# block 1

File: config.mk
export PLATFORM = sky130hd
export DESIGN_NAME = mips_debug_console
export DESIGN_NICKNAME = d
export VERILOG_FILES = /design/src/rtl/mips_debug_console.sv
export SDC_FILE = /design/constraint.sdc
export NUM_CORES = 1
export LEC_CHECK = 0
export ABC_AREA = 1
export CORE_MARGIN = 10
export CORE_UTILIZATION = 33
export DETAILED_ROUTE_END_ITERATION = 6
export GPL_ROUTABILITY_DRIVEN = 0
export PLACE_DENSITY_LB_ADDON = 0.05
export SYNTH_ARGS = -nofsm -noshare
export SYNTH_HDL_FRONTEND = slang
export SYNTH_SLANG_ARGS = --single-unit
File: constraint.sdc
create_clock -name CLK -period 2.1 [get_ports CLK]
set_input_delay 0.315 -clock CLK [delete_from_list [all_inputs] [get_ports CLK]]
set_output_delay 0.315 -clock CLK [all_outputs]
set_load 0.03 [all_outputs]
File: src/rtl/mips_debug_console.sv
// Board-level debug controller: step/run/breakpoint CPU clock enable,
// channel selection with optional auto-scan, and paged 7-segment hex display.
module mips_debug_console #(
  parameter int DW       = 32,
  parameter int NCH      = 5,
  parameter int ND       = 4,
  parameter int PCW      = 32,
  parameter int RUN_DIV  = 5000000,
  parameter int SCAN_DIV = 25000000
) (
  input  logic              CLK,
  input  logic              RST,
  input  logic              BTN_STEP,
  input  logic              BTN_RUN,
  input  logic              BTN_NEXT,
  input  logic              BTN_PREV,
  input  logic              BTN_PAGE,
  input  logic              MODE_SCAN,
  input  logic              BP_EN,
  input  logic [PCW-1:0]    BP_ADDR,
  input  logic [PCW-1:0]    PC,
  input  logic [NCH*DW-1:0] CH_DATA,
  output logic              CPU_CE,
  output logic              HALTED,
  output logic [8*ND-1:0]   SEG_OUT,
  output logic [NCH-1:0]    CH_LED
);

  localparam int NPAGE = DW / (4 * ND);
  localparam int CW    = (NCH > 1) ? $clog2(NCH) : 1;
  localparam int PGW   = (NPAGE > 1) ? $clog2(NPAGE) : 1;
  localparam int RCW   = $clog2(RUN_DIV);
  localparam int SCW   = $clog2(SCAN_DIV);

  localparam logic [CW-1:0]  CH_LAST   = CW'(NCH - 1);
  localparam logic [PGW-1:0] PG_LAST   = PGW'(NPAGE - 1);
  localparam logic [RCW-1:0] RUN_LAST  = RCW'(RUN_DIV - 1);
  localparam logic [SCW-1:0] SCAN_LAST = SCW'(SCAN_DIV - 1);

  typedef enum logic [1:0] {S_IDLE, S_STEP, S_RUN, S_BREAK} state_t;

  state_t         state, state_n;
  logic [RCW-1:0] run_cnt, run_cnt_n;
  logic           moved, moved_n;
  logic           ce_n;
  logic [SCW-1:0] scan_cnt, scan_cnt_n;
  logic [CW-1:0]  ch, ch_n;
  logic [PGW-1:0] page, page_n;
  logic           bp_hit;

  function automatic logic [6:0] hex7(input logic [3:0] n);
    case (n)
      4'h0: hex7 = 7'h40;  4'h1: hex7 = 7'h79;  4'h2: hex7 = 7'h24;  4'h3: hex7 = 7'h30;
      4'h4: hex7 = 7'h19;  4'h5: hex7 = 7'h12;  4'h6: hex7 = 7'h02;  4'h7: hex7 = 7'h78;
      4'h8: hex7 = 7'h00;  4'h9: hex7 = 7'h10;  4'hA: hex7 = 7'h08;  4'hB: hex7 = 7'h03;
      4'hC: hex7 = 7'h46;  4'hD: hex7 = 7'h21;  4'hE: hex7 = 7'h06;  default: hex7 = 7'h0E;
    endcase
  endfunction

  assign HALTED = (state == S_BREAK);

  // moved rises at the end of a CE cycle, i.e. once the CPU has actually taken a step.
  assign bp_hit = BP_EN && moved && (PC == BP_ADDR);

  always_ff @(posedge CLK or negedge RST) begin
    if (!RST) begin
      state   <= S_IDLE;
      run_cnt <= '0;
      moved   <= 1'b0;
      CPU_CE  <= 1'b0;
    end else begin
      state   <= state_n;
      run_cnt <= run_cnt_n;
      moved   <= moved_n;
      CPU_CE  <= ce_n;
    end
  end

  // CE is registered, so the run pulse is decided in the last count cycle and
  // a break or stop request in that cycle suppresses it.
  always_comb begin
    state_n   = state;
    run_cnt_n = run_cnt;
    moved_n   = moved;
    ce_n      = 1'b0;
    case (state)
      S_IDLE, S_BREAK: begin
        if (BTN_RUN) begin
          state_n   = S_RUN;
          run_cnt_n = '0;
          moved_n   = 1'b0;
        end else if (BTN_STEP) begin
          state_n = S_STEP;
          ce_n    = 1'b1;
        end
      end
      S_STEP: state_n = S_IDLE;
      S_RUN: begin
        if (CPU_CE) moved_n = 1'b1;
        if (BTN_RUN) begin
          state_n   = S_IDLE;
          run_cnt_n = '0;
        end else if (bp_hit) begin
          state_n   = S_BREAK;
          run_cnt_n = '0;
        end else if (run_cnt == RUN_LAST) begin
          run_cnt_n = '0;
          ce_n      = 1'b1;
        end else begin
          run_cnt_n = run_cnt + RCW'(1);
        end
      end
      default: state_n = S_IDLE;
    endcase
  end

  always_comb begin
    ch_n       = ch;
    page_n     = page;
    scan_cnt_n = scan_cnt;
    if (BTN_NEXT && !BTN_PREV) begin
      ch_n = (ch == CH_LAST) ? '0 : ch + CW'(1);
    end else if (BTN_PREV && !BTN_NEXT) begin
      ch_n = (ch == '0) ? CH_LAST : ch - CW'(1);
    end
    if (!MODE_SCAN || BTN_NEXT || BTN_PREV) begin
      scan_cnt_n = '0;
    end else if (scan_cnt == SCAN_LAST) begin
      scan_cnt_n = '0;
      ch_n       = (ch == CH_LAST) ? '0 : ch + CW'(1);
    end else begin
      scan_cnt_n = scan_cnt + SCW'(1);
    end
    if (BTN_PAGE) page_n = (page == PG_LAST) ? '0 : page + PGW'(1);
  end

  always_ff @(posedge CLK or negedge RST) begin
    if (!RST) begin
      ch       <= '0;
      page     <= '0;
      scan_cnt <= '0;
    end else begin
      ch       <= ch_n;
      page     <= page_n;
      scan_cnt <= scan_cnt_n;
    end
  end

  logic [DW-1:0]   ch_word;
  logic [NCH-1:0]  led_n;
  logic [8*ND-1:0] seg_n;
  logic [3:0]      nib;
  logic            dp_lit;

  always_comb begin
    ch_word = '0;
    led_n   = '0;
    for (int unsigned k = 0; k < NCH; k++) begin
      if (ch == CW'(k)) begin
        ch_word  = CH_DATA[k*DW +: DW];
        led_n[k] = 1'b1;
      end
    end
    seg_n  = '1;
    nib    = '0;
    dp_lit = 1'b0;
    for (int unsigned d = 0; d < ND; d++) begin
      nib = '0;
      for (int unsigned p = 0; p < NPAGE; p++) begin
        if (page == PGW'(p)) nib = ch_word[(p*ND + d)*4 +: 4];
      end
      dp_lit = ((d == ND - 1) && HALTED) || ((d == 0) && (page != '0));
      seg_n[d*8 +: 8] = {~dp_lit, hex7(nib)};
    end
  end

  always_ff @(posedge CLK or negedge RST) begin
    if (!RST) begin
      SEG_OUT <= '1;
      CH_LED  <= NCH'(1);
    end else begin
      SEG_OUT <= seg_n;
      CH_LED  <= led_n;
    end
  end

endmodule

# block 2

$ cat config.mk
export PLATFORM = sky130hd
export DESIGN_NAME = io_request_responder
export DESIGN_NICKNAME = d
export VERILOG_FILES = /design/src/rtl/io_request_responder.sv
export SDC_FILE = /design/constraint.sdc
export NUM_CORES = 1
export LEC_CHECK = 0
export CAP_MARGIN = 10
export CORE_AREA = 2 2 82 123
export DETAILED_ROUTE_END_ITERATION = 16
export DIE_AREA = 0 0 84 125
export PLACE_DENSITY = 0.8
export SYNTH_ARGS = -nofsm -noshare
export SYNTH_HDL_FRONTEND = slang
export SYNTH_SLANG_ARGS = --single-unit
$ cat constraint.sdc
create_clock -name CLK -period 2.4 [get_ports CLK]
set_input_delay 0.72 -clock CLK [delete_from_list [all_inputs] [get_ports CLK]]
set_output_delay 0.72 -clock CLK [all_outputs]
set_load 0.05 [all_outputs]
$ cat src/rtl/io_request_responder.sv
// Board-side responder for processor I/O requests: debounced key input handshake and 8-digit hex output display.
// Optional macro IO_ECHO_EN: show the live switch value on HEX7..HEX0 while an input request waits for a key press.
module io_request_responder #(
    parameter int unsigned DEBOUNCE_CYCLES = 16,
    parameter int unsigned SW_WIDTH        = 15
) (
    input  logic                CLK,
    input  logic                reset,
    input  logic                insert,
    input  logic [SW_WIDTH-1:0] SW,
    input  logic                input_flag,
    input  logic                output_flag,
    input  logic [31:0]         out_data,
    output logic [31:0]         user_input,
    output logic                in_ready,
    output logic                stall,
    output logic [6:0]          HEX0,
    output logic [6:0]          HEX1,
    output logic [6:0]          HEX2,
    output logic [6:0]          HEX3,
    output logic [6:0]          HEX4,
    output logic [6:0]          HEX5,
    output logic [6:0]          HEX6,
    output logic [6:0]          HEX7
);

    localparam int unsigned CNT_W = $clog2(DEBOUNCE_CYCLES + 1);

    typedef enum logic [1:0] {IDLE, WAIT_PRESS, ACK, WAIT_RELEASE} state_e;

    state_e             state_q, state_d;
    logic               sync1_q, sync1_d, sync2_q, sync2_d;
    logic               db_q, db_d, db_prev_q, db_prev_d;
    logic [CNT_W-1:0]   cnt_q, cnt_d;
    logic [31:0]        user_input_q, user_input_d;
    logic [31:0]        disp_q, disp_d;
    logic [31:0]        show_val;
    logic               press;

    function automatic logic [6:0] seg7(input logic [3:0] n);
        case (n)
            4'h0: seg7 = 7'b1000000;
            4'h1: seg7 = 7'b1111001;
            4'h2: seg7 = 7'b0100100;
            4'h3: seg7 = 7'b0110000;
            4'h4: seg7 = 7'b0011001;
            4'h5: seg7 = 7'b0010010;
            4'h6: seg7 = 7'b0000010;
            4'h7: seg7 = 7'b1111000;
            4'h8: seg7 = 7'b0000000;
            4'h9: seg7 = 7'b0010000;
            4'hA: seg7 = 7'b0001000;
            4'hB: seg7 = 7'b0000011;
            4'hC: seg7 = 7'b1000110;
            4'hD: seg7 = 7'b0100001;
            4'hE: seg7 = 7'b0000110;
            default: seg7 = 7'b0001110;
        endcase
    endfunction

    always_ff @(posedge CLK or posedge reset) begin
        if (reset) begin
            state_q      <= IDLE;
            sync1_q      <= 1'b0;
            sync2_q      <= 1'b0;
            db_q         <= 1'b0;
            db_prev_q    <= 1'b0;
            cnt_q        <= '0;
            user_input_q <= '0;
            disp_q       <= '0;
        end else begin
            state_q      <= state_d;
            sync1_q      <= sync1_d;
            sync2_q      <= sync2_d;
            db_q         <= db_d;
            db_prev_q    <= db_prev_d;
            cnt_q        <= cnt_d;
            user_input_q <= user_input_d;
            disp_q       <= disp_d;
        end
    end

    always_comb begin
        sync1_d   = insert;
        sync2_d   = sync1_q;
        db_prev_d = db_q;
        db_d      = db_q;
        cnt_d     = '0;
        // db flips on the cycle the DEBOUNCE_CYCLES-th consecutive differing sample is seen
        if (sync2_q != db_q) begin
            if (cnt_q == CNT_W'(DEBOUNCE_CYCLES - 1)) begin
                db_d = ~db_q;
            end else begin
                cnt_d = cnt_q + 1'b1;
            end
        end
        press = db_q & ~db_prev_q;

        state_d      = state_q;
        user_input_d = user_input_q;
        in_ready     = 1'b0;
        stall        = 1'b0;
        case (state_q)
            IDLE: begin
                if (input_flag) state_d = WAIT_PRESS;
            end
            WAIT_PRESS: begin
                stall = 1'b1;
                if (!input_flag) begin
                    state_d = IDLE;
                end else if (press) begin
                    user_input_d = 32'(SW);
                    state_d      = ACK;
                end
            end
            ACK: begin
                in_ready = 1'b1;
                state_d  = db_q ? WAIT_RELEASE : IDLE;
            end
            default: begin
                // a request arriving while the key is still held must wait for a fresh press
                stall = input_flag;
                if (!db_q) state_d = IDLE;
            end
        endcase

        disp_d = output_flag ? out_data : disp_q;

`ifdef IO_ECHO_EN
        show_val = (state_q == WAIT_PRESS) ? 32'(SW) : disp_q;
`else
        show_val = disp_q;
`endif
        HEX0 = seg7(show_val[3:0]);
        HEX1 = seg7(show_val[7:4]);
        HEX2 = seg7(show_val[11:8]);
        HEX3 = seg7(show_val[15:12]);
        HEX4 = seg7(show_val[19:16]);
        HEX5 = seg7(show_val[23:20]);
        HEX6 = seg7(show_val[27:24]);
        HEX7 = seg7(show_val[31:28]);
    end

    assign user_input = user_input_q;

endmodule

# block 3

File: config.mk
export PLATFORM = sky130hd
export DESIGN_NAME = speck_decrypt_core
export DESIGN_NICKNAME = d
export VERILOG_FILES = /design/src/rtl/speck_pkg.sv /design/src/rtl/speck_inv_round.sv /design/src/rtl/speck_decrypt_core.sv
export SDC_FILE = /design/constraint.sdc
export NUM_CORES = 2
export LEC_CHECK = 0
export CAP_MARGIN = 0
export CORE_MARGIN = 1.5
export CORE_UTILIZATION = 38
export CTS_CLUSTER_DIAMETER = 50
export DETAILED_ROUTE_END_ITERATION = 8
export PLACE_DENSITY = 0.7
export SYNTH_ARGS = -nofsm -noshare
export SYNTH_HDL_FRONTEND = slang
export SYNTH_SLANG_ARGS = --single-unit
File: constraint.sdc
create_clock -name clk -period 21 [get_ports clk]
set_clock_uncertainty 0.05 [all_clocks]
set_input_delay 2.1 -clock clk [delete_from_list [all_inputs] [get_ports clk]]
set_output_delay 2.1 -clock clk [all_outputs]
set_load 0.02 [all_outputs]
File: src/rtl/speck_pkg.sv
// speck_pkg: shared SPECK128/128 constants, state encoding and rotate helpers.
package speck_pkg;

    localparam int WORD_W    = 64;
    localparam int NR_ROUNDS = 32;
    localparam int ALPHA     = 8;
    localparam int BETA      = 3;
    localparam int CNT_W     = $clog2(NR_ROUNDS);

    typedef logic [WORD_W-1:0] word_t;

    typedef enum logic [1:0] {
        IDLE       = 2'd0,
        KEY_EXPAND = 2'd1,
        DECRYPT    = 2'd2,
        DONE       = 2'd3
    } state_t;

    function automatic word_t ror(input word_t v, input int unsigned n);
        return (v >> n) | (v << (WORD_W - n));
    endfunction

    function automatic word_t rol(input word_t v, input int unsigned n);
        return (v << n) | (v >> (WORD_W - n));
    endfunction

endpackage

File: src/rtl/speck_inv_round.sv
// speck_inv_round: one combinational SPECK decryption round plus the matching
// inverse key-schedule step.
module speck_inv_round
    import speck_pkg::*;
(
    input  word_t x,
    input  word_t y,
    input  word_t k,
    input  word_t l,
    input  word_t i,
    output word_t x_next,
    output word_t y_next,
    output word_t k_next,
    output word_t l_next
);

    assign y_next = ror(x ^ y, BETA);
    assign x_next = rol((x ^ k) - y_next, ALPHA);
    assign k_next = ror(k ^ l, BETA);
    assign l_next = rol((l ^ i) - k_next, ALPHA);

endmodule

File: src/rtl/speck_decrypt_core.sv
// speck_decrypt_core: iterative SPECK128/128 decryptor, forward key expansion to
// k31 then on-the-fly inversion. Optional key cache: SPECK_KEY_CACHE_EN.
module speck_decrypt_core
    import speck_pkg::*;
(
    input  logic         clk,
    input  logic         rst,
    input  logic         signal_start,
    input  logic [127:0] key,
    input  logic [127:0] ciphertext,
    output logic [127:0] plaintext,
    output logic         busy,
    output logic         finished
);

    state_t           state, state_next;
    word_t            x, y, k, l;
    logic [CNT_W-1:0] cnt;
    logic             accept, hit, last_expand;
    word_t            k_fwd, l_fwd, load_k, load_l;
    word_t            x_inv, y_inv, k_inv, l_inv;

    assign accept      = signal_start && (state == IDLE || state == DONE);
    assign last_expand = cnt == CNT_W'(NR_ROUNDS - 2);
    assign l_fwd       = (k + ror(l, ALPHA)) ^ word_t'(cnt);
    assign k_fwd       = rol(k, BETA) ^ l_fwd;

    speck_inv_round u_round (
        .x      (x),
        .y      (y),
        .k      (k),
        .l      (l),
        .i      (word_t'(CNT_W'(cnt - CNT_W'(1)))),
        .x_next (x_inv),
        .y_next (y_inv),
        .k_next (k_inv),
        .l_next (l_inv)
    );

`ifdef SPECK_KEY_CACHE_EN
    // Cache key is captured at a miss so later key changes cannot corrupt it.
    logic [127:0] cache_key;
    word_t        cache_k, cache_l;
    logic         cache_valid;

    assign hit    = cache_valid && key == cache_key;
    assign load_k = hit ? cache_k : key[127:64];
    assign load_l = hit ? cache_l : key[63:0];

    always_ff @(posedge clk or posedge rst) begin
        if (rst) begin
            cache_key   <= '0;
            cache_k     <= '0;
            cache_l     <= '0;
            cache_valid <= 1'b0;
        end else if (accept && !hit) begin
            cache_key   <= key;
            cache_valid <= 1'b0;
        end else if (state == KEY_EXPAND && last_expand) begin
            cache_k     <= k_fwd;
            cache_l     <= l_fwd;
            cache_valid <= 1'b1;
        end
    end
`else
    assign hit    = 1'b0;
    assign load_k = key[127:64];
    assign load_l = key[63:0];
`endif

    always_ff @(posedge clk or posedge rst) begin
        if (rst) state <= IDLE;
        else     state <= state_next;
    end

    always_comb begin
        state_next = state;
        unique case (state)
            IDLE, DONE: if (accept) state_next = hit ? DECRYPT : KEY_EXPAND;
            KEY_EXPAND: if (last_expand) state_next = DECRYPT;
            DECRYPT:    if (cnt == '0) state_next = DONE;
            default:    state_next = IDLE;
        endcase
    end

    always_comb begin
        busy     = state == KEY_EXPAND || state == DECRYPT;
        finished = state == DONE;
    end

    always_ff @(posedge clk or posedge rst) begin
        if (rst) begin
            x         <= '0;
            y         <= '0;
            k         <= '0;
            l         <= '0;
            cnt       <= '0;
            plaintext <= '0;
        end else if (accept) begin
            x   <= ciphertext[127:64];
            y   <= ciphertext[63:0];
            k   <= load_k;
            l   <= load_l;
            cnt <= hit ? CNT_W'(NR_ROUNDS - 1) : '0;
        end else if (state == KEY_EXPAND) begin
            k   <= k_fwd;
            l   <= l_fwd;
            cnt <= cnt + CNT_W'(1);
        end else if (state == DECRYPT) begin
            x   <= x_inv;
            y   <= y_inv;
            k   <= k_inv;
            l   <= l_inv;
            cnt <= cnt - CNT_W'(1);
            if (cnt == '0) plaintext <= {x_inv, y_inv};
        end
    end

endmodule

# block 4

### config.mk
export PLATFORM = sky130hd
export DESIGN_NAME = join_result_unpacker
export DESIGN_NICKNAME = d
export VERILOG_FILES = /design/src/rtl/join_result_unpacker.sv
export SDC_FILE = /design/constraint.sdc
export NUM_CORES = 2
export LEC_CHECK = 0
export ABC_AREA = 1
export CAP_MARGIN = 20
export CELL_PAD_IN_SITES_DETAIL_PLACEMENT = 1
export CELL_PAD_IN_SITES_GLOBAL_PLACEMENT = 2
export CORE_AREA = 2 2 520 522
export DETAILED_ROUTE_END_ITERATION = 6
export DIE_AREA = 0 0 522 524
export PLACE_DENSITY = 0.69
export SLEW_MARGIN = 20
export SYNTH_ARGS = -nofsm -noshare
export SYNTH_HDL_FRONTEND = slang
export SYNTH_SLANG_ARGS = --single-unit
### constraint.sdc
create_clock -name clk -period 4.6 [get_ports clk]
set_clock_uncertainty 0.05 [all_clocks]
set_input_delay 0.92 -clock clk [delete_from_list [all_inputs] [get_ports clk]]
set_output_delay 0.92 -clock clk [all_outputs]
set_load 0.05 [all_outputs]
### src/rtl/join_result_unpacker.sv
// join_result_unpacker: takes one packed multi-lane beat of joined tuples and
// serialises its fully-kept lanes, lowest lane first, onto a one-tuple-per-cycle
// valid/ready stream. It also flags partially-kept lanes, counts the delivered
// tuples and signals when the result set has been drained.
module join_result_unpacker #(
   parameter int LANES      = 8,
   parameter int TUPLE_BITS = 128,
   parameter int CNT_BITS   = 32
) (
   input  logic                          clk,
   input  logic                          resetn,
   input  logic [LANES*TUPLE_BITS-1:0]   in_data,
   input  logic [LANES*TUPLE_BITS/8-1:0] in_keep,
   input  logic                          in_valid,
   input  logic                          in_last,
   output logic                          in_ready,
   output logic [TUPLE_BITS-1:0]         out_data,
   output logic [2:0]                    out_lane,
   output logic                          out_valid,
   output logic                          out_last,
   input  logic                          out_ready,
   output logic [CNT_BITS-1:0]           result_count,
   output logic                          done,
   output logic                          keep_error
);

   localparam int KB = TUPLE_BITS / 8;

   typedef enum logic [1:0] {IDLE, DRAIN, FINISHED} state_t;

   state_t                        state_q, state_d;
   logic [LANES*TUPLE_BITS-1:0]   data_q, data_d;
   logic [LANES-1:0]              pending_q, pending_d;
   logic                          last_q, last_d;
   logic [CNT_BITS-1:0]           cnt_q, cnt_d;
   logic                          kerr_q, kerr_d;

   logic [LANES-1:0]              lane_full, lane_part;
   logic [2:0]                    lane_idx;
   logic                          one_left, take, accept;

   // Classify each incoming lane's keep slice: full -> deliver, partial -> malformed.
   for (genvar g = 0; g < LANES; g++) begin : g_cls
      assign lane_full[g] = &in_keep[g*KB +: KB];
      assign lane_part[g] = (|in_keep[g*KB +: KB]) && !lane_full[g];
   end

   // Output side: lowest pending lane is presented; everything comes from registers.
   always_comb begin
      lane_idx = '0;
      for (int k = LANES - 1; k >= 0; k--)
         if (pending_q[k]) lane_idx = 3'(k);
      out_valid = |pending_q;
      out_data  = out_valid ? data_q[lane_idx*TUPLE_BITS +: TUPLE_BITS] : '0;
      out_lane  = lane_idx;
      one_left  = out_valid && ((pending_q & (pending_q - LANES'(1))) == '0);
      out_last  = last_q && one_left;
      in_ready  = !out_valid || (one_left && out_ready);
      take      = out_valid && out_ready;
      accept    = in_valid && in_ready;
   end

   // Next state: retire the presented tuple, then let an accepted beat replace the mask.
   always_comb begin
      state_d   = state_q;
      data_d    = data_q;
      pending_d = pending_q;
      last_d    = last_q;
      cnt_d     = cnt_q;
      kerr_d    = kerr_q;
      if (take) begin
         pending_d[lane_idx] = 1'b0;
         if (cnt_q != '1) cnt_d = cnt_q + CNT_BITS'(1);
      end
      if (state_q == DRAIN && take && pending_d == '0)
         state_d = last_q ? FINISHED : IDLE;
      if (accept) begin
         data_d    = in_data;
         pending_d = lane_full;
         last_d    = in_last;
         kerr_d    = kerr_q | (|lane_part);
         // A new result set starts counting from zero.
         if (state_q == FINISHED) cnt_d = '0;
         if (|lane_full)   state_d = DRAIN;
         else if (in_last) state_d = FINISHED;
         else              state_d = IDLE;
      end
   end

   // State and beat registers.
   always_ff @(posedge clk or negedge resetn) begin
      if (!resetn) begin
         state_q   <= IDLE;
         data_q    <= '0;
         pending_q <= '0;
         last_q    <= 1'b0;
         cnt_q     <= '0;
         kerr_q    <= 1'b0;
      end else begin
         state_q   <= state_d;
         data_q    <= data_d;
         pending_q <= pending_d;
         last_q    <= last_d;
         cnt_q     <= cnt_d;
         kerr_q    <= kerr_d;
      end
   end

   assign result_count = cnt_q;
   assign done         = (state_q == FINISHED);
   assign keep_error   = kerr_q;

endmodule

# block 5

File: config.mk
export PLATFORM = sky130hd
export DESIGN_NAME = updown_counter
export DESIGN_NICKNAME = d
export VERILOG_FILES = /design/src/rtl/updown_counter.sv
export SDC_FILE = /design/constraint.sdc
export NUM_CORES = 1
export LEC_CHECK = 0
export CORE_UTILIZATION = 40
export DETAILED_ROUTE_END_ITERATION = 8
export PLACE_DENSITY = 0.76
export SYNTH_ARGS = -nofsm -noshare
export SYNTH_HDL_FRONTEND = slang
export SYNTH_SLANG_ARGS = --single-unit
export TNS_END_PERCENT = 30
File: constraint.sdc
create_clock -name clock_in -period 5.66 [get_ports clock_in]
set_clock_uncertainty 0.1 [all_clocks]
set_input_delay 1.132 -clock clock_in [delete_from_list [all_inputs] [get_ports clock_in]]
set_output_delay 1.132 -clock clock_in [all_outputs]
set_load 0.01 [all_outputs]
File: src/rtl/updown_counter.sv
// ----------------------------------------------------------------------------
// updown_counter
//
// Purpose:
//    Up/down counter with a run-time inclusive upper limit and a wrap or
//    saturate boundary behaviour. Boundary events set sticky overflow /
//    underflow flags and give a one-cycle registered wrap pulse. Synchronous
//    load and synchronous active-high reset.
//
// Parameters:
//    WORD         counter and data width in bits (2..32)
//    RESET_VALUE  count loaded on reset
//
// Ports:
//    clock_in        in   1     sole clock, rising edge
//    reset_in        in   1     synchronous active-high reset
//    enable_in       in   1     count enable
//    direction_in    in   1     1 = up, 0 = down
//    saturate_in     in   1     0 = wrap mode, 1 = saturate mode
//    limit_in        in   WORD  inclusive upper bound of the count range
//    load_in         in   1     synchronous load strobe
//    load_value_in   in   WORD  value written to the count on load
//    clear_flags_in  in   1     clears the sticky flags
//    count_out       out  WORD  registered count
//    overflow_out    out  1     sticky up-boundary flag
//    underflow_out   out  1     sticky down-boundary flag
//    wrap_out        out  1     one-cycle pulse after each boundary event
//    at_limit_out    out  1     combinational, count == limit_in
//    at_zero_out     out  1     combinational, count == 0
// ----------------------------------------------------------------------------
module updown_counter #(
   parameter int unsigned     WORD        = 8,
   parameter logic [WORD-1:0] RESET_VALUE = '0
) (
   input  logic            clock_in,
   input  logic            reset_in,
   input  logic            enable_in,
   input  logic            direction_in,
   input  logic            saturate_in,
   input  logic [WORD-1:0] limit_in,
   input  logic            load_in,
   input  logic [WORD-1:0] load_value_in,
   input  logic            clear_flags_in,
   output logic [WORD-1:0] count_out,
   output logic            overflow_out,
   output logic            underflow_out,
   output logic            wrap_out,
   output logic            at_limit_out,
   output logic            at_zero_out
);

   localparam logic [WORD-1:0] ONE = WORD'(1);

   logic [WORD-1:0] count_next;
   logic            up_event;
   logic            down_event;

   // Next-count and boundary-event decode. Load outranks counting, so no
   // boundary event can be reported on a load cycle. An up-count at or
   // above the limit is a boundary event even when the count was loaded
   // above the limit, which makes a lowered limit take effect immediately.
   // A down-count only hits the boundary at zero, so a count above the limit
   // simply steps down.
   always_comb begin
      count_next = count_out;
      up_event   = 1'b0;
      down_event = 1'b0;
      if (load_in) begin
         count_next = load_value_in;
      end else if (enable_in) begin
         if (direction_in) begin
            if (count_out >= limit_in) begin
               up_event   = 1'b1;
               count_next = saturate_in ? limit_in : '0;
            end else begin
               count_next = count_out + ONE;
            end
         end else begin
            if (count_out == '0) begin
               down_event = 1'b1;
               count_next = saturate_in ? '0 : limit_in;
            end else begin
               count_next = count_out - ONE;
            end
         end
      end
   end

   // State register. A boundary event in the same cycle as a flag clear
   // leaves its flag set; the clear acts regardless of enable and load.
   always_ff @(posedge clock_in) begin
      if (reset_in) begin
         count_out     <= RESET_VALUE;
         overflow_out  <= 1'b0;
         underflow_out <= 1'b0;
         wrap_out      <= 1'b0;
      end else begin
         count_out     <= count_next;
         overflow_out  <= up_event | (overflow_out & ~clear_flags_in);
         underflow_out <= down_event | (underflow_out & ~clear_flags_in);
         wrap_out      <= up_event | down_event;
      end
   end

   assign at_limit_out = (count_out == limit_in);
   assign at_zero_out  = (count_out == '0);

endmodule


==> gallery <==
Wiring heat map.
shot_01.png
26 x 26 tiles, from dark blue (low) to red (high), scaled to the fullest tile. Values are wire area over tile area, all layers added.
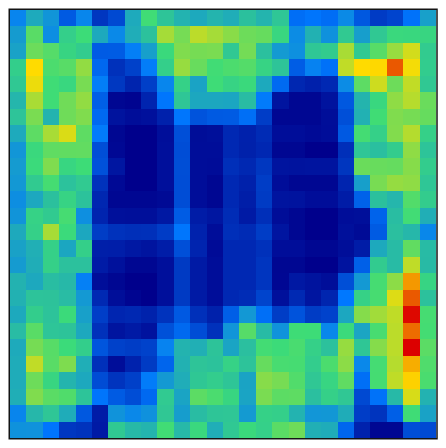
shot_02.png
(2 px per micron) 35 x 35 tiles, from dark blue (low) to red (high), scaled to the fullest tile. Values are wire area over tile area, all layers added.
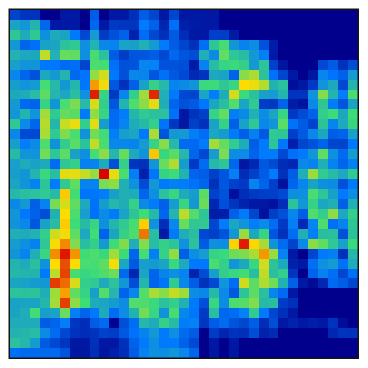
shot_03.png
(3 px per micron) 17 x 25 tiles, from dark blue (low) to red (high), scaled to the fullest tile. Values are wire area over tile area, all layers added.
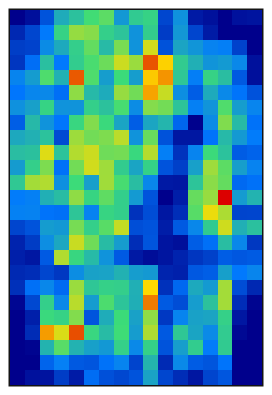
shot_04.png
(6 px per micron) 12 x 12 tiles, from dark blue (low) to red (high), scaled to the fullest tile. Values are wire area over tile area, all layers added.
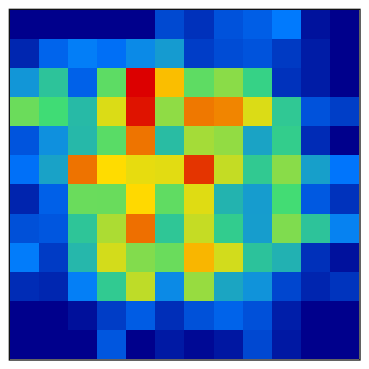
shot_05.png
(1 px per micron) 29 x 29 tiles, from dark blue (low) to red (high), scaled to the fullest tile. Values are wire area over tile area, all layers added.
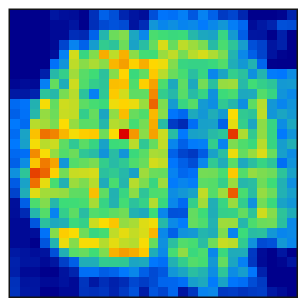
block 1 -> shot_02.png
block 5 -> shot_04.png
block 2 -> shot_03.png
block 3 -> shot_05.png
block 4 -> shot_01.png

Key to shot_03.png:
tiles over half the peak	19%
nearly empty tiles	6.1%
densest ninth of the die	top centre

Fig. 1: block 3, metal layers overlaid
(1 px per micron) Only two layers are drawn.
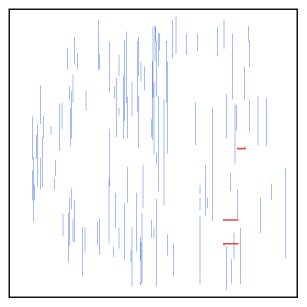
colour	layer	wire length
blue	met4	4480 microns
red	met5	35.0 microns
routed length per instance: 24.6 microns
via count: 30305
Total Wirelength: 125000 microns

==> impl_metrics.json, block 3 <==
{
  "dieArea_sq_um": 82100,
  "hold_ws_ns": 0.427,
  "cts_hold_buf": 0,
  "grt.met3_usage": 0.0555,
  "r2r-start": "cnt[0]$_DFFE_PP0P_",
  "floorplan.nets": 4176,
  "clkTransAtPathRegs_ns": 0.06,
  "yosys.area_share.xor_xnor": 0.130,
  "startpoint_type": "input pin",
  "nClkBuffers": 75,
  "run_status": "finished clean",
  "synth_flops": 391,
  "gp_congestion": 0.952,
  "wl_met1_microns": 53100,
  "ys_top_logic_family": "AND-OR/OR-AND gates",
  "dominant_cells": "combinational gates",
  "worst_path_largest_cell_delay_ns": 0.81,
  "ys_sh_mux": 0.0230
}
## block 3: cells in the mapped netlist (15+ instances only)
| cell | n | area share |
|---|---|---|
| nand2_1 | 516 | 0.063 |
| dfrtp_1 | 391 | 0.32 |
| o21ai_0 | 377 | 0.062 |
| a21oi_1 | 361 | 0.059 |
| xnor2_1 | 282 | 0.081 |
| nor2_1 | 232 | 0.029 |
| ha_1 | 196 | 0.080 |
| clkbuf_1 | 190 | 0.023 |
| xor2_1 | 171 | 0.049 |
| a21o_1 | 129 | 0.032 |
| o21ai_1 | 69 | 0.011 |
| inv_1 | 55 | 0.0068 |
| nand4_1 | 50 | 0.010 |
| o21bai_1 | 50 | 0.012 |
| a31oi_1 | 49 | 0.010 |
| a22oi_1 | 46 | 0.011 |
| a211oi_1 | 45 | 0.011 |
| nand3_1 | 45 | 0.0074 |
| mux2_2 | 41 | 0.015 |
| nor3_1 | 34 | 0.0056 |
| and3_1 | 29 | 0.0059 |
| o211ai_1 | 25 | 0.0061 |
| o22ai_1 | 20 | 0.0041 |
| buf_1 | 18 | 0.0022 |
| or3_1 | 18 | 0.0037 |
| and2_1 | 16 | 0.0033 |
| a221oi_1 | 15 | 0.0043 |
| o21a_1 | 15 | 0.0037 |
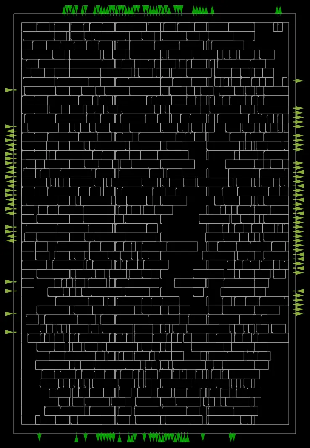
Fig. 2. Cell placement (block 2).
Tap Cells: 115
Seq area share: 0.200
row count: 44

Fig. 3: block 2, I/O nets highlighted
(4 px per micron)
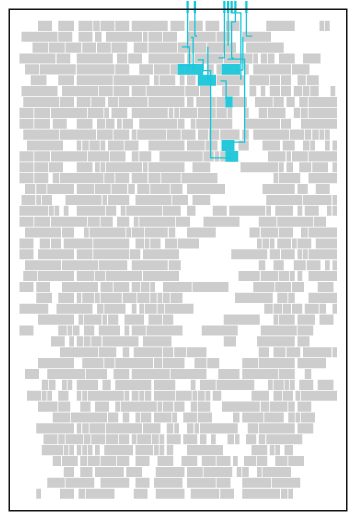
colour	port	bits	direction	end cells	buffers	wire
cyan	HEX7	7	output	7	7	181 microns
io pins: 142
buffers added on ports: 124

==> impl_metrics.json, block 2 <==
{
  "violations": "negative setup slack",
  "vias": 4053,
  "hold_ws_ns": 0.373,
  "hp-class": "register to register",
  "grt_use_met2": 0.408,
  "run_status": "finished, violations left",
  "final.setup.worst_slack_ns": -0.0477,
  "fillers": 534,
  "wl_met3_microns": 528,
  "layout.nets": 740,
  "startpoint_type": "register",
  "yosysCellCount": 470,
  "finalSetupViolCount": 5,
  "final_area_sq_um": 7360,
  "first_pass_iters": 5,
  "clk-insertion-delay-late_ns": 0.33,
  "first_global_vias": 3955,
  "tightest_slew_ns": 0.585,
  "worstHoldPathCells": 0,
  "grt.met3_usage": 0.0409,
  "drt_iter0_drc": 158,
  "viasPerCell": 5.40,
  "grt_max_degree": 59,
  "maxCapViolCount": 0,
  "drv_slew": 0,
  "wl_met2_microns": 7080
}
## block 2: flip-flops by register name, summed over array words and instances, names as in the netlist
signal	flops
state_q	2
db_prev_q	1
sync1_q	1
user_input	15
db_prev_d	1
disp_q	32
sync2_q	1
cnt_q	5
## block 2: cell families after synthesis
| logic type | after synthesis | synth area share |
|---|---|---|
| and+or+nand+nor | 122 | 0.129 |
| buffers and inverters | 68 | 0.0775 |
| other | 1 | 0.000866 |
| muxes | 58 | 0.148 |
| DFF | 58 | 0.335 |
| xor gates and xnor gates | 3 | 0.00607 |
| adders and majority gates | 57 | 0.165 |
| AOI/OAI and AO/OA | 103 | 0.139 |
## block 2: worst max-delay path, stage by stage, from the launching register on
cell     delay (ns)
dfrtp_2        0.40
inv_4          0.06
ha_4           0.26
inv_2          0.03
mux4_2         0.48
buf_8          0.17
## block 2: cell type report
class	instances	area, sq um	area share
Inverter	27	129	0.0175
Tap cell	115	144	0.0196
Sequential cell	58	1470	0.200
Multi-Input combinational cell	360	3090	0.420
Timing Repair Buffer	175	2190	0.298
Clock buffer	9	225	0.0306
Clock inverter	7	103	0.0139
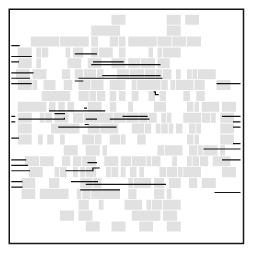
Fig. 4. The metal 3 layer (block 5).
(4 px per micron) Cells faint in the background.
main direction	horizontal
nets with wire on the layer	39
longest straight run	20.7 microns

==> impl_metrics.json, block 5 <==
{
  "cts_hold_buf": 0,
  "viasPerCell": 5.57,
  "busiest_layer": "met2",
  "min_from": "overflow_out$_SDFF_PP0_",
  "synth_async_sr_flop_share": 0,
  "rsz0062_at_grt": "false",
  "yosysSeqAreaShare": 0.174,
  "grt_max_degree": 21,
  "die_x_microns": 58.2,
  "fp_util": 0.417,
  "post_cts_buffers": 0,
  "slowest_stage": "clkdlybuf4s50_1",
  "endpoint": "at_limit_out",
  "timing.critical_path.mode_cell": "clkdlybuf4s50_1",
  "ys_sh_mux": 0.0554,
  "area_growth_pct": 28.4,
  "placed_area_sq_um": 1600,
  "final_area_sq_um": 1620,
  "ys_sh_simple": 0.277,
  "final.setup.worst_slack_ns": 1.65,
  "regToRegSetupSlack_ns": 2.97,
  "top_area_cell": "dfxtp_1",
  "area_leaders": "dfxtp_1 (17%), ha_1 (11%), mux2i_1 (5.5%)",
  "worst_path_largest_cell_delay_ns": 0.53,
  "worst_r2r_endpoint": "count_out[1]$_SDFFE_PP0P_",
  "first_global_vias": 1199,
  "drv_slew": 0,
  "port_buffers": 35,
  "crit_path_start": "limit_in[5]",
  "rr_worst_depth": 8,
  "clk-insertion-delay-late_ns": 0.28,
  "vias": 1347,
  "diodes": 0,
  "run_status": "finished clean",
  "stage_log_warnings": 28
}
==> block 5: area by class of cell <==
cell class	count	area, sq um	share of cell area
multi-input cells	134	918	0.566
clock buffers	4	26.3	0.0162
repair buffers	35	350	0.216
inverters	14	52.6	0.0324
well taps	44	55.1	0.0339
flip-flops and latches	11	220	0.136
==> block 5: state kept, by name, summed over array words and instances, names as in the netlist <==
register       count
count_out          8
overflow_out       1
underflow_out      1
wrap_out           1
==> block 5: worst reg2reg max path, stage by stage, from the launching register on <==
cell	delay, ns
dfxtp_1	0.49
inv_1	0.14
ha_1	0.32
nor2b_1	0.11
o21ai_0	0.13
a31oi_2	0.65
mux2i_1	0.26
a222oi_1	0.11
a211oi_1	0.29
==> block 5: per-layer routing <==
metal  routed length [microns]  vias to the layer above  part of all wire
li1                          -                      672                 -
met1                      1610                      608              0.47
met2                      1520                       60              0.44
met3                       252                        7             0.073
met4                        49                        0             0.014
met5                         0                        -                 0
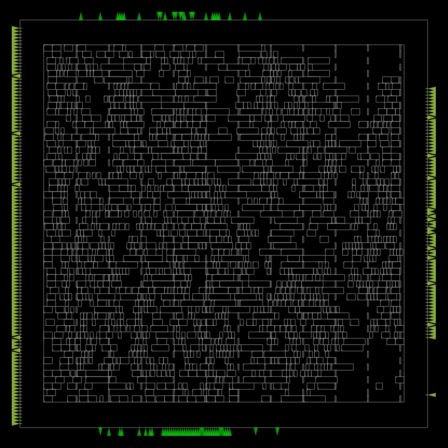
Fig. 5. Cell placement (block 1).
Non-Filler Instances: 1976
row count: 56

==> impl_metrics.json, block 1 <==
{
  "drv_slew": 0,
  "dieArea_sq_um": 30200,
  "wl_met1_microns": 13500,
  "diodes": 0,
  "logic_gate_count": 994,
  "fp_util": 0.334,
  "first_pass_iters": 5,
  "gr-total-overflow": 0,
  "largest_reg_flops": 30,
  "port_buffers": 269,
  "cp-end-kind": "register",
  "startpoint_type": "register",
  "run_status": "finished, violations left",
  "placed_area_sq_um": 11600,
  "clkTransAtPathRegs_ns": 0.07,
  "rr_worst_depth": 18,
  "finalSetupViolCount": 28,
  "ctsResizeCount": 42,
  "final.setup.worst_slack_ns": -0.195,
  "viasPerCell": 4.65,
  "grt_use_met2": 0.322,
  "violations": "negative setup slack",
  "worst_r2r_endpoint": "SEG_OUT[8]$_DFF_PN1_",
  "dominant_cells": "combinational gates",
  "logic_area_sq_um": 5300,
  "dpl.hpwl_microns": 24700,
  "drive_above_1_share": 0.193
}
## block 1: worst max path at each step
| stage | to | startpoint | depth (start not counted) |
|---|---|---|---|
| 4_1_cts | SEG_OUT[3]$_DFF_PN1_ | ch[1]$_DFF_PN0_ | 18 |
| 3_5_place_dp | SEG_OUT[3]$_DFF_PN1_ | ch[0]$_DFF_PN0_ | 14 |
| 2_1_floorplan | SEG_OUT[3]$_DFF_PN1_ | ch[1]$_DFF_PN0_ | 19 |
| 5_1_grt | SEG_OUT[3]$_DFF_PN1_ | ch[1]$_DFF_PN0_ | 18 |
| 3_3_place_gp | SEG_OUT[0]$_DFF_PN1_ | ch[0]$_DFF_PN0_ | 14 |
| 6_report | SEG_OUT[8]$_DFF_PN1_ | ch[1]$_DFF_PN0_ | 18 |
## block 1: stage by stage
step           TNS [ns]  setup slack (ns)  std cells   util
2_1_floorplan    -0.279           -0.0388       1303      -
3_3_place_gp      -4.83            -0.260       1936  0.494
3_5_place_dp      -5.45            -0.284       1936  0.494
4_1_cts           -2.12            -0.133       1962  0.516
5_1_grt           -8.02            -0.346       1976  0.545
6_report          -4.03            -0.195       1976  0.545
Fig. 6: block 4, where the registers sit
(1 px per micron)
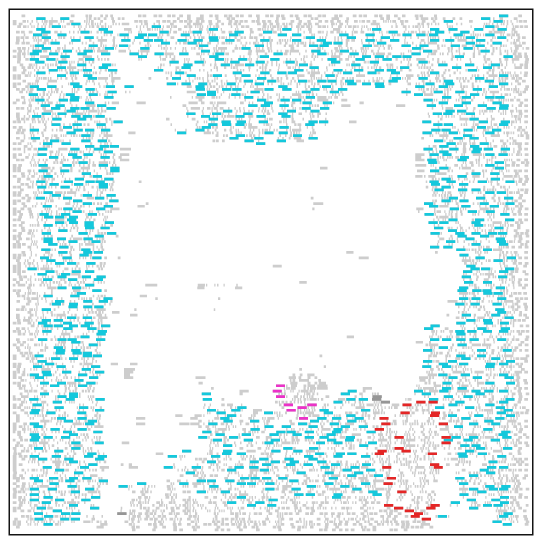
colour	netlist name	sequential cells	where
red	result_count	32	lower right
magenta	pending_q	8	bottom centre
cyan	data_q	1024	all over the die

==> impl_metrics.json, block 4 <==
{
  "yosysCellCount": 6139,
  "dieHeight_microns": 524,
  "slowest_stage": "dfrtp_1",
  "routed_wl_microns": 273000,
  "worst_path_largest_cell_delay_ns": 0.44,
  "run_status": "finished clean",
  "gp_congestion": 0.899,
  "bufAreaShareNonClock": 0.219,
  "final-clk-cell-share": 0.0626,
  "yosysTopAreaCellShare": 0.555,
  "gr-total-overflow": 0,
  "grt_use_total": 0.194,
  "synthCells": 6139,
  "cts.sinks": 1068,
  "diodes": 19,
  "clockBufferDepth": 3,
  "drive_above_1_share": 0.0812,
  "route.detailed.drc": 0,
  "yosys_most_used_dff": "dfrtp_1",
  "synth_top_cell_by_count": "nand2_1",
  "cp_num_cells": 12,
  "drv_slew": 0,
  "crit_family": "buffers and inverters",
  "tightest_slew_ns": 1.07,
  "place_ws_ns": 0.283,
  "worstPathCellList": "inv_1, nand2_1, nor2_2, o21ai_4, buf_4, buf_12, clkbuf_16, o22ai_1, nor3_1, nor2_1, nor2_1, buf_4",
  "area_growth_pct": 48.0,
  "flop-count": 1068,
  "finalClockPeriodUsage": 0.979,
  "tns_ns": 0,
  "yosysSeqAreaShare": 0.555,
  "dpl.cell_count": 10794,
  "synth_warnings": 0,
  "die_x_microns": 522,
  "maxCapViolCount": 0
}
-- block 4: flip-flops by register name (all words and copies together) (netlist names) --
signal,count
last_q,1
keep_error,1
data_q,1024
state_q,2
result_count,32
pending_q,8
-- block 4: routing by layer --
metal | vias up | part of all wire | global-route usage | wire length, microns
met5 | - | 0.00043 | 0 | 117
met4 | 18 | 0.028 | 0.0586 | 7530
met3 | 277 | 0.056 | 0.0354 | 15400
met2 | 1557 | 0.48 | 0.331 | 132000
met1 | 24118 | 0.43 | 0.247 | 118000
li1 | 22257 | - | - | -
-- block 4: cells by family (layout without fill, tap and decap cells) --
group           count (synthesis)  count (layout)  share of synthesized area
compound gates                551             551                     0.0708
other cells                     0              19                          0
xor+xnor                       26              26                    0.00473
fa+ha+maj                       1               1                   0.000260
simple gates                 4006            4006                      0.324
flops                        1068            1068                      0.555
buf+inv                       487            1850                     0.0454

# block 6

Fig. 7: block 6, where the registers sit
(8 px per micron)
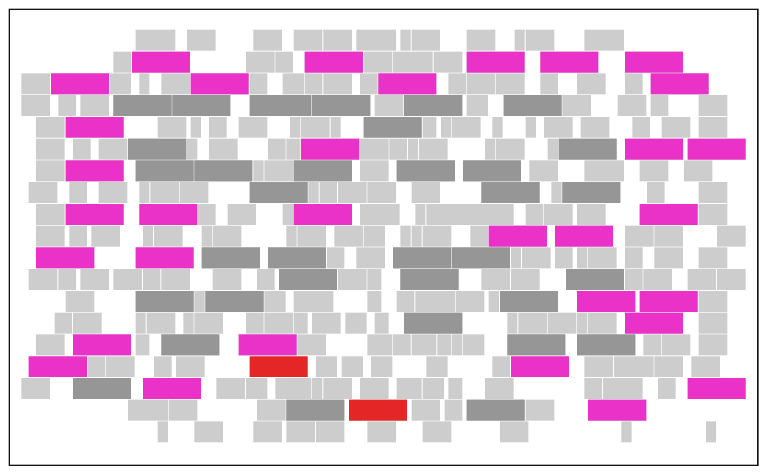

`config.mk`:
```
export PLATFORM = sky130hd
export DESIGN_NAME = hold_reg_bank
export DESIGN_NICKNAME = d
export VERILOG_FILES = /design/src/rtl/hold_reg_pkg.sv /design/src/rtl/hold_reg_slot.sv /design/src/rtl/hold_reg_bank.sv
export SDC_FILE = /design/constraint.sdc
export NUM_CORES = 1
export LEC_CHECK = 0
export CORE_ASPECT_RATIO = 0.6
export CORE_UTILIZATION = 54
export CTS_CLUSTER_SIZE = 30
export DETAILED_ROUTE_END_ITERATION = 16
export GPL_ROUTABILITY_DRIVEN = 1
export PLACE_DENSITY = 0.84
export SLEW_MARGIN = 20
export SYNTH_ARGS = -nofsm -noshare
export SYNTH_HDL_FRONTEND = slang
export SYNTH_HIERARCHICAL = 1
export SYNTH_SLANG_ARGS = --single-unit
```
`constraint.sdc`:
```
create_clock -name clk -period 3.2 [get_ports clk]
set_clock_uncertainty 0.1 [all_clocks]
set_input_delay 0.8 -clock clk [delete_from_list [all_inputs] [get_ports clk]]
set_output_delay 0.8 -clock clk [all_outputs]
set_load 0.005 [all_outputs]
```
`src/rtl/hold_reg_pkg.sv`:
```
// Shared types and helpers for the double-buffered holding register bank.
package hold_reg_pkg;

    typedef enum logic [0:0] {
        ST_IDLE   = 1'b0,
        ST_COMMIT = 1'b1
    } state_e;

    // Address width for a channel count; never below one bit.
    function automatic int unsigned addr_w(input int unsigned n);
        return (n <= 2) ? 1 : $clog2(n);
    endfunction

endpackage

```
`src/rtl/hold_reg_slot.sv`:
```
// One channel: shadow register, active register and optional pending-change flag.
// The flag exists only when HOLD_BANK_DIRTY_EN is defined.
module hold_reg_slot #(
    parameter int unsigned WIDTH = 8
) (
    input  logic             clk,
    input  logic             rst_n,
    input  logic             clr,
    input  logic             ld,
    input  logic             xfer,
    input  logic [WIDTH-1:0] d,
    output logic [WIDTH-1:0] q,
    output logic             dirty
);

    logic [WIDTH-1:0] r_shadow;
    logic [WIDTH-1:0] r_active;

    // Transfer reads the pre-clear shadow because both update on the same edge.
    always_ff @(posedge clk) begin
        if (!rst_n) begin
            r_shadow <= '0;
            r_active <= '0;
        end else begin
            if (xfer) begin
                r_active <= r_shadow;
            end
            if (clr) begin
                r_shadow <= '0;
            end else if (ld) begin
                r_shadow <= d;
            end
        end
    end

    assign q = r_active;

`ifdef HOLD_BANK_DIRTY_EN
    logic r_dirty;

    always_ff @(posedge clk) begin
        if (!rst_n) begin
            r_dirty <= 1'b0;
        end else if (clr || xfer) begin
            r_dirty <= 1'b0;
        end else if (ld) begin
            r_dirty <= 1'b1;
        end
    end

    assign dirty = r_dirty;
`else
    assign dirty = 1'b0;
`endif

endmodule

```
`src/rtl/hold_reg_bank.sv`:
```
// CHANNELS x WIDTH double-buffered holding registers with atomic commit.
// Optional per-channel dirty flags enabled by HOLD_BANK_DIRTY_EN.
module hold_reg_bank
    import hold_reg_pkg::*;
#(
    parameter int unsigned WIDTH    = 8,
    parameter int unsigned CHANNELS = 4,
    localparam int unsigned AW      = addr_w(CHANNELS)
) (
    input  logic                      clk,
    input  logic                      rst_n,
    input  logic                      clr,
    input  logic                      wr_valid,
    output logic                      wr_ready,
    input  logic                      wr_auto,
    input  logic [AW-1:0]             wr_addr,
    input  logic [WIDTH-1:0]          wr_data,
    input  logic                      commit,
    output logic                      commit_done,
    output logic                      wr_err,
    output logic [AW-1:0]             ptr,
    output logic [CHANNELS*WIDTH-1:0] q,
    output logic [CHANNELS-1:0]       dirty
);

    state_e            r_state;
    state_e            w_state_nxt;
    logic              w_xfer;
    logic              w_acc;
    logic              w_bad;
    logic [AW-1:0]     w_tgt;
    logic [AW-1:0]     r_ptr;
    logic              r_done;
    logic              r_err;
    logic [CHANNELS-1:0] w_ld;

    always_ff @(posedge clk) begin
        if (!rst_n) begin
            r_state <= ST_IDLE;
        end else begin
            r_state <= w_state_nxt;
        end
    end

    // Commit holds off writes for exactly one cycle while the transfer happens.
    always_comb begin
        w_state_nxt = r_state;
        wr_ready    = 1'b0;
        w_xfer      = 1'b0;
        case (r_state)
            ST_IDLE: begin
                wr_ready = rst_n;
                if (commit) begin
                    w_state_nxt = ST_COMMIT;
                end
            end
            ST_COMMIT: begin
                w_xfer      = 1'b1;
                w_state_nxt = ST_IDLE;
            end
            default: w_state_nxt = ST_IDLE;
        endcase
    end

    assign w_acc = wr_valid && wr_ready;
    assign w_tgt = wr_auto ? r_ptr : wr_addr;
    assign w_bad = !wr_auto && ({1'b0, wr_addr} >= (AW+1)'(CHANNELS));

    always_ff @(posedge clk) begin
        if (!rst_n) begin
            r_ptr  <= '0;
            r_done <= 1'b0;
            r_err  <= 1'b0;
        end else begin
            r_done <= w_xfer;
            r_err  <= w_acc && w_bad;
            if (clr) begin
                r_ptr <= '0;
            end else if (w_acc && wr_auto) begin
                r_ptr <= (r_ptr == AW'(CHANNELS - 1)) ? '0 : r_ptr + AW'(1);
            end
        end
    end

    for (genvar i = 0; i < CHANNELS; i++) begin : g_slot
        assign w_ld[i] = w_acc && !w_bad && (w_tgt == AW'(i));

        hold_reg_slot #(.WIDTH(WIDTH)) u_slot (
            .clk   (clk),
            .rst_n (rst_n),
            .clr   (clr),
            .ld    (w_ld[i]),
            .xfer  (w_xfer),
            .d     (wr_data),
            .q     (q[i*WIDTH +: WIDTH]),
            .dirty (dirty[i])
        );
    end

    assign ptr         = r_ptr;
    assign commit_done = r_done;
    assign wr_err      = r_err;

endmodule
```
# block 7

[src/rtl/conv_frame_sequencer.sv]
// Frame sequencer for the stage-1 convolution core: streams one image from a
// synchronous ROM into the core and counts the feature-map outputs that come back.
module conv_frame_sequencer #(
    parameter int I_F_BW        = 8,
    parameter int IX            = 28,
    parameter int IY            = 28,
    parameter int KX            = 5,
    parameter int KY            = 5,
    parameter int OUT_W         = IX - KX + 1,
    parameter int OUT_H         = IY - KY + 1,
    parameter int DRAIN_TIMEOUT = 256,
    parameter int ADDR_BW       = $clog2(IX * IY)
) (
    input  logic               clk,
    input  logic               reset_n,
    input  logic               i_start,
    input  logic               i_hold,
    output logic               o_rom_en,
    output logic [ADDR_BW-1:0] o_rom_addr,
    input  logic [I_F_BW-1:0]  i_rom_data,
    output logic               o_pix_valid,
    output logic [I_F_BW-1:0]  o_pixel,
    input  logic               i_core_valid,
    output logic [9:0]         o_out_cnt,
    output logic               o_busy,
    output logic               o_done,
    output logic               o_err_timeout,
    output logic               o_err_overrun,
    output logic [2:0]         o_state
);

    // Pixel and result streams carry a valid qualifier only: there is no ready,
    // so every cycle with valid high transfers exactly one item.

    localparam int IDLE_BW = $clog2(DRAIN_TIMEOUT + 1);
    localparam logic [ADDR_BW-1:0] LAST_ADDR = ADDR_BW'(IX * IY - 1);
    localparam logic [9:0]         OUT_N     = 10'(OUT_W * OUT_H);
    localparam logic [IDLE_BW-1:0] IDLE_LAST = IDLE_BW'(DRAIN_TIMEOUT - 1);

    typedef enum logic [2:0] {
        S_IDLE   = 3'd0,
        S_STREAM = 3'd1,
        S_DRAIN  = 3'd2,
        S_DONE   = 3'd3,
        S_ERR    = 3'd4
    } state_t;

    state_t               state, next_state;
    logic [ADDR_BW-1:0]   addr;
    logic [9:0]           out_cnt, cnt_next;
    logic [IDLE_BW-1:0]   idle_cnt;
    logic                 err_to, err_ov;
    logic                 rom_en, en_d1;
    logic                 start_acc, busy, count_inc, overrun_hit;
    logic                 pix_valid;
    logic [I_F_BW-1:0]    pixel;

    always_comb begin
        next_state  = state;
        rom_en      = 1'b0;
        start_acc   = 1'b0;
        count_inc   = 1'b0;
        overrun_hit = 1'b0;
        busy        = (state == S_STREAM) || (state == S_DRAIN);

        if (i_core_valid) begin
            if (busy && (out_cnt != OUT_N)) count_inc   = 1'b1;
            else                            overrun_hit = 1'b1;
        end
        cnt_next = out_cnt + {9'd0, count_inc};

        case (state)
            S_IDLE: begin
                if (i_start) begin
                    start_acc  = 1'b1;
                    next_state = S_STREAM;
                end
            end
            S_STREAM: begin
                if (!i_hold) begin
                    rom_en = 1'b1;
                    if (addr == LAST_ADDR) next_state = S_DRAIN;
                end
            end
            S_DRAIN: begin
                // A result arriving on the timeout cycle is counted and cancels the timeout.
                if (cnt_next == OUT_N)                        next_state = S_DONE;
                else if (!i_core_valid && idle_cnt == IDLE_LAST) next_state = S_ERR;
            end
            S_DONE:  next_state = S_IDLE;
            S_ERR:   next_state = S_IDLE;
            default: next_state = S_IDLE;
        endcase
    end

    always_ff @(posedge clk or negedge reset_n) begin
        if (!reset_n) begin
            state    <= S_IDLE;
            addr     <= '0;
            out_cnt  <= '0;
            idle_cnt <= '0;
            err_to   <= 1'b0;
            err_ov   <= 1'b0;
        end else begin
            state <= next_state;

            if (start_acc)   addr <= '0;
            else if (rom_en) addr <= (addr == LAST_ADDR) ? '0 : addr + 1'b1;

            out_cnt <= start_acc ? '0 : cnt_next;

            // The idle counter reaching DRAIN_TIMEOUT is the same edge that enters ERR.
            if (state == S_DRAIN && !i_core_valid) idle_cnt <= idle_cnt + 1'b1;
            else                                   idle_cnt <= '0;

            if (start_acc)                                     err_to <= 1'b0;
            else if (state == S_DRAIN && next_state == S_ERR)  err_to <= 1'b1;

            if (start_acc)        err_ov <= 1'b0;
            else if (overrun_hit) err_ov <= 1'b1;
        end
    end

    // Two-stage pixel path: ROM data lands one cycle after the read, then is registered.
    always_ff @(posedge clk or negedge reset_n) begin
        if (!reset_n) begin
            en_d1     <= 1'b0;
            pix_valid <= 1'b0;
            pixel     <= '0;
        end else begin
            en_d1     <= rom_en;
            pix_valid <= en_d1;
            if (en_d1) pixel <= i_rom_data;
        end
    end

    assign o_rom_en      = rom_en;
    assign o_rom_addr    = addr;
    assign o_pix_valid   = pix_valid;
    assign o_pixel       = pixel;
    assign o_out_cnt     = out_cnt;
    assign o_busy        = busy;
    assign o_done        = (state == S_DONE);
    assign o_err_timeout = err_to;
    assign o_err_overrun = err_ov;
    assign o_state       = state;

endmodule

[config.mk]
export PLATFORM = sky130hd
export DESIGN_NAME = conv_frame_sequencer
export DESIGN_NICKNAME = d
export VERILOG_FILES = /design/src/rtl/conv_frame_sequencer.sv
export SDC_FILE = /design/constraint.sdc
export NUM_CORES = 1
export LEC_CHECK = 0
export CORE_MARGIN = 1.5
export CORE_UTILIZATION = 50
export DETAILED_ROUTE_END_ITERATION = 10
export PLACE_DENSITY = 0.8
export SLEW_MARGIN = 10
export SYNTH_ARGS = -nofsm -noshare
export SYNTH_HDL_FRONTEND = slang
export SYNTH_SLANG_ARGS = --single-unit
export TNS_END_PERCENT = 10
[constraint.sdc]
create_clock -name clk -period 3.3 [get_ports clk]
set_input_delay 0.66 -clock clk [delete_from_list [all_inputs] [get_ports clk]]
set_output_delay 0.66 -clock clk [all_outputs]
set_load 0.01 [all_outputs]
# block 8

$ cat config.mk
export PLATFORM = sky130hd
export DESIGN_NAME = vco_clk_divider_flat
export DESIGN_NICKNAME = d
export VERILOG_FILES = /design/src/rtl/vco_clk_divider_if.sv /design/src/rtl/vco_clk_divider.sv /design/src/flat_wrapper.sv
export SDC_FILE = /design/constraint.sdc
export NUM_CORES = 1
export LEC_CHECK = 0
export ABC_AREA = 1
export CAP_MARGIN = 20
export CORE_UTILIZATION = 58
export DETAILED_ROUTE_END_ITERATION = 12
export GPL_ROUTABILITY_DRIVEN = 0
export PLACE_DENSITY_LB_ADDON = 0.1
export SLEW_MARGIN = 20
export SYNTH_ARGS = -nofsm -noshare
export SYNTH_HDL_FRONTEND = slang
export SYNTH_SLANG_ARGS = --single-unit
export TNS_END_PERCENT = 1
$ cat constraint.sdc
create_clock -name clk_i -period 5.62 [get_ports clk_i]
set_input_delay 0.562 -clock clk_i [delete_from_list [all_inputs] [get_ports clk_i]]
set_output_delay 0.562 -clock clk_i [all_outputs]
set_load 0.005 [all_outputs]
$ cat src/rtl/vco_clk_divider_if.sv
// rtl/vco_clk_divider_if.sv - ratio request handshake between requester and divider
interface vco_clk_divider_if #(
  parameter int DIV_WIDTH = 8
);
  logic [DIV_WIDTH-1:0] div_i;
  logic                 div_valid_i;
  logic                 div_ready_o;

  modport master (
    output div_i,
    output div_valid_i,
    input  div_ready_o
  );

  modport slave (
    input  div_i,
    input  div_valid_i,
    output div_ready_o
  );
endinterface

$ cat src/rtl/vco_clk_divider.sv
// rtl/vco_clk_divider.sv - glitch-free programmable integer divider on the VCO clock
module vco_clk_divider #(
  parameter int DIV_WIDTH = 8,
  parameter int RESET_DIV = 2
) (
  input  logic                 clk_i,
  input  logic                 rst_i,
  vco_clk_divider_if.slave     req,
  output logic [DIV_WIDTH-1:0] active_div_o,
  output logic                 clk_o,
  output logic                 tick_o
);

  localparam logic [DIV_WIDTH-1:0] RST_DIV = DIV_WIDTH'(RESET_DIV);
  localparam logic [DIV_WIDTH-1:0] ONE     = DIV_WIDTH'(1);

  // ST_IDLE is the single cycle after reset, before period k=0 starts.
  typedef enum logic {ST_IDLE, ST_RUN} state_t;

  state_t               state, state_n;
  logic [DIV_WIDTH-1:0] cnt, cnt_n;
  logic [DIV_WIDTH-1:0] active, active_n;
  logic [DIV_WIDTH-1:0] pend_div, pend_div_n;
  logic                 pend_v, pend_v_n;
  logic                 ready, ready_n;
  logic                 clk_n, tick_n;
  logic                 boundary;
  logic                 xfer;

  // Next-state: counter advance, ratio application at period end, handshake and output decode.
  always_comb begin
    state_n    = state;
    cnt_n      = cnt;
    active_n   = active;
    pend_div_n = pend_div;
    pend_v_n   = pend_v;
    ready_n    = ready;
    clk_n      = 1'b0;
    tick_n     = 1'b0;

    xfer     = req.div_valid_i & ready;
    // Ratios 0 and 1 make every cycle a boundary; otherwise the last cycle k=N-1.
    boundary = (active <= ONE) || (cnt == active - ONE);

    case (state)
      ST_IDLE: begin
        state_n = ST_RUN;
        cnt_n   = '0;
      end
      default: begin
        if (boundary) begin
          cnt_n = '0;
          // Only a ratio already pending before this cycle is applied; no same-cycle bypass.
          if (pend_v) begin
            active_n = pend_div;
            pend_v_n = 1'b0;
          end
        end else begin
          cnt_n = cnt + ONE;
        end
      end
    endcase

    // Ready reopens one cycle after the pending ratio has taken effect.
    if (xfer) begin
      pend_v_n   = 1'b1;
      pend_div_n = req.div_i;
      ready_n    = 1'b0;
    end else if (!pend_v) begin
      ready_n = 1'b1;
    end

    // Outputs are decoded from the next k so the registered values line up with it.
    if (state_n == ST_RUN) begin
      tick_n = (active_n != '0) && (cnt_n == '0);
      clk_n  = (active_n == ONE) || (cnt_n < (active_n >> 1));
    end
  end

  // State and output registers; reset discards any pending ratio.
  always_ff @(posedge clk_i) begin
    if (rst_i) begin
      state    <= ST_IDLE;
      cnt      <= '0;
      active   <= RST_DIV;
      pend_div <= '0;
      pend_v   <= 1'b0;
      ready    <= 1'b1;
      clk_o    <= 1'b0;
      tick_o   <= 1'b0;
    end else begin
      state    <= state_n;
      cnt      <= cnt_n;
      active   <= active_n;
      pend_div <= pend_div_n;
      pend_v   <= pend_v_n;
      ready    <= ready_n;
      clk_o    <= clk_n;
      tick_o   <= tick_n;
    end
  end

  assign req.div_ready_o = ready;
  assign active_div_o    = active;

endmodule

$ cat src/flat_wrapper.sv
// flat-port wrapper written by rule: the top's interface ports become plain ports
module vco_clk_divider_flat 
#(
  parameter int DIV_WIDTH = 8,
  parameter int RESET_DIV = 2
)
  (clk_i, rst_i, active_div_o, clk_o, tick_o, req_div_i, req_div_valid_i, req_div_ready_o);
  vco_clk_divider_if #(.DIV_WIDTH(DIV_WIDTH)) req_i ();
  input  logic clk_i;
  input  logic rst_i;
  output logic [DIV_WIDTH-1:0] active_div_o;
  output logic clk_o;
  output logic tick_o;
  input wire logic [$bits(req_i.div_i)-1:0] req_div_i;
  input wire logic [$bits(req_i.div_valid_i)-1:0] req_div_valid_i;
  output wire logic [$bits(req_i.div_ready_o)-1:0] req_div_ready_o;
  assign req_i.div_i = req_div_i;
  assign req_i.div_valid_i = req_div_valid_i;
  assign req_div_ready_o = req_i.div_ready_o;
  vco_clk_divider #(.DIV_WIDTH(DIV_WIDTH), .RESET_DIV(RESET_DIV)) u_core (.clk_i(clk_i), .rst_i(rst_i), .req(req_i), .active_div_o(active_div_o), .clk_o(clk_o), .tick_o(tick_o));
endmodule
# block 9

### src/rtl/vt_decode.sv
`default_nettype none
// +--------------------------------------------------------------------------+
// | Module      : vt_decode                                                  |
// | Description : Sequential single-deletion-correcting Varshamov-Tenengolts |
// |               decoder. Accepts a full N-bit word or an (N-1)-bit word    |
// |               with one deleted bit. It accumulates the VT checksum one   |
// |               bit per cycle, reinserts a deleted bit when the residue    |
// |               allows it, and extracts the K information bits.            |
// |               Modulus is 2N+1, residue SYNDROME_VAL.                     |
// | Ports       : clk, rst_n          clock, async active-low reset          |
// |               in_valid/in_ready   input handshake                        |
// |               in_word[N-1:0]      received word, bit i = position i+1    |
// |               in_full             1 = N-bit word, 0 = one deletion       |
// |               out_valid/out_ready output handshake                       |
// |               data_out[K-1:0]     decoded information bits               |
// |               corrected           a deleted bit was reinserted           |
// |               err                 word not decodable                     |
// | Revision    : 1.0  initial release                                       |
// +--------------------------------------------------------------------------+
module vt_decode #(
    parameter int K            = 5,
    parameter int N            = 10,
    parameter int SYNDROME_VAL = 0
) (
    input  logic         clk,
    input  logic         rst_n,
    input  logic         in_valid,
    output logic         in_ready,
    input  logic [N-1:0] in_word,
    input  logic         in_full,
    output logic         out_valid,
    input  logic         out_ready,
    output logic [K-1:0] data_out,
    output logic         corrected,
    output logic         err
);

    // N is expected to be the smallest length with N - clog2(N) - 1 >= K,
    // matching the encoder; the data map below assumes that pairing.
    localparam int c_m     = 2 * N + 1;
    localparam int c_sum_w = $clog2(N * (N + 1) / 2 + 1);
    localparam int c_wt_w  = $clog2(N + 1);
    localparam int c_d_w   = $clog2(c_m);
    localparam int c_cnt_w = $clog2(N);
    localparam int c_cw    = c_sum_w + c_d_w;

    localparam logic [c_cw-1:0]    c_mod  = c_cw'(c_m);
    localparam logic [c_cw-1:0]    c_res  = c_cw'(SYNDROME_VAL % c_m);
    localparam logic [c_cnt_w-1:0] c_last = c_cnt_w'(N - 1);

    // Index of the j-th data bit in the codeword. Parity sits at every
    // index i with (i+1)&i == 0, and also at N-1 when the power-of-two
    // parities plus the tail bit still leave room.
    function automatic int data_idx(input int j);
        int   lp;
        int   cnt;
        int   res;
        logic tail;
        lp = 0;
        for (int i = 0; i < N; i++) begin
            if (((i + 1) & i) == 0) lp = i;
        end
        tail = (K + $clog2(lp + 1) + 1) < N;
        cnt  = 0;
        res  = 0;
        for (int i = 0; i < N; i++) begin
            if (!((((i + 1) & i) == 0) || (tail && (i == N - 1)))) begin
                if (cnt == j) res = i;
                cnt++;
            end
        end
        return res;
    endfunction

    typedef enum logic [2:0] {
        S_IDLE    = 3'd0,
        S_SUM     = 3'd1,
        S_CHECK   = 3'd2,
        S_LOCATE  = 3'd3,
        S_EXTRACT = 3'd4,
        S_OUT     = 3'd5
    } state_t;

    state_t              r_state;
    state_t              w_next;

    logic [N-1:0]        r_word;
    logic                r_full;
    logic [c_sum_w-1:0]  r_sum;
    logic [c_wt_w-1:0]   r_weight;
    logic [c_cnt_w-1:0]  r_cnt;
    logic [c_d_w-1:0]    r_d;
    logic [c_wt_w-1:0]   r_ones;   // ones in y[0..p-1] while locating
    logic                r_found;
    logic [c_cnt_w-1:0]  r_pos;
    logic                r_ins;
    logic                r_err;

    logic                w_bit;
    logic [c_d_w-1:0]    w_d;
    logic                w_d_big;
    logic                w_match;
    logic [N-1:0]        w_fixed;
    logic [N-1:0]        w_final;
    logic [K-1:0]        w_data;

    assign w_bit = r_word[r_cnt];

    // D = (a - sum) mod m, always in 0..m-1.
    assign w_d     = c_d_w'((c_res + c_mod - (c_cw'(r_sum) % c_mod)) % c_mod);
    assign w_d_big = c_cw'(w_d) > c_cw'(N);

    // Candidate insertion point p = r_cnt. A deleted 0 leaves D ones to its
    // right; a deleted 1 leaves D-weight-1 zeros to its left.
    always_comb begin
        w_match = 1'b0;
        if (c_cw'(r_d) <= c_cw'(r_weight)) begin
            w_match = (c_cw'(r_weight) - c_cw'(r_ones)) == c_cw'(r_d);
        end else begin
            w_match = (c_cw'(r_cnt) - c_cw'(r_ones)) ==
                      (c_cw'(r_d) - c_cw'(r_weight) - c_cw'(1));
        end
    end

    // Rebuilt word: below p unchanged, p holds the inserted bit, above p
    // shifted up by one.
    for (genvar j = 0; j < N; j++) begin : g_rebuild
        if (j == 0) begin : g_first
            assign w_fixed[j] = (r_pos == '0) ? r_ins : r_word[0];
        end else begin : g_rest
            assign w_fixed[j] = (c_cnt_w'(j) < r_pos)  ? r_word[j] :
                                (c_cnt_w'(j) == r_pos) ? r_ins     :
                                                         r_word[j-1];
        end
    end

    assign w_final = r_found ? w_fixed : r_word;

    for (genvar j = 0; j < K; j++) begin : g_data
        localparam int c_idx = data_idx(j);
        assign w_data[j] = w_final[c_idx];
    end

    always_ff @(posedge clk or negedge rst_n) begin
        if (!rst_n) begin
            r_state <= S_IDLE;
        end else begin
            r_state <= w_next;
        end
    end

    always_comb begin
        w_next    = r_state;
        in_ready  = 1'b0;
        out_valid = 1'b0;
        case (r_state)
            S_IDLE: begin
                in_ready = 1'b1;
                if (in_valid) w_next = S_SUM;
            end
            S_SUM: begin
                if (r_cnt == c_last) w_next = S_CHECK;
            end
            S_CHECK: begin
                if (r_full || w_d_big) w_next = S_EXTRACT;
                else                   w_next = S_LOCATE;
            end
            S_LOCATE: begin
                if (r_cnt == c_last) w_next = S_EXTRACT;
            end
            S_EXTRACT: begin
                w_next = S_OUT;
            end
            S_OUT: begin
                out_valid = 1'b1;
                if (out_ready) w_next = S_IDLE;
            end
            default: begin
                w_next = S_IDLE;
            end
        endcase
    end

    always_ff @(posedge clk or negedge rst_n) begin
        if (!rst_n) begin
            r_word    <= '0;
            r_full    <= 1'b0;
            r_sum     <= '0;
            r_weight  <= '0;
            r_cnt     <= '0;
            r_d       <= '0;
            r_ones    <= '0;
            r_found   <= 1'b0;
            r_pos     <= '0;
            r_ins     <= 1'b0;
            r_err     <= 1'b0;
            data_out  <= '0;
            corrected <= 1'b0;
            err       <= 1'b0;
        end else begin
            case (r_state)
                S_IDLE: begin
                    if (in_valid) begin
                        // The top bit of a short word is channel garbage.
                        r_word   <= in_full ? in_word : {1'b0, in_word[N-2:0]};
                        r_full   <= in_full;
                        r_sum    <= '0;
                        r_weight <= '0;
                        r_cnt    <= '0;
                        r_ones   <= '0;
                        r_found  <= 1'b0;
                        r_pos    <= '0;
                        r_ins    <= 1'b0;
                        r_err    <= 1'b0;
                    end
                end
                S_SUM: begin
                    r_sum    <= r_sum + (w_bit ? (c_sum_w'(r_cnt) + c_sum_w'(1))
                                               : c_sum_w'(0));
                    r_weight <= r_weight + c_wt_w'(w_bit);
                    r_cnt    <= (r_cnt == c_last) ? '0 : r_cnt + c_cnt_w'(1);
                end
                S_CHECK: begin
                    r_d <= w_d;
                    if (r_full) r_err <= (w_d != '0);
                    else        r_err <= w_d_big;
                end
                S_LOCATE: begin
                    // Scan every p so the phase length is always N cycles.
                    if (!r_found && w_match) begin
                        r_found <= 1'b1;
                        r_pos   <= r_cnt;
                        r_ins   <= (c_cw'(r_d) > c_cw'(r_weight));
                    end
                    r_ones <= r_ones + c_wt_w'(w_bit);
                    r_cnt  <= (r_cnt == c_last) ? '0 : r_cnt + c_cnt_w'(1);
                end
                S_EXTRACT: begin
                    data_out  <= w_data;
                    corrected <= r_found;
                    err       <= r_err | (!r_full && !r_found);
                end
                default: begin
                end
            endcase
        end
    end

endmodule
`default_nettype wire

### config.mk
export PLATFORM = sky130hd
export DESIGN_NAME = vt_decode
export DESIGN_NICKNAME = d
export VERILOG_FILES = /design/src/rtl/vt_decode.sv
export SDC_FILE = /design/constraint.sdc
export NUM_CORES = 1
export LEC_CHECK = 0
export CELL_PAD_IN_SITES_DETAIL_PLACEMENT = 1
export CELL_PAD_IN_SITES_GLOBAL_PLACEMENT = 2
export CORE_MARGIN = 1
export CORE_UTILIZATION = 39
export DETAILED_ROUTE_END_ITERATION = 10
export PLACE_DENSITY_LB_ADDON = 0.1
export SKIP_LAST_GASP = 1
export SYNTH_ARGS = -nofsm -noshare
export SYNTH_HDL_FRONTEND = slang
export SYNTH_SLANG_ARGS = --single-unit
### constraint.sdc
create_clock -name clk -period 11.6 [get_ports clk]
set_input_delay 2.32 -clock clk [delete_from_list [all_inputs] [get_ports clk]]
set_output_delay 2.32 -clock clk [all_outputs]
set_load 0.005 [all_outputs]
Fig. 8: block 8, wiring heat map
(6 px per micron) 11 x 11 tiles, from dark blue (low) to red (high), scaled to the fullest tile. Values are wire area over tile area, all layers added.
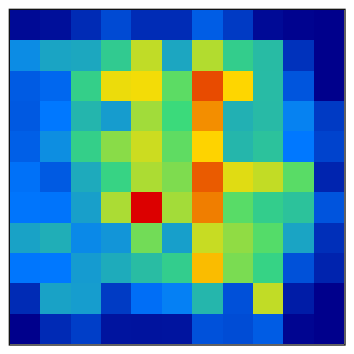
nearly empty tiles	7.4%
mean over tiles	0.18
fullest tile	0.51
densest ninth of the die	centre
tiles over half the peak	26%
routed length per instance: 11.4 microns
via count: 1557
GR Util All Layers: 0.246
Total Wirelength: 3450 microns

==> impl_metrics.json, block 8 <==
{
  "yosysTopAreaCellShare": 0.347,
  "fmax_mhz": 383,
  "path_buffers": 2,
  "yosysSeqAreaShare": 0.347,
  "wl_met1_microns": 1620,
  "drv_slew": 0,
  "row_count": 19,
  "drt_iter0_drc": 48,
  "dpl.hpwl_microns": 2780,
  "maxUsedRoutingLayer": "met4",
  "run_status": "finished clean",
  "holdPathEnd": "u_core.pend_div[1]$_SDFFE_PP0P_",
  "clkTransAtPathRegs_ns": 0.09,
  "grt_use_met2": 0.387,
  "htree_levels": 2,
  "synth_cell_types": 27,
  "worstHoldPathCells": 2,
  "cts.sinks": 29,
  "port_buffers": 21,
  "worstPathCellList": "inv_2, ha_1, xor2_1, nand2_1, nor2_1, nand2_1, nor2_1, nand3_2, nand2_4, nand2_4, o21ai_1, ha_1, nand3_1, nand4_1, inv_1, nand2_1, nand2_1",
  "viasPerCell": 5.14,
  "cts_tree": "yes",
  "hold_ws_ns": 0.481,
  "cp.arrival_ns": 2.87,
  "synthCells": 249,
  "finalSetupViolCount": 0,
  "clockBufferDepth": 2,
  "edf_count": 0,
  "min_from": "u_core.pend_div[1]$_SDFFE_PP0P_"
}
-- block 8: cells by family after synthesis --
| logic type | after synthesis | synth area share |
|---|---|---|
| buffers and inverters | 40 | 0.0942 |
| AND/OR/NAND/NOR | 138 | 0.364 |
| adder cells (fa/ha/maj) | 9 | 0.0673 |
| flip-flops | 29 | 0.347 |
| XOR/XNOR | 9 | 0.0471 |
| AND-OR/OR-AND | 24 | 0.0800 |
-- block 8: through the flow --
step,setup slack (ns),instance area [sq um],std cells
2_1_floorplan,3.17,1670,249
3_5_place_dp,3.03,1900,296
5_1_grt,2.68,1950,303
6_report,3.01,1950,303
3_3_place_gp,3.08,1900,296
4_1_cts,3.01,1950,303
-- block 8: registers in the layout, summed over array words and instances (netlist names) --
register,flops
u_core.active_div_o,8
u_core.clk_o,1
u_core.cnt,8
u_core.pend_div,8
u_core.pend_v,1
u_core.req.div_ready_o,1
u_core.state,1
u_core.tick_o,1
-- block 8: area by class of cell --
cell class | instances | share of cell area
Sequential cell | 29 | 0.298
Timing Repair Buffer | 21 | 0.108
Tap cell | 31 | 0.0199
Multi-Input combinational cell | 180 | 0.479
Clock buffer | 7 | 0.0282
Inverter | 35 | 0.0674
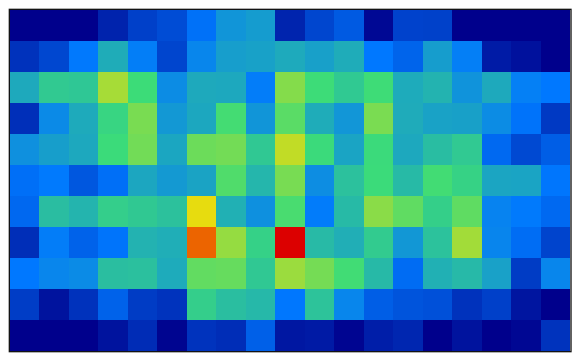
Fig. 9. Wiring heat map (block 6).
(6 px per micron) 19 x 11 tiles, from dark blue (low) to red (high), scaled to the fullest tile. Values are wire area over tile area, all layers added.
nearly empty tiles	8.6%
fullest tile	0.52
tiles over half the peak	14%
mean over tiles	0.16
densest ninth of the die	centre

Fig. 10: block 6, metal layers overlaid
(6 px per micron) Only two layers are drawn.
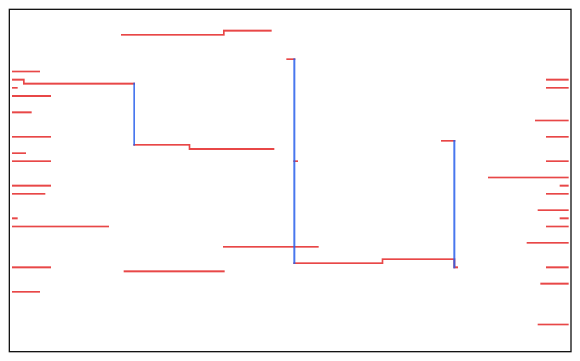
colour	layer	wire length
red	met3	269 microns
blue	met4	65.3 microns
GR Util All Layers: 0.222
Total Wirelength: 5340 microns

## Picture notes: Fig. 7
colour	netlist name	sequential cells
magenta	g_slot.u_slot/q	32
red	ptr	2

==> impl_metrics.json, block 6 <==
{
  "run_status": "finished clean",
  "clockBufferDepth": 2,
  "gr-total-overflow": 0,
  "place_ws_ns": 0.315,
  "cp.arrival_ns": 1.99,
  "final_area_sq_um": 3380,
  "dpl.cell_count": 349,
  "crit_path_start": "rst_n",
  "drive_above_1_share": 0.0828,
  "antenna_found_initial": 0,
  "top_area_cell": "dfxtp_1",
  "root_buffer": "clkbuf_8",
  "maxCapViolCount": 0,
  "first_global_vias": 1730,
  "cts-buffers-inserted": 9,
  "yosys.area_share.xor_xnor": 0,
  "cp-end-kind": "primary output",
  "area_growth_pct": 25.1,
  "tightest_slew_ns": 0.581
}
==> block 6: per-layer routing <==
metal	global-route usage	share of wire
met4	0.0791	0.012
met1	0.310	0.53
met5	0	0
met2	0.311	0.41
met3	0.0813	0.050
==> block 6: critical path, cell delays in order <==
cell,delay [ns]
clkdlybuf4s50_1,0.50
nor2b_1,0.17
clkdlybuf4s50_1,0.52
==> block 6: area by class of cell <==
cell class,count,area share
Sequential cell,68,0.403
Multi-Input combinational cell,161,0.350
Timing Repair Buffer,57,0.164
Clock buffer,11,0.0447
Tap cell,63,0.0233
Clock inverter,5,0.0148
==> block 6: placed cells by master (no fill, tap or decap), drive strengths merged, types with 2 or more instances in the layout <==
cell,synthesis,routed
dfxtp,68,68
mux2i,66,66
clkdlybuf4s50,0,51
nor2b,33,33
nor2,32,32
clkbuf,0,11
nand3b,7,7
buf,17,6
conb,5,5
a21oi,4,4
clkinv,0,4
nand2b,4,4
or3b,3,3
and2,2,2
==> block 6: state kept, by name (all words and copies together), names as in the netlist <==
name	cells
g_slot.u_slot/q	32
g_slot.u_slot/r_shadow	32
ptr	2
commit_done	1
r_state	1
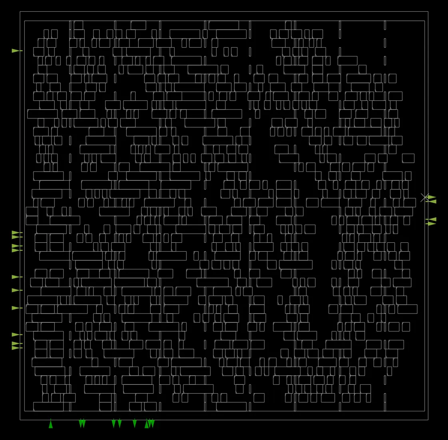
Fig. 11. Cell placement (block 9).
Non-Filler Instances: 910
row count: 44

==> impl_metrics.json, block 9 <==
{
  "rr_worst_depth": 36,
  "cts_tree": "yes",
  "coreArea_sq_um": 14700,
  "inverters": 32,
  "drv_slew": 0,
  "tns_ns": 0,
  "largest_reg_flops": 10,
  "compound_area_frac": 0.311,
  "viasPerCell": 5.98,
  "run_status": "finished, violations left",
  "yosysSeqAreaShare": 0.215,
  "stage_log_warnings": 33,
  "grt_use_total": 0.224,
  "route.detailed.drc": 1,
  "post_cts_buffers": 0,
  "flop-count": 51,
  "signal_buffers": 26,
  "die_x_microns": 125,
  "syn_area_sq_um": 5920,
  "violations": "design-rule violations",
  "path_buffers": 3,
  "first_pass_iters": 7,
  "clock_skew_ns": 0.00384,
  "grt_max_degree": 52,
  "antenna_found_initial": 0,
  "worstHoldPathCells": 1,
  "endpoint": "r_err$_DFFE_PN0P_",
  "crit_fanout": 15,
  "cts-buffers-inserted": 5,
  "area_growth_pct": 8.72
}
block 9: cells in the mapped netlist, types with 6 or more instances:
cell / count / area [sq um]
xnor2_1: 33 / 289
o31ai_1: 8 / 60.1
ha_1: 34 / 425
clkbuf_1: 13 / 48.8
nor2_1: 52 / 195
a31oi_1: 12 / 75.1
mux2_2: 16 / 180
xor2_1: 7 / 61.3
nand3_1: 39 / 195
o22ai_1: 6 / 37.5
o21ai_0: 52 / 260
o21a_1: 10 / 75.1
nor4_1: 6 / 37.5
nor3_1: 12 / 60.1
nand4_1: 7 / 43.8
inv_1: 32 / 120
a211o_1: 6 / 52.6
nor2b_1: 7 / 43.8
dfrtp_1: 51 / 1280
a21oi_1: 35 / 175
a21o_1: 18 / 135
mux2i_1: 9 / 90.1
and2_1: 9 / 56.3
buf_2: 7 / 35.0
nand2_1: 72 / 270
nand2b_1: 10 / 62.6
o211ai_1: 8 / 60.1
o21ai_1: 9 / 45.0
and3_1: 8 / 50.1
Fig. 12: block 7, where the registers sit
(8 px per micron)
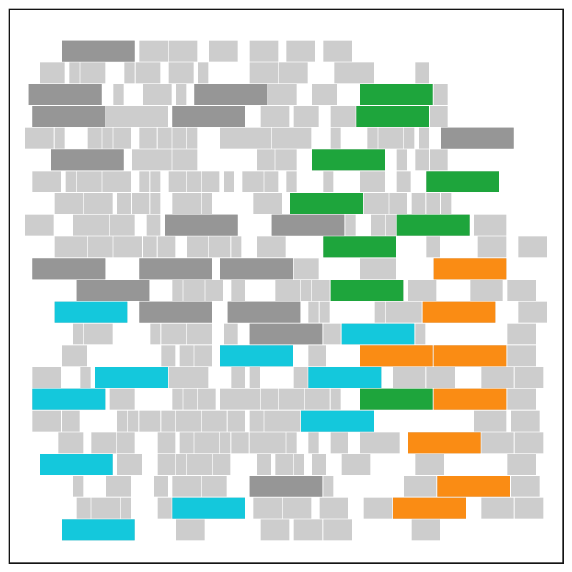
colour	netlist name	sequential cells
green	idle_cnt	9
cyan	o_out_cnt	10
orange	o_pixel	8

==> impl_metrics.json, block 7 <==
{
  "yosys_area_sq_um": 2180,
  "coreArea_sq_um": 4090,
  "area_growth_pct": 27.4,
  "synth_top_cell_by_count": "dfrtp_1",
  "run_status": "finished clean",
  "holdPathEnd": "idle_cnt[0]$_DFF_PN0_",
  "grt_max_degree": 45,
  "diodes": 0,
  "fp_util": 0.534,
  "post_cts_buffers": 0,
  "synthTopCellsByCount": "dfrtp_1 (44), nor2_1 (32), xnor2_1 (15)",
  "maxCapViolCount": 0,
  "tns_ns": 0
}
block 7: logic make-up (layout without fill, tap and decap cells):
group                      after synthesis  count (layout)  synth area share
and+or+nand+nor                         91              91             0.227
DFF                                     44              44             0.505
AOI/OAI and AO/OA                       29              29            0.0906
xor gates and xnor gates                20              20            0.0803
buffers and inverters                   12              61            0.0224
muxes                                    9               9            0.0464
adders and majority gates                5               5            0.0287
block 7: worst max-delay path, cell delays in order:
cell and delay (ns):
clkdlybuf4s50_1 0.39, nand2b_2 0.21, nor3_2 0.22, clkdlybuf4s50_1 0.60
block 7: area by class of cell:
type	instances	area, sq um
fillers	328	1310
flip-flops and latches	44	1100
multi-input cells	154	1030
repair buffers	50	493
clock buffers	5	68.8
well taps	50	62.6
inverters	6	22.5
block 7: per-layer routing:
| metal | vias to the layer above | part of all wire | track usage |
|---|---|---|---|
| met4 | 0 | 0.016 | 0.0784 |
| met3 | 4 | 0.070 | 0.0541 |
| li1 | 831 | - | - |
| met5 | - | 0 | 0 |
| met2 | 66 | 0.48 | 0.311 |
| met1 | 812 | 0.44 | 0.249 |

## Gallery

I/O nets highlighted.
picture 1
(6 px per micron)
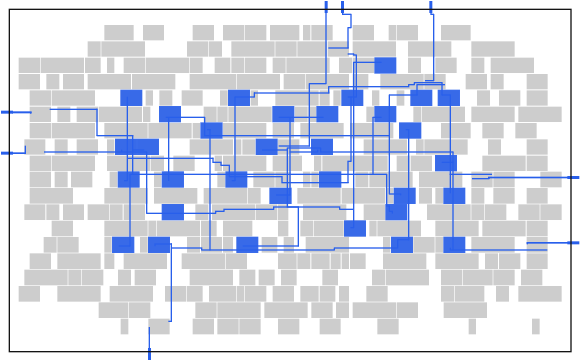
picture 2
(4 px per micron)
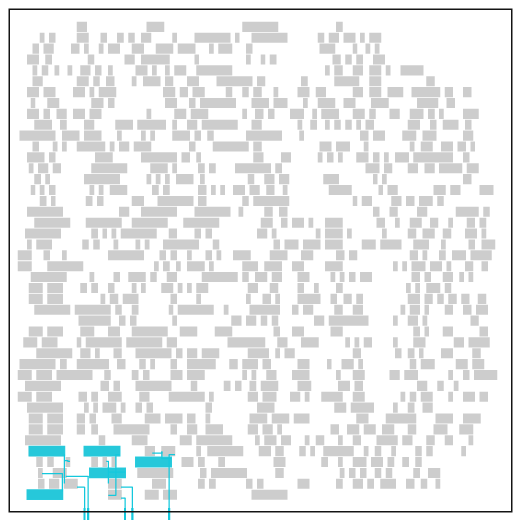
picture 3
(6 px per micron)
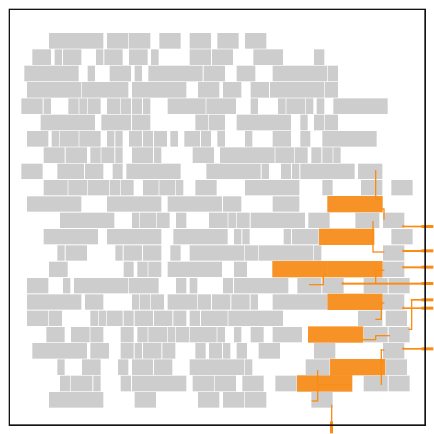
picture 4
(8 px per micron)
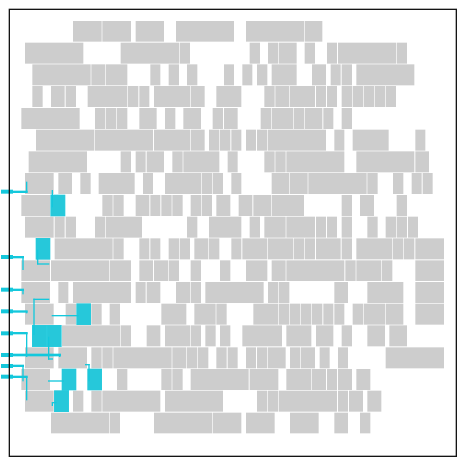
For block 9, see picture 2.
For block 6, see picture 1.
For block 8, see picture 4.
For block 7, see picture 3.
- smallest die: picture 4



==> gallery <==
I/O nets highlighted.
image #1
(1.5 px per micron)
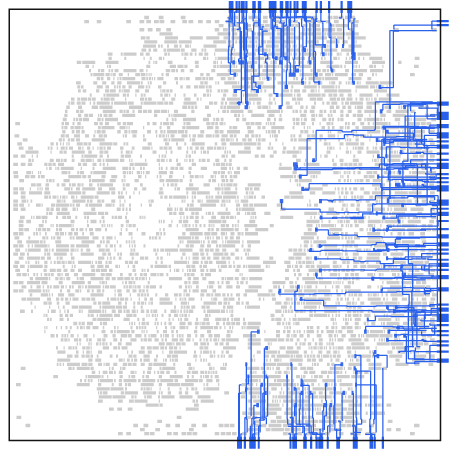
image #2
(3 px per micron)
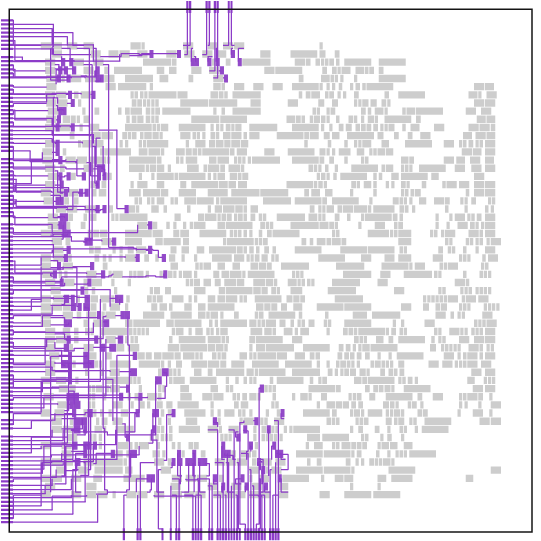
image #3
(1 px per micron)
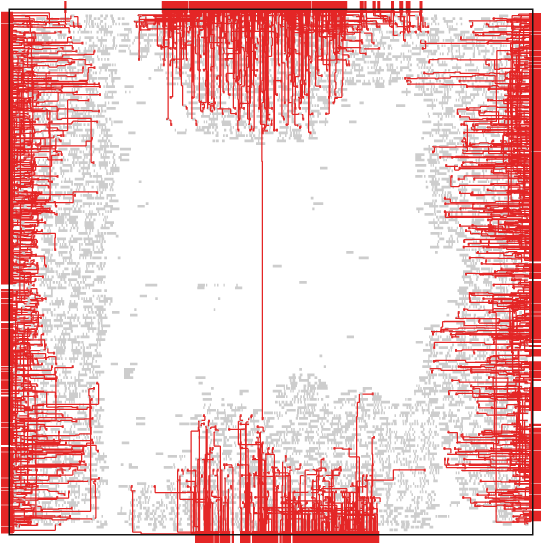
image #4
(8 px per micron)
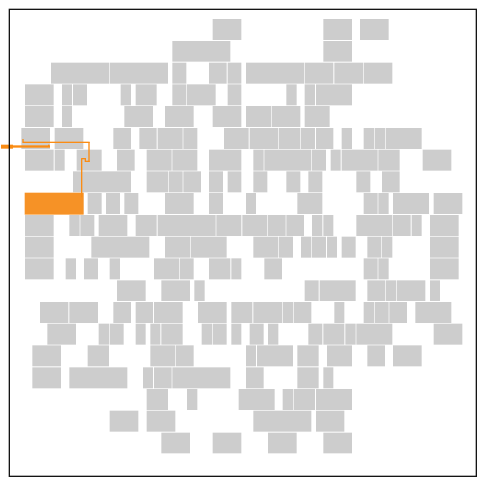
block 4 -> image #3
block 1 -> image #2
block 5 -> image #4
block 3 -> image #1

Key to image #1:
colour	port	bits	direction	end cells	buffers	wire
blue	ciphertext	128	input	128	128	7370 microns


==> screenshots <==
Cell placement.
panel A
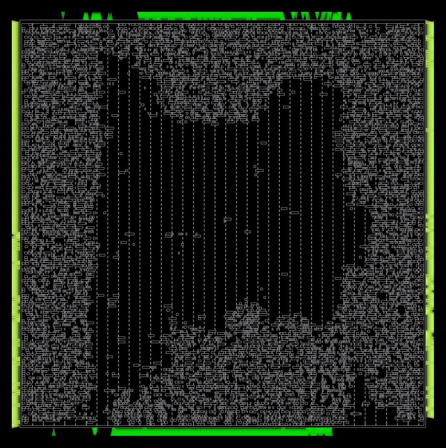
panel B
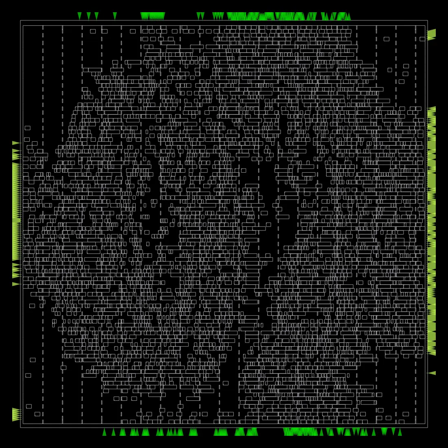
panel C
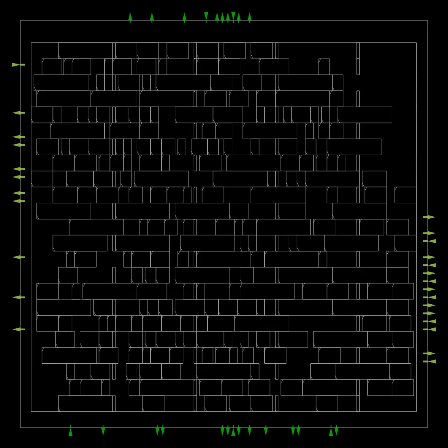
panel D
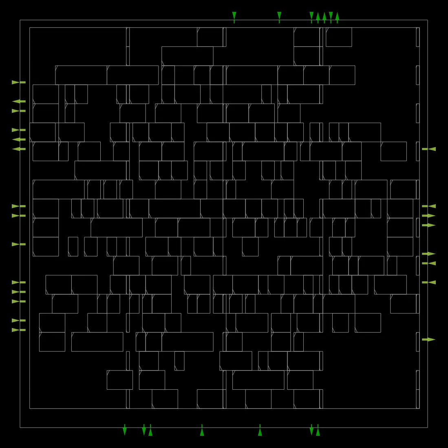
panel E
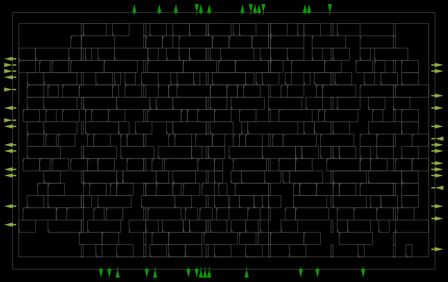
panel F
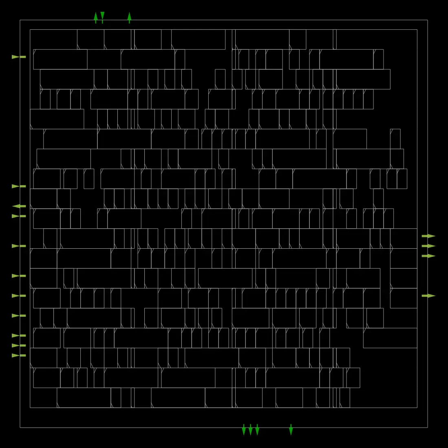
For block 8, see panel F.
For block 4, see panel A.
For block 7, see panel C.
For block 5, see panel D.
For block 6, see panel E.
For block 3, see panel B.

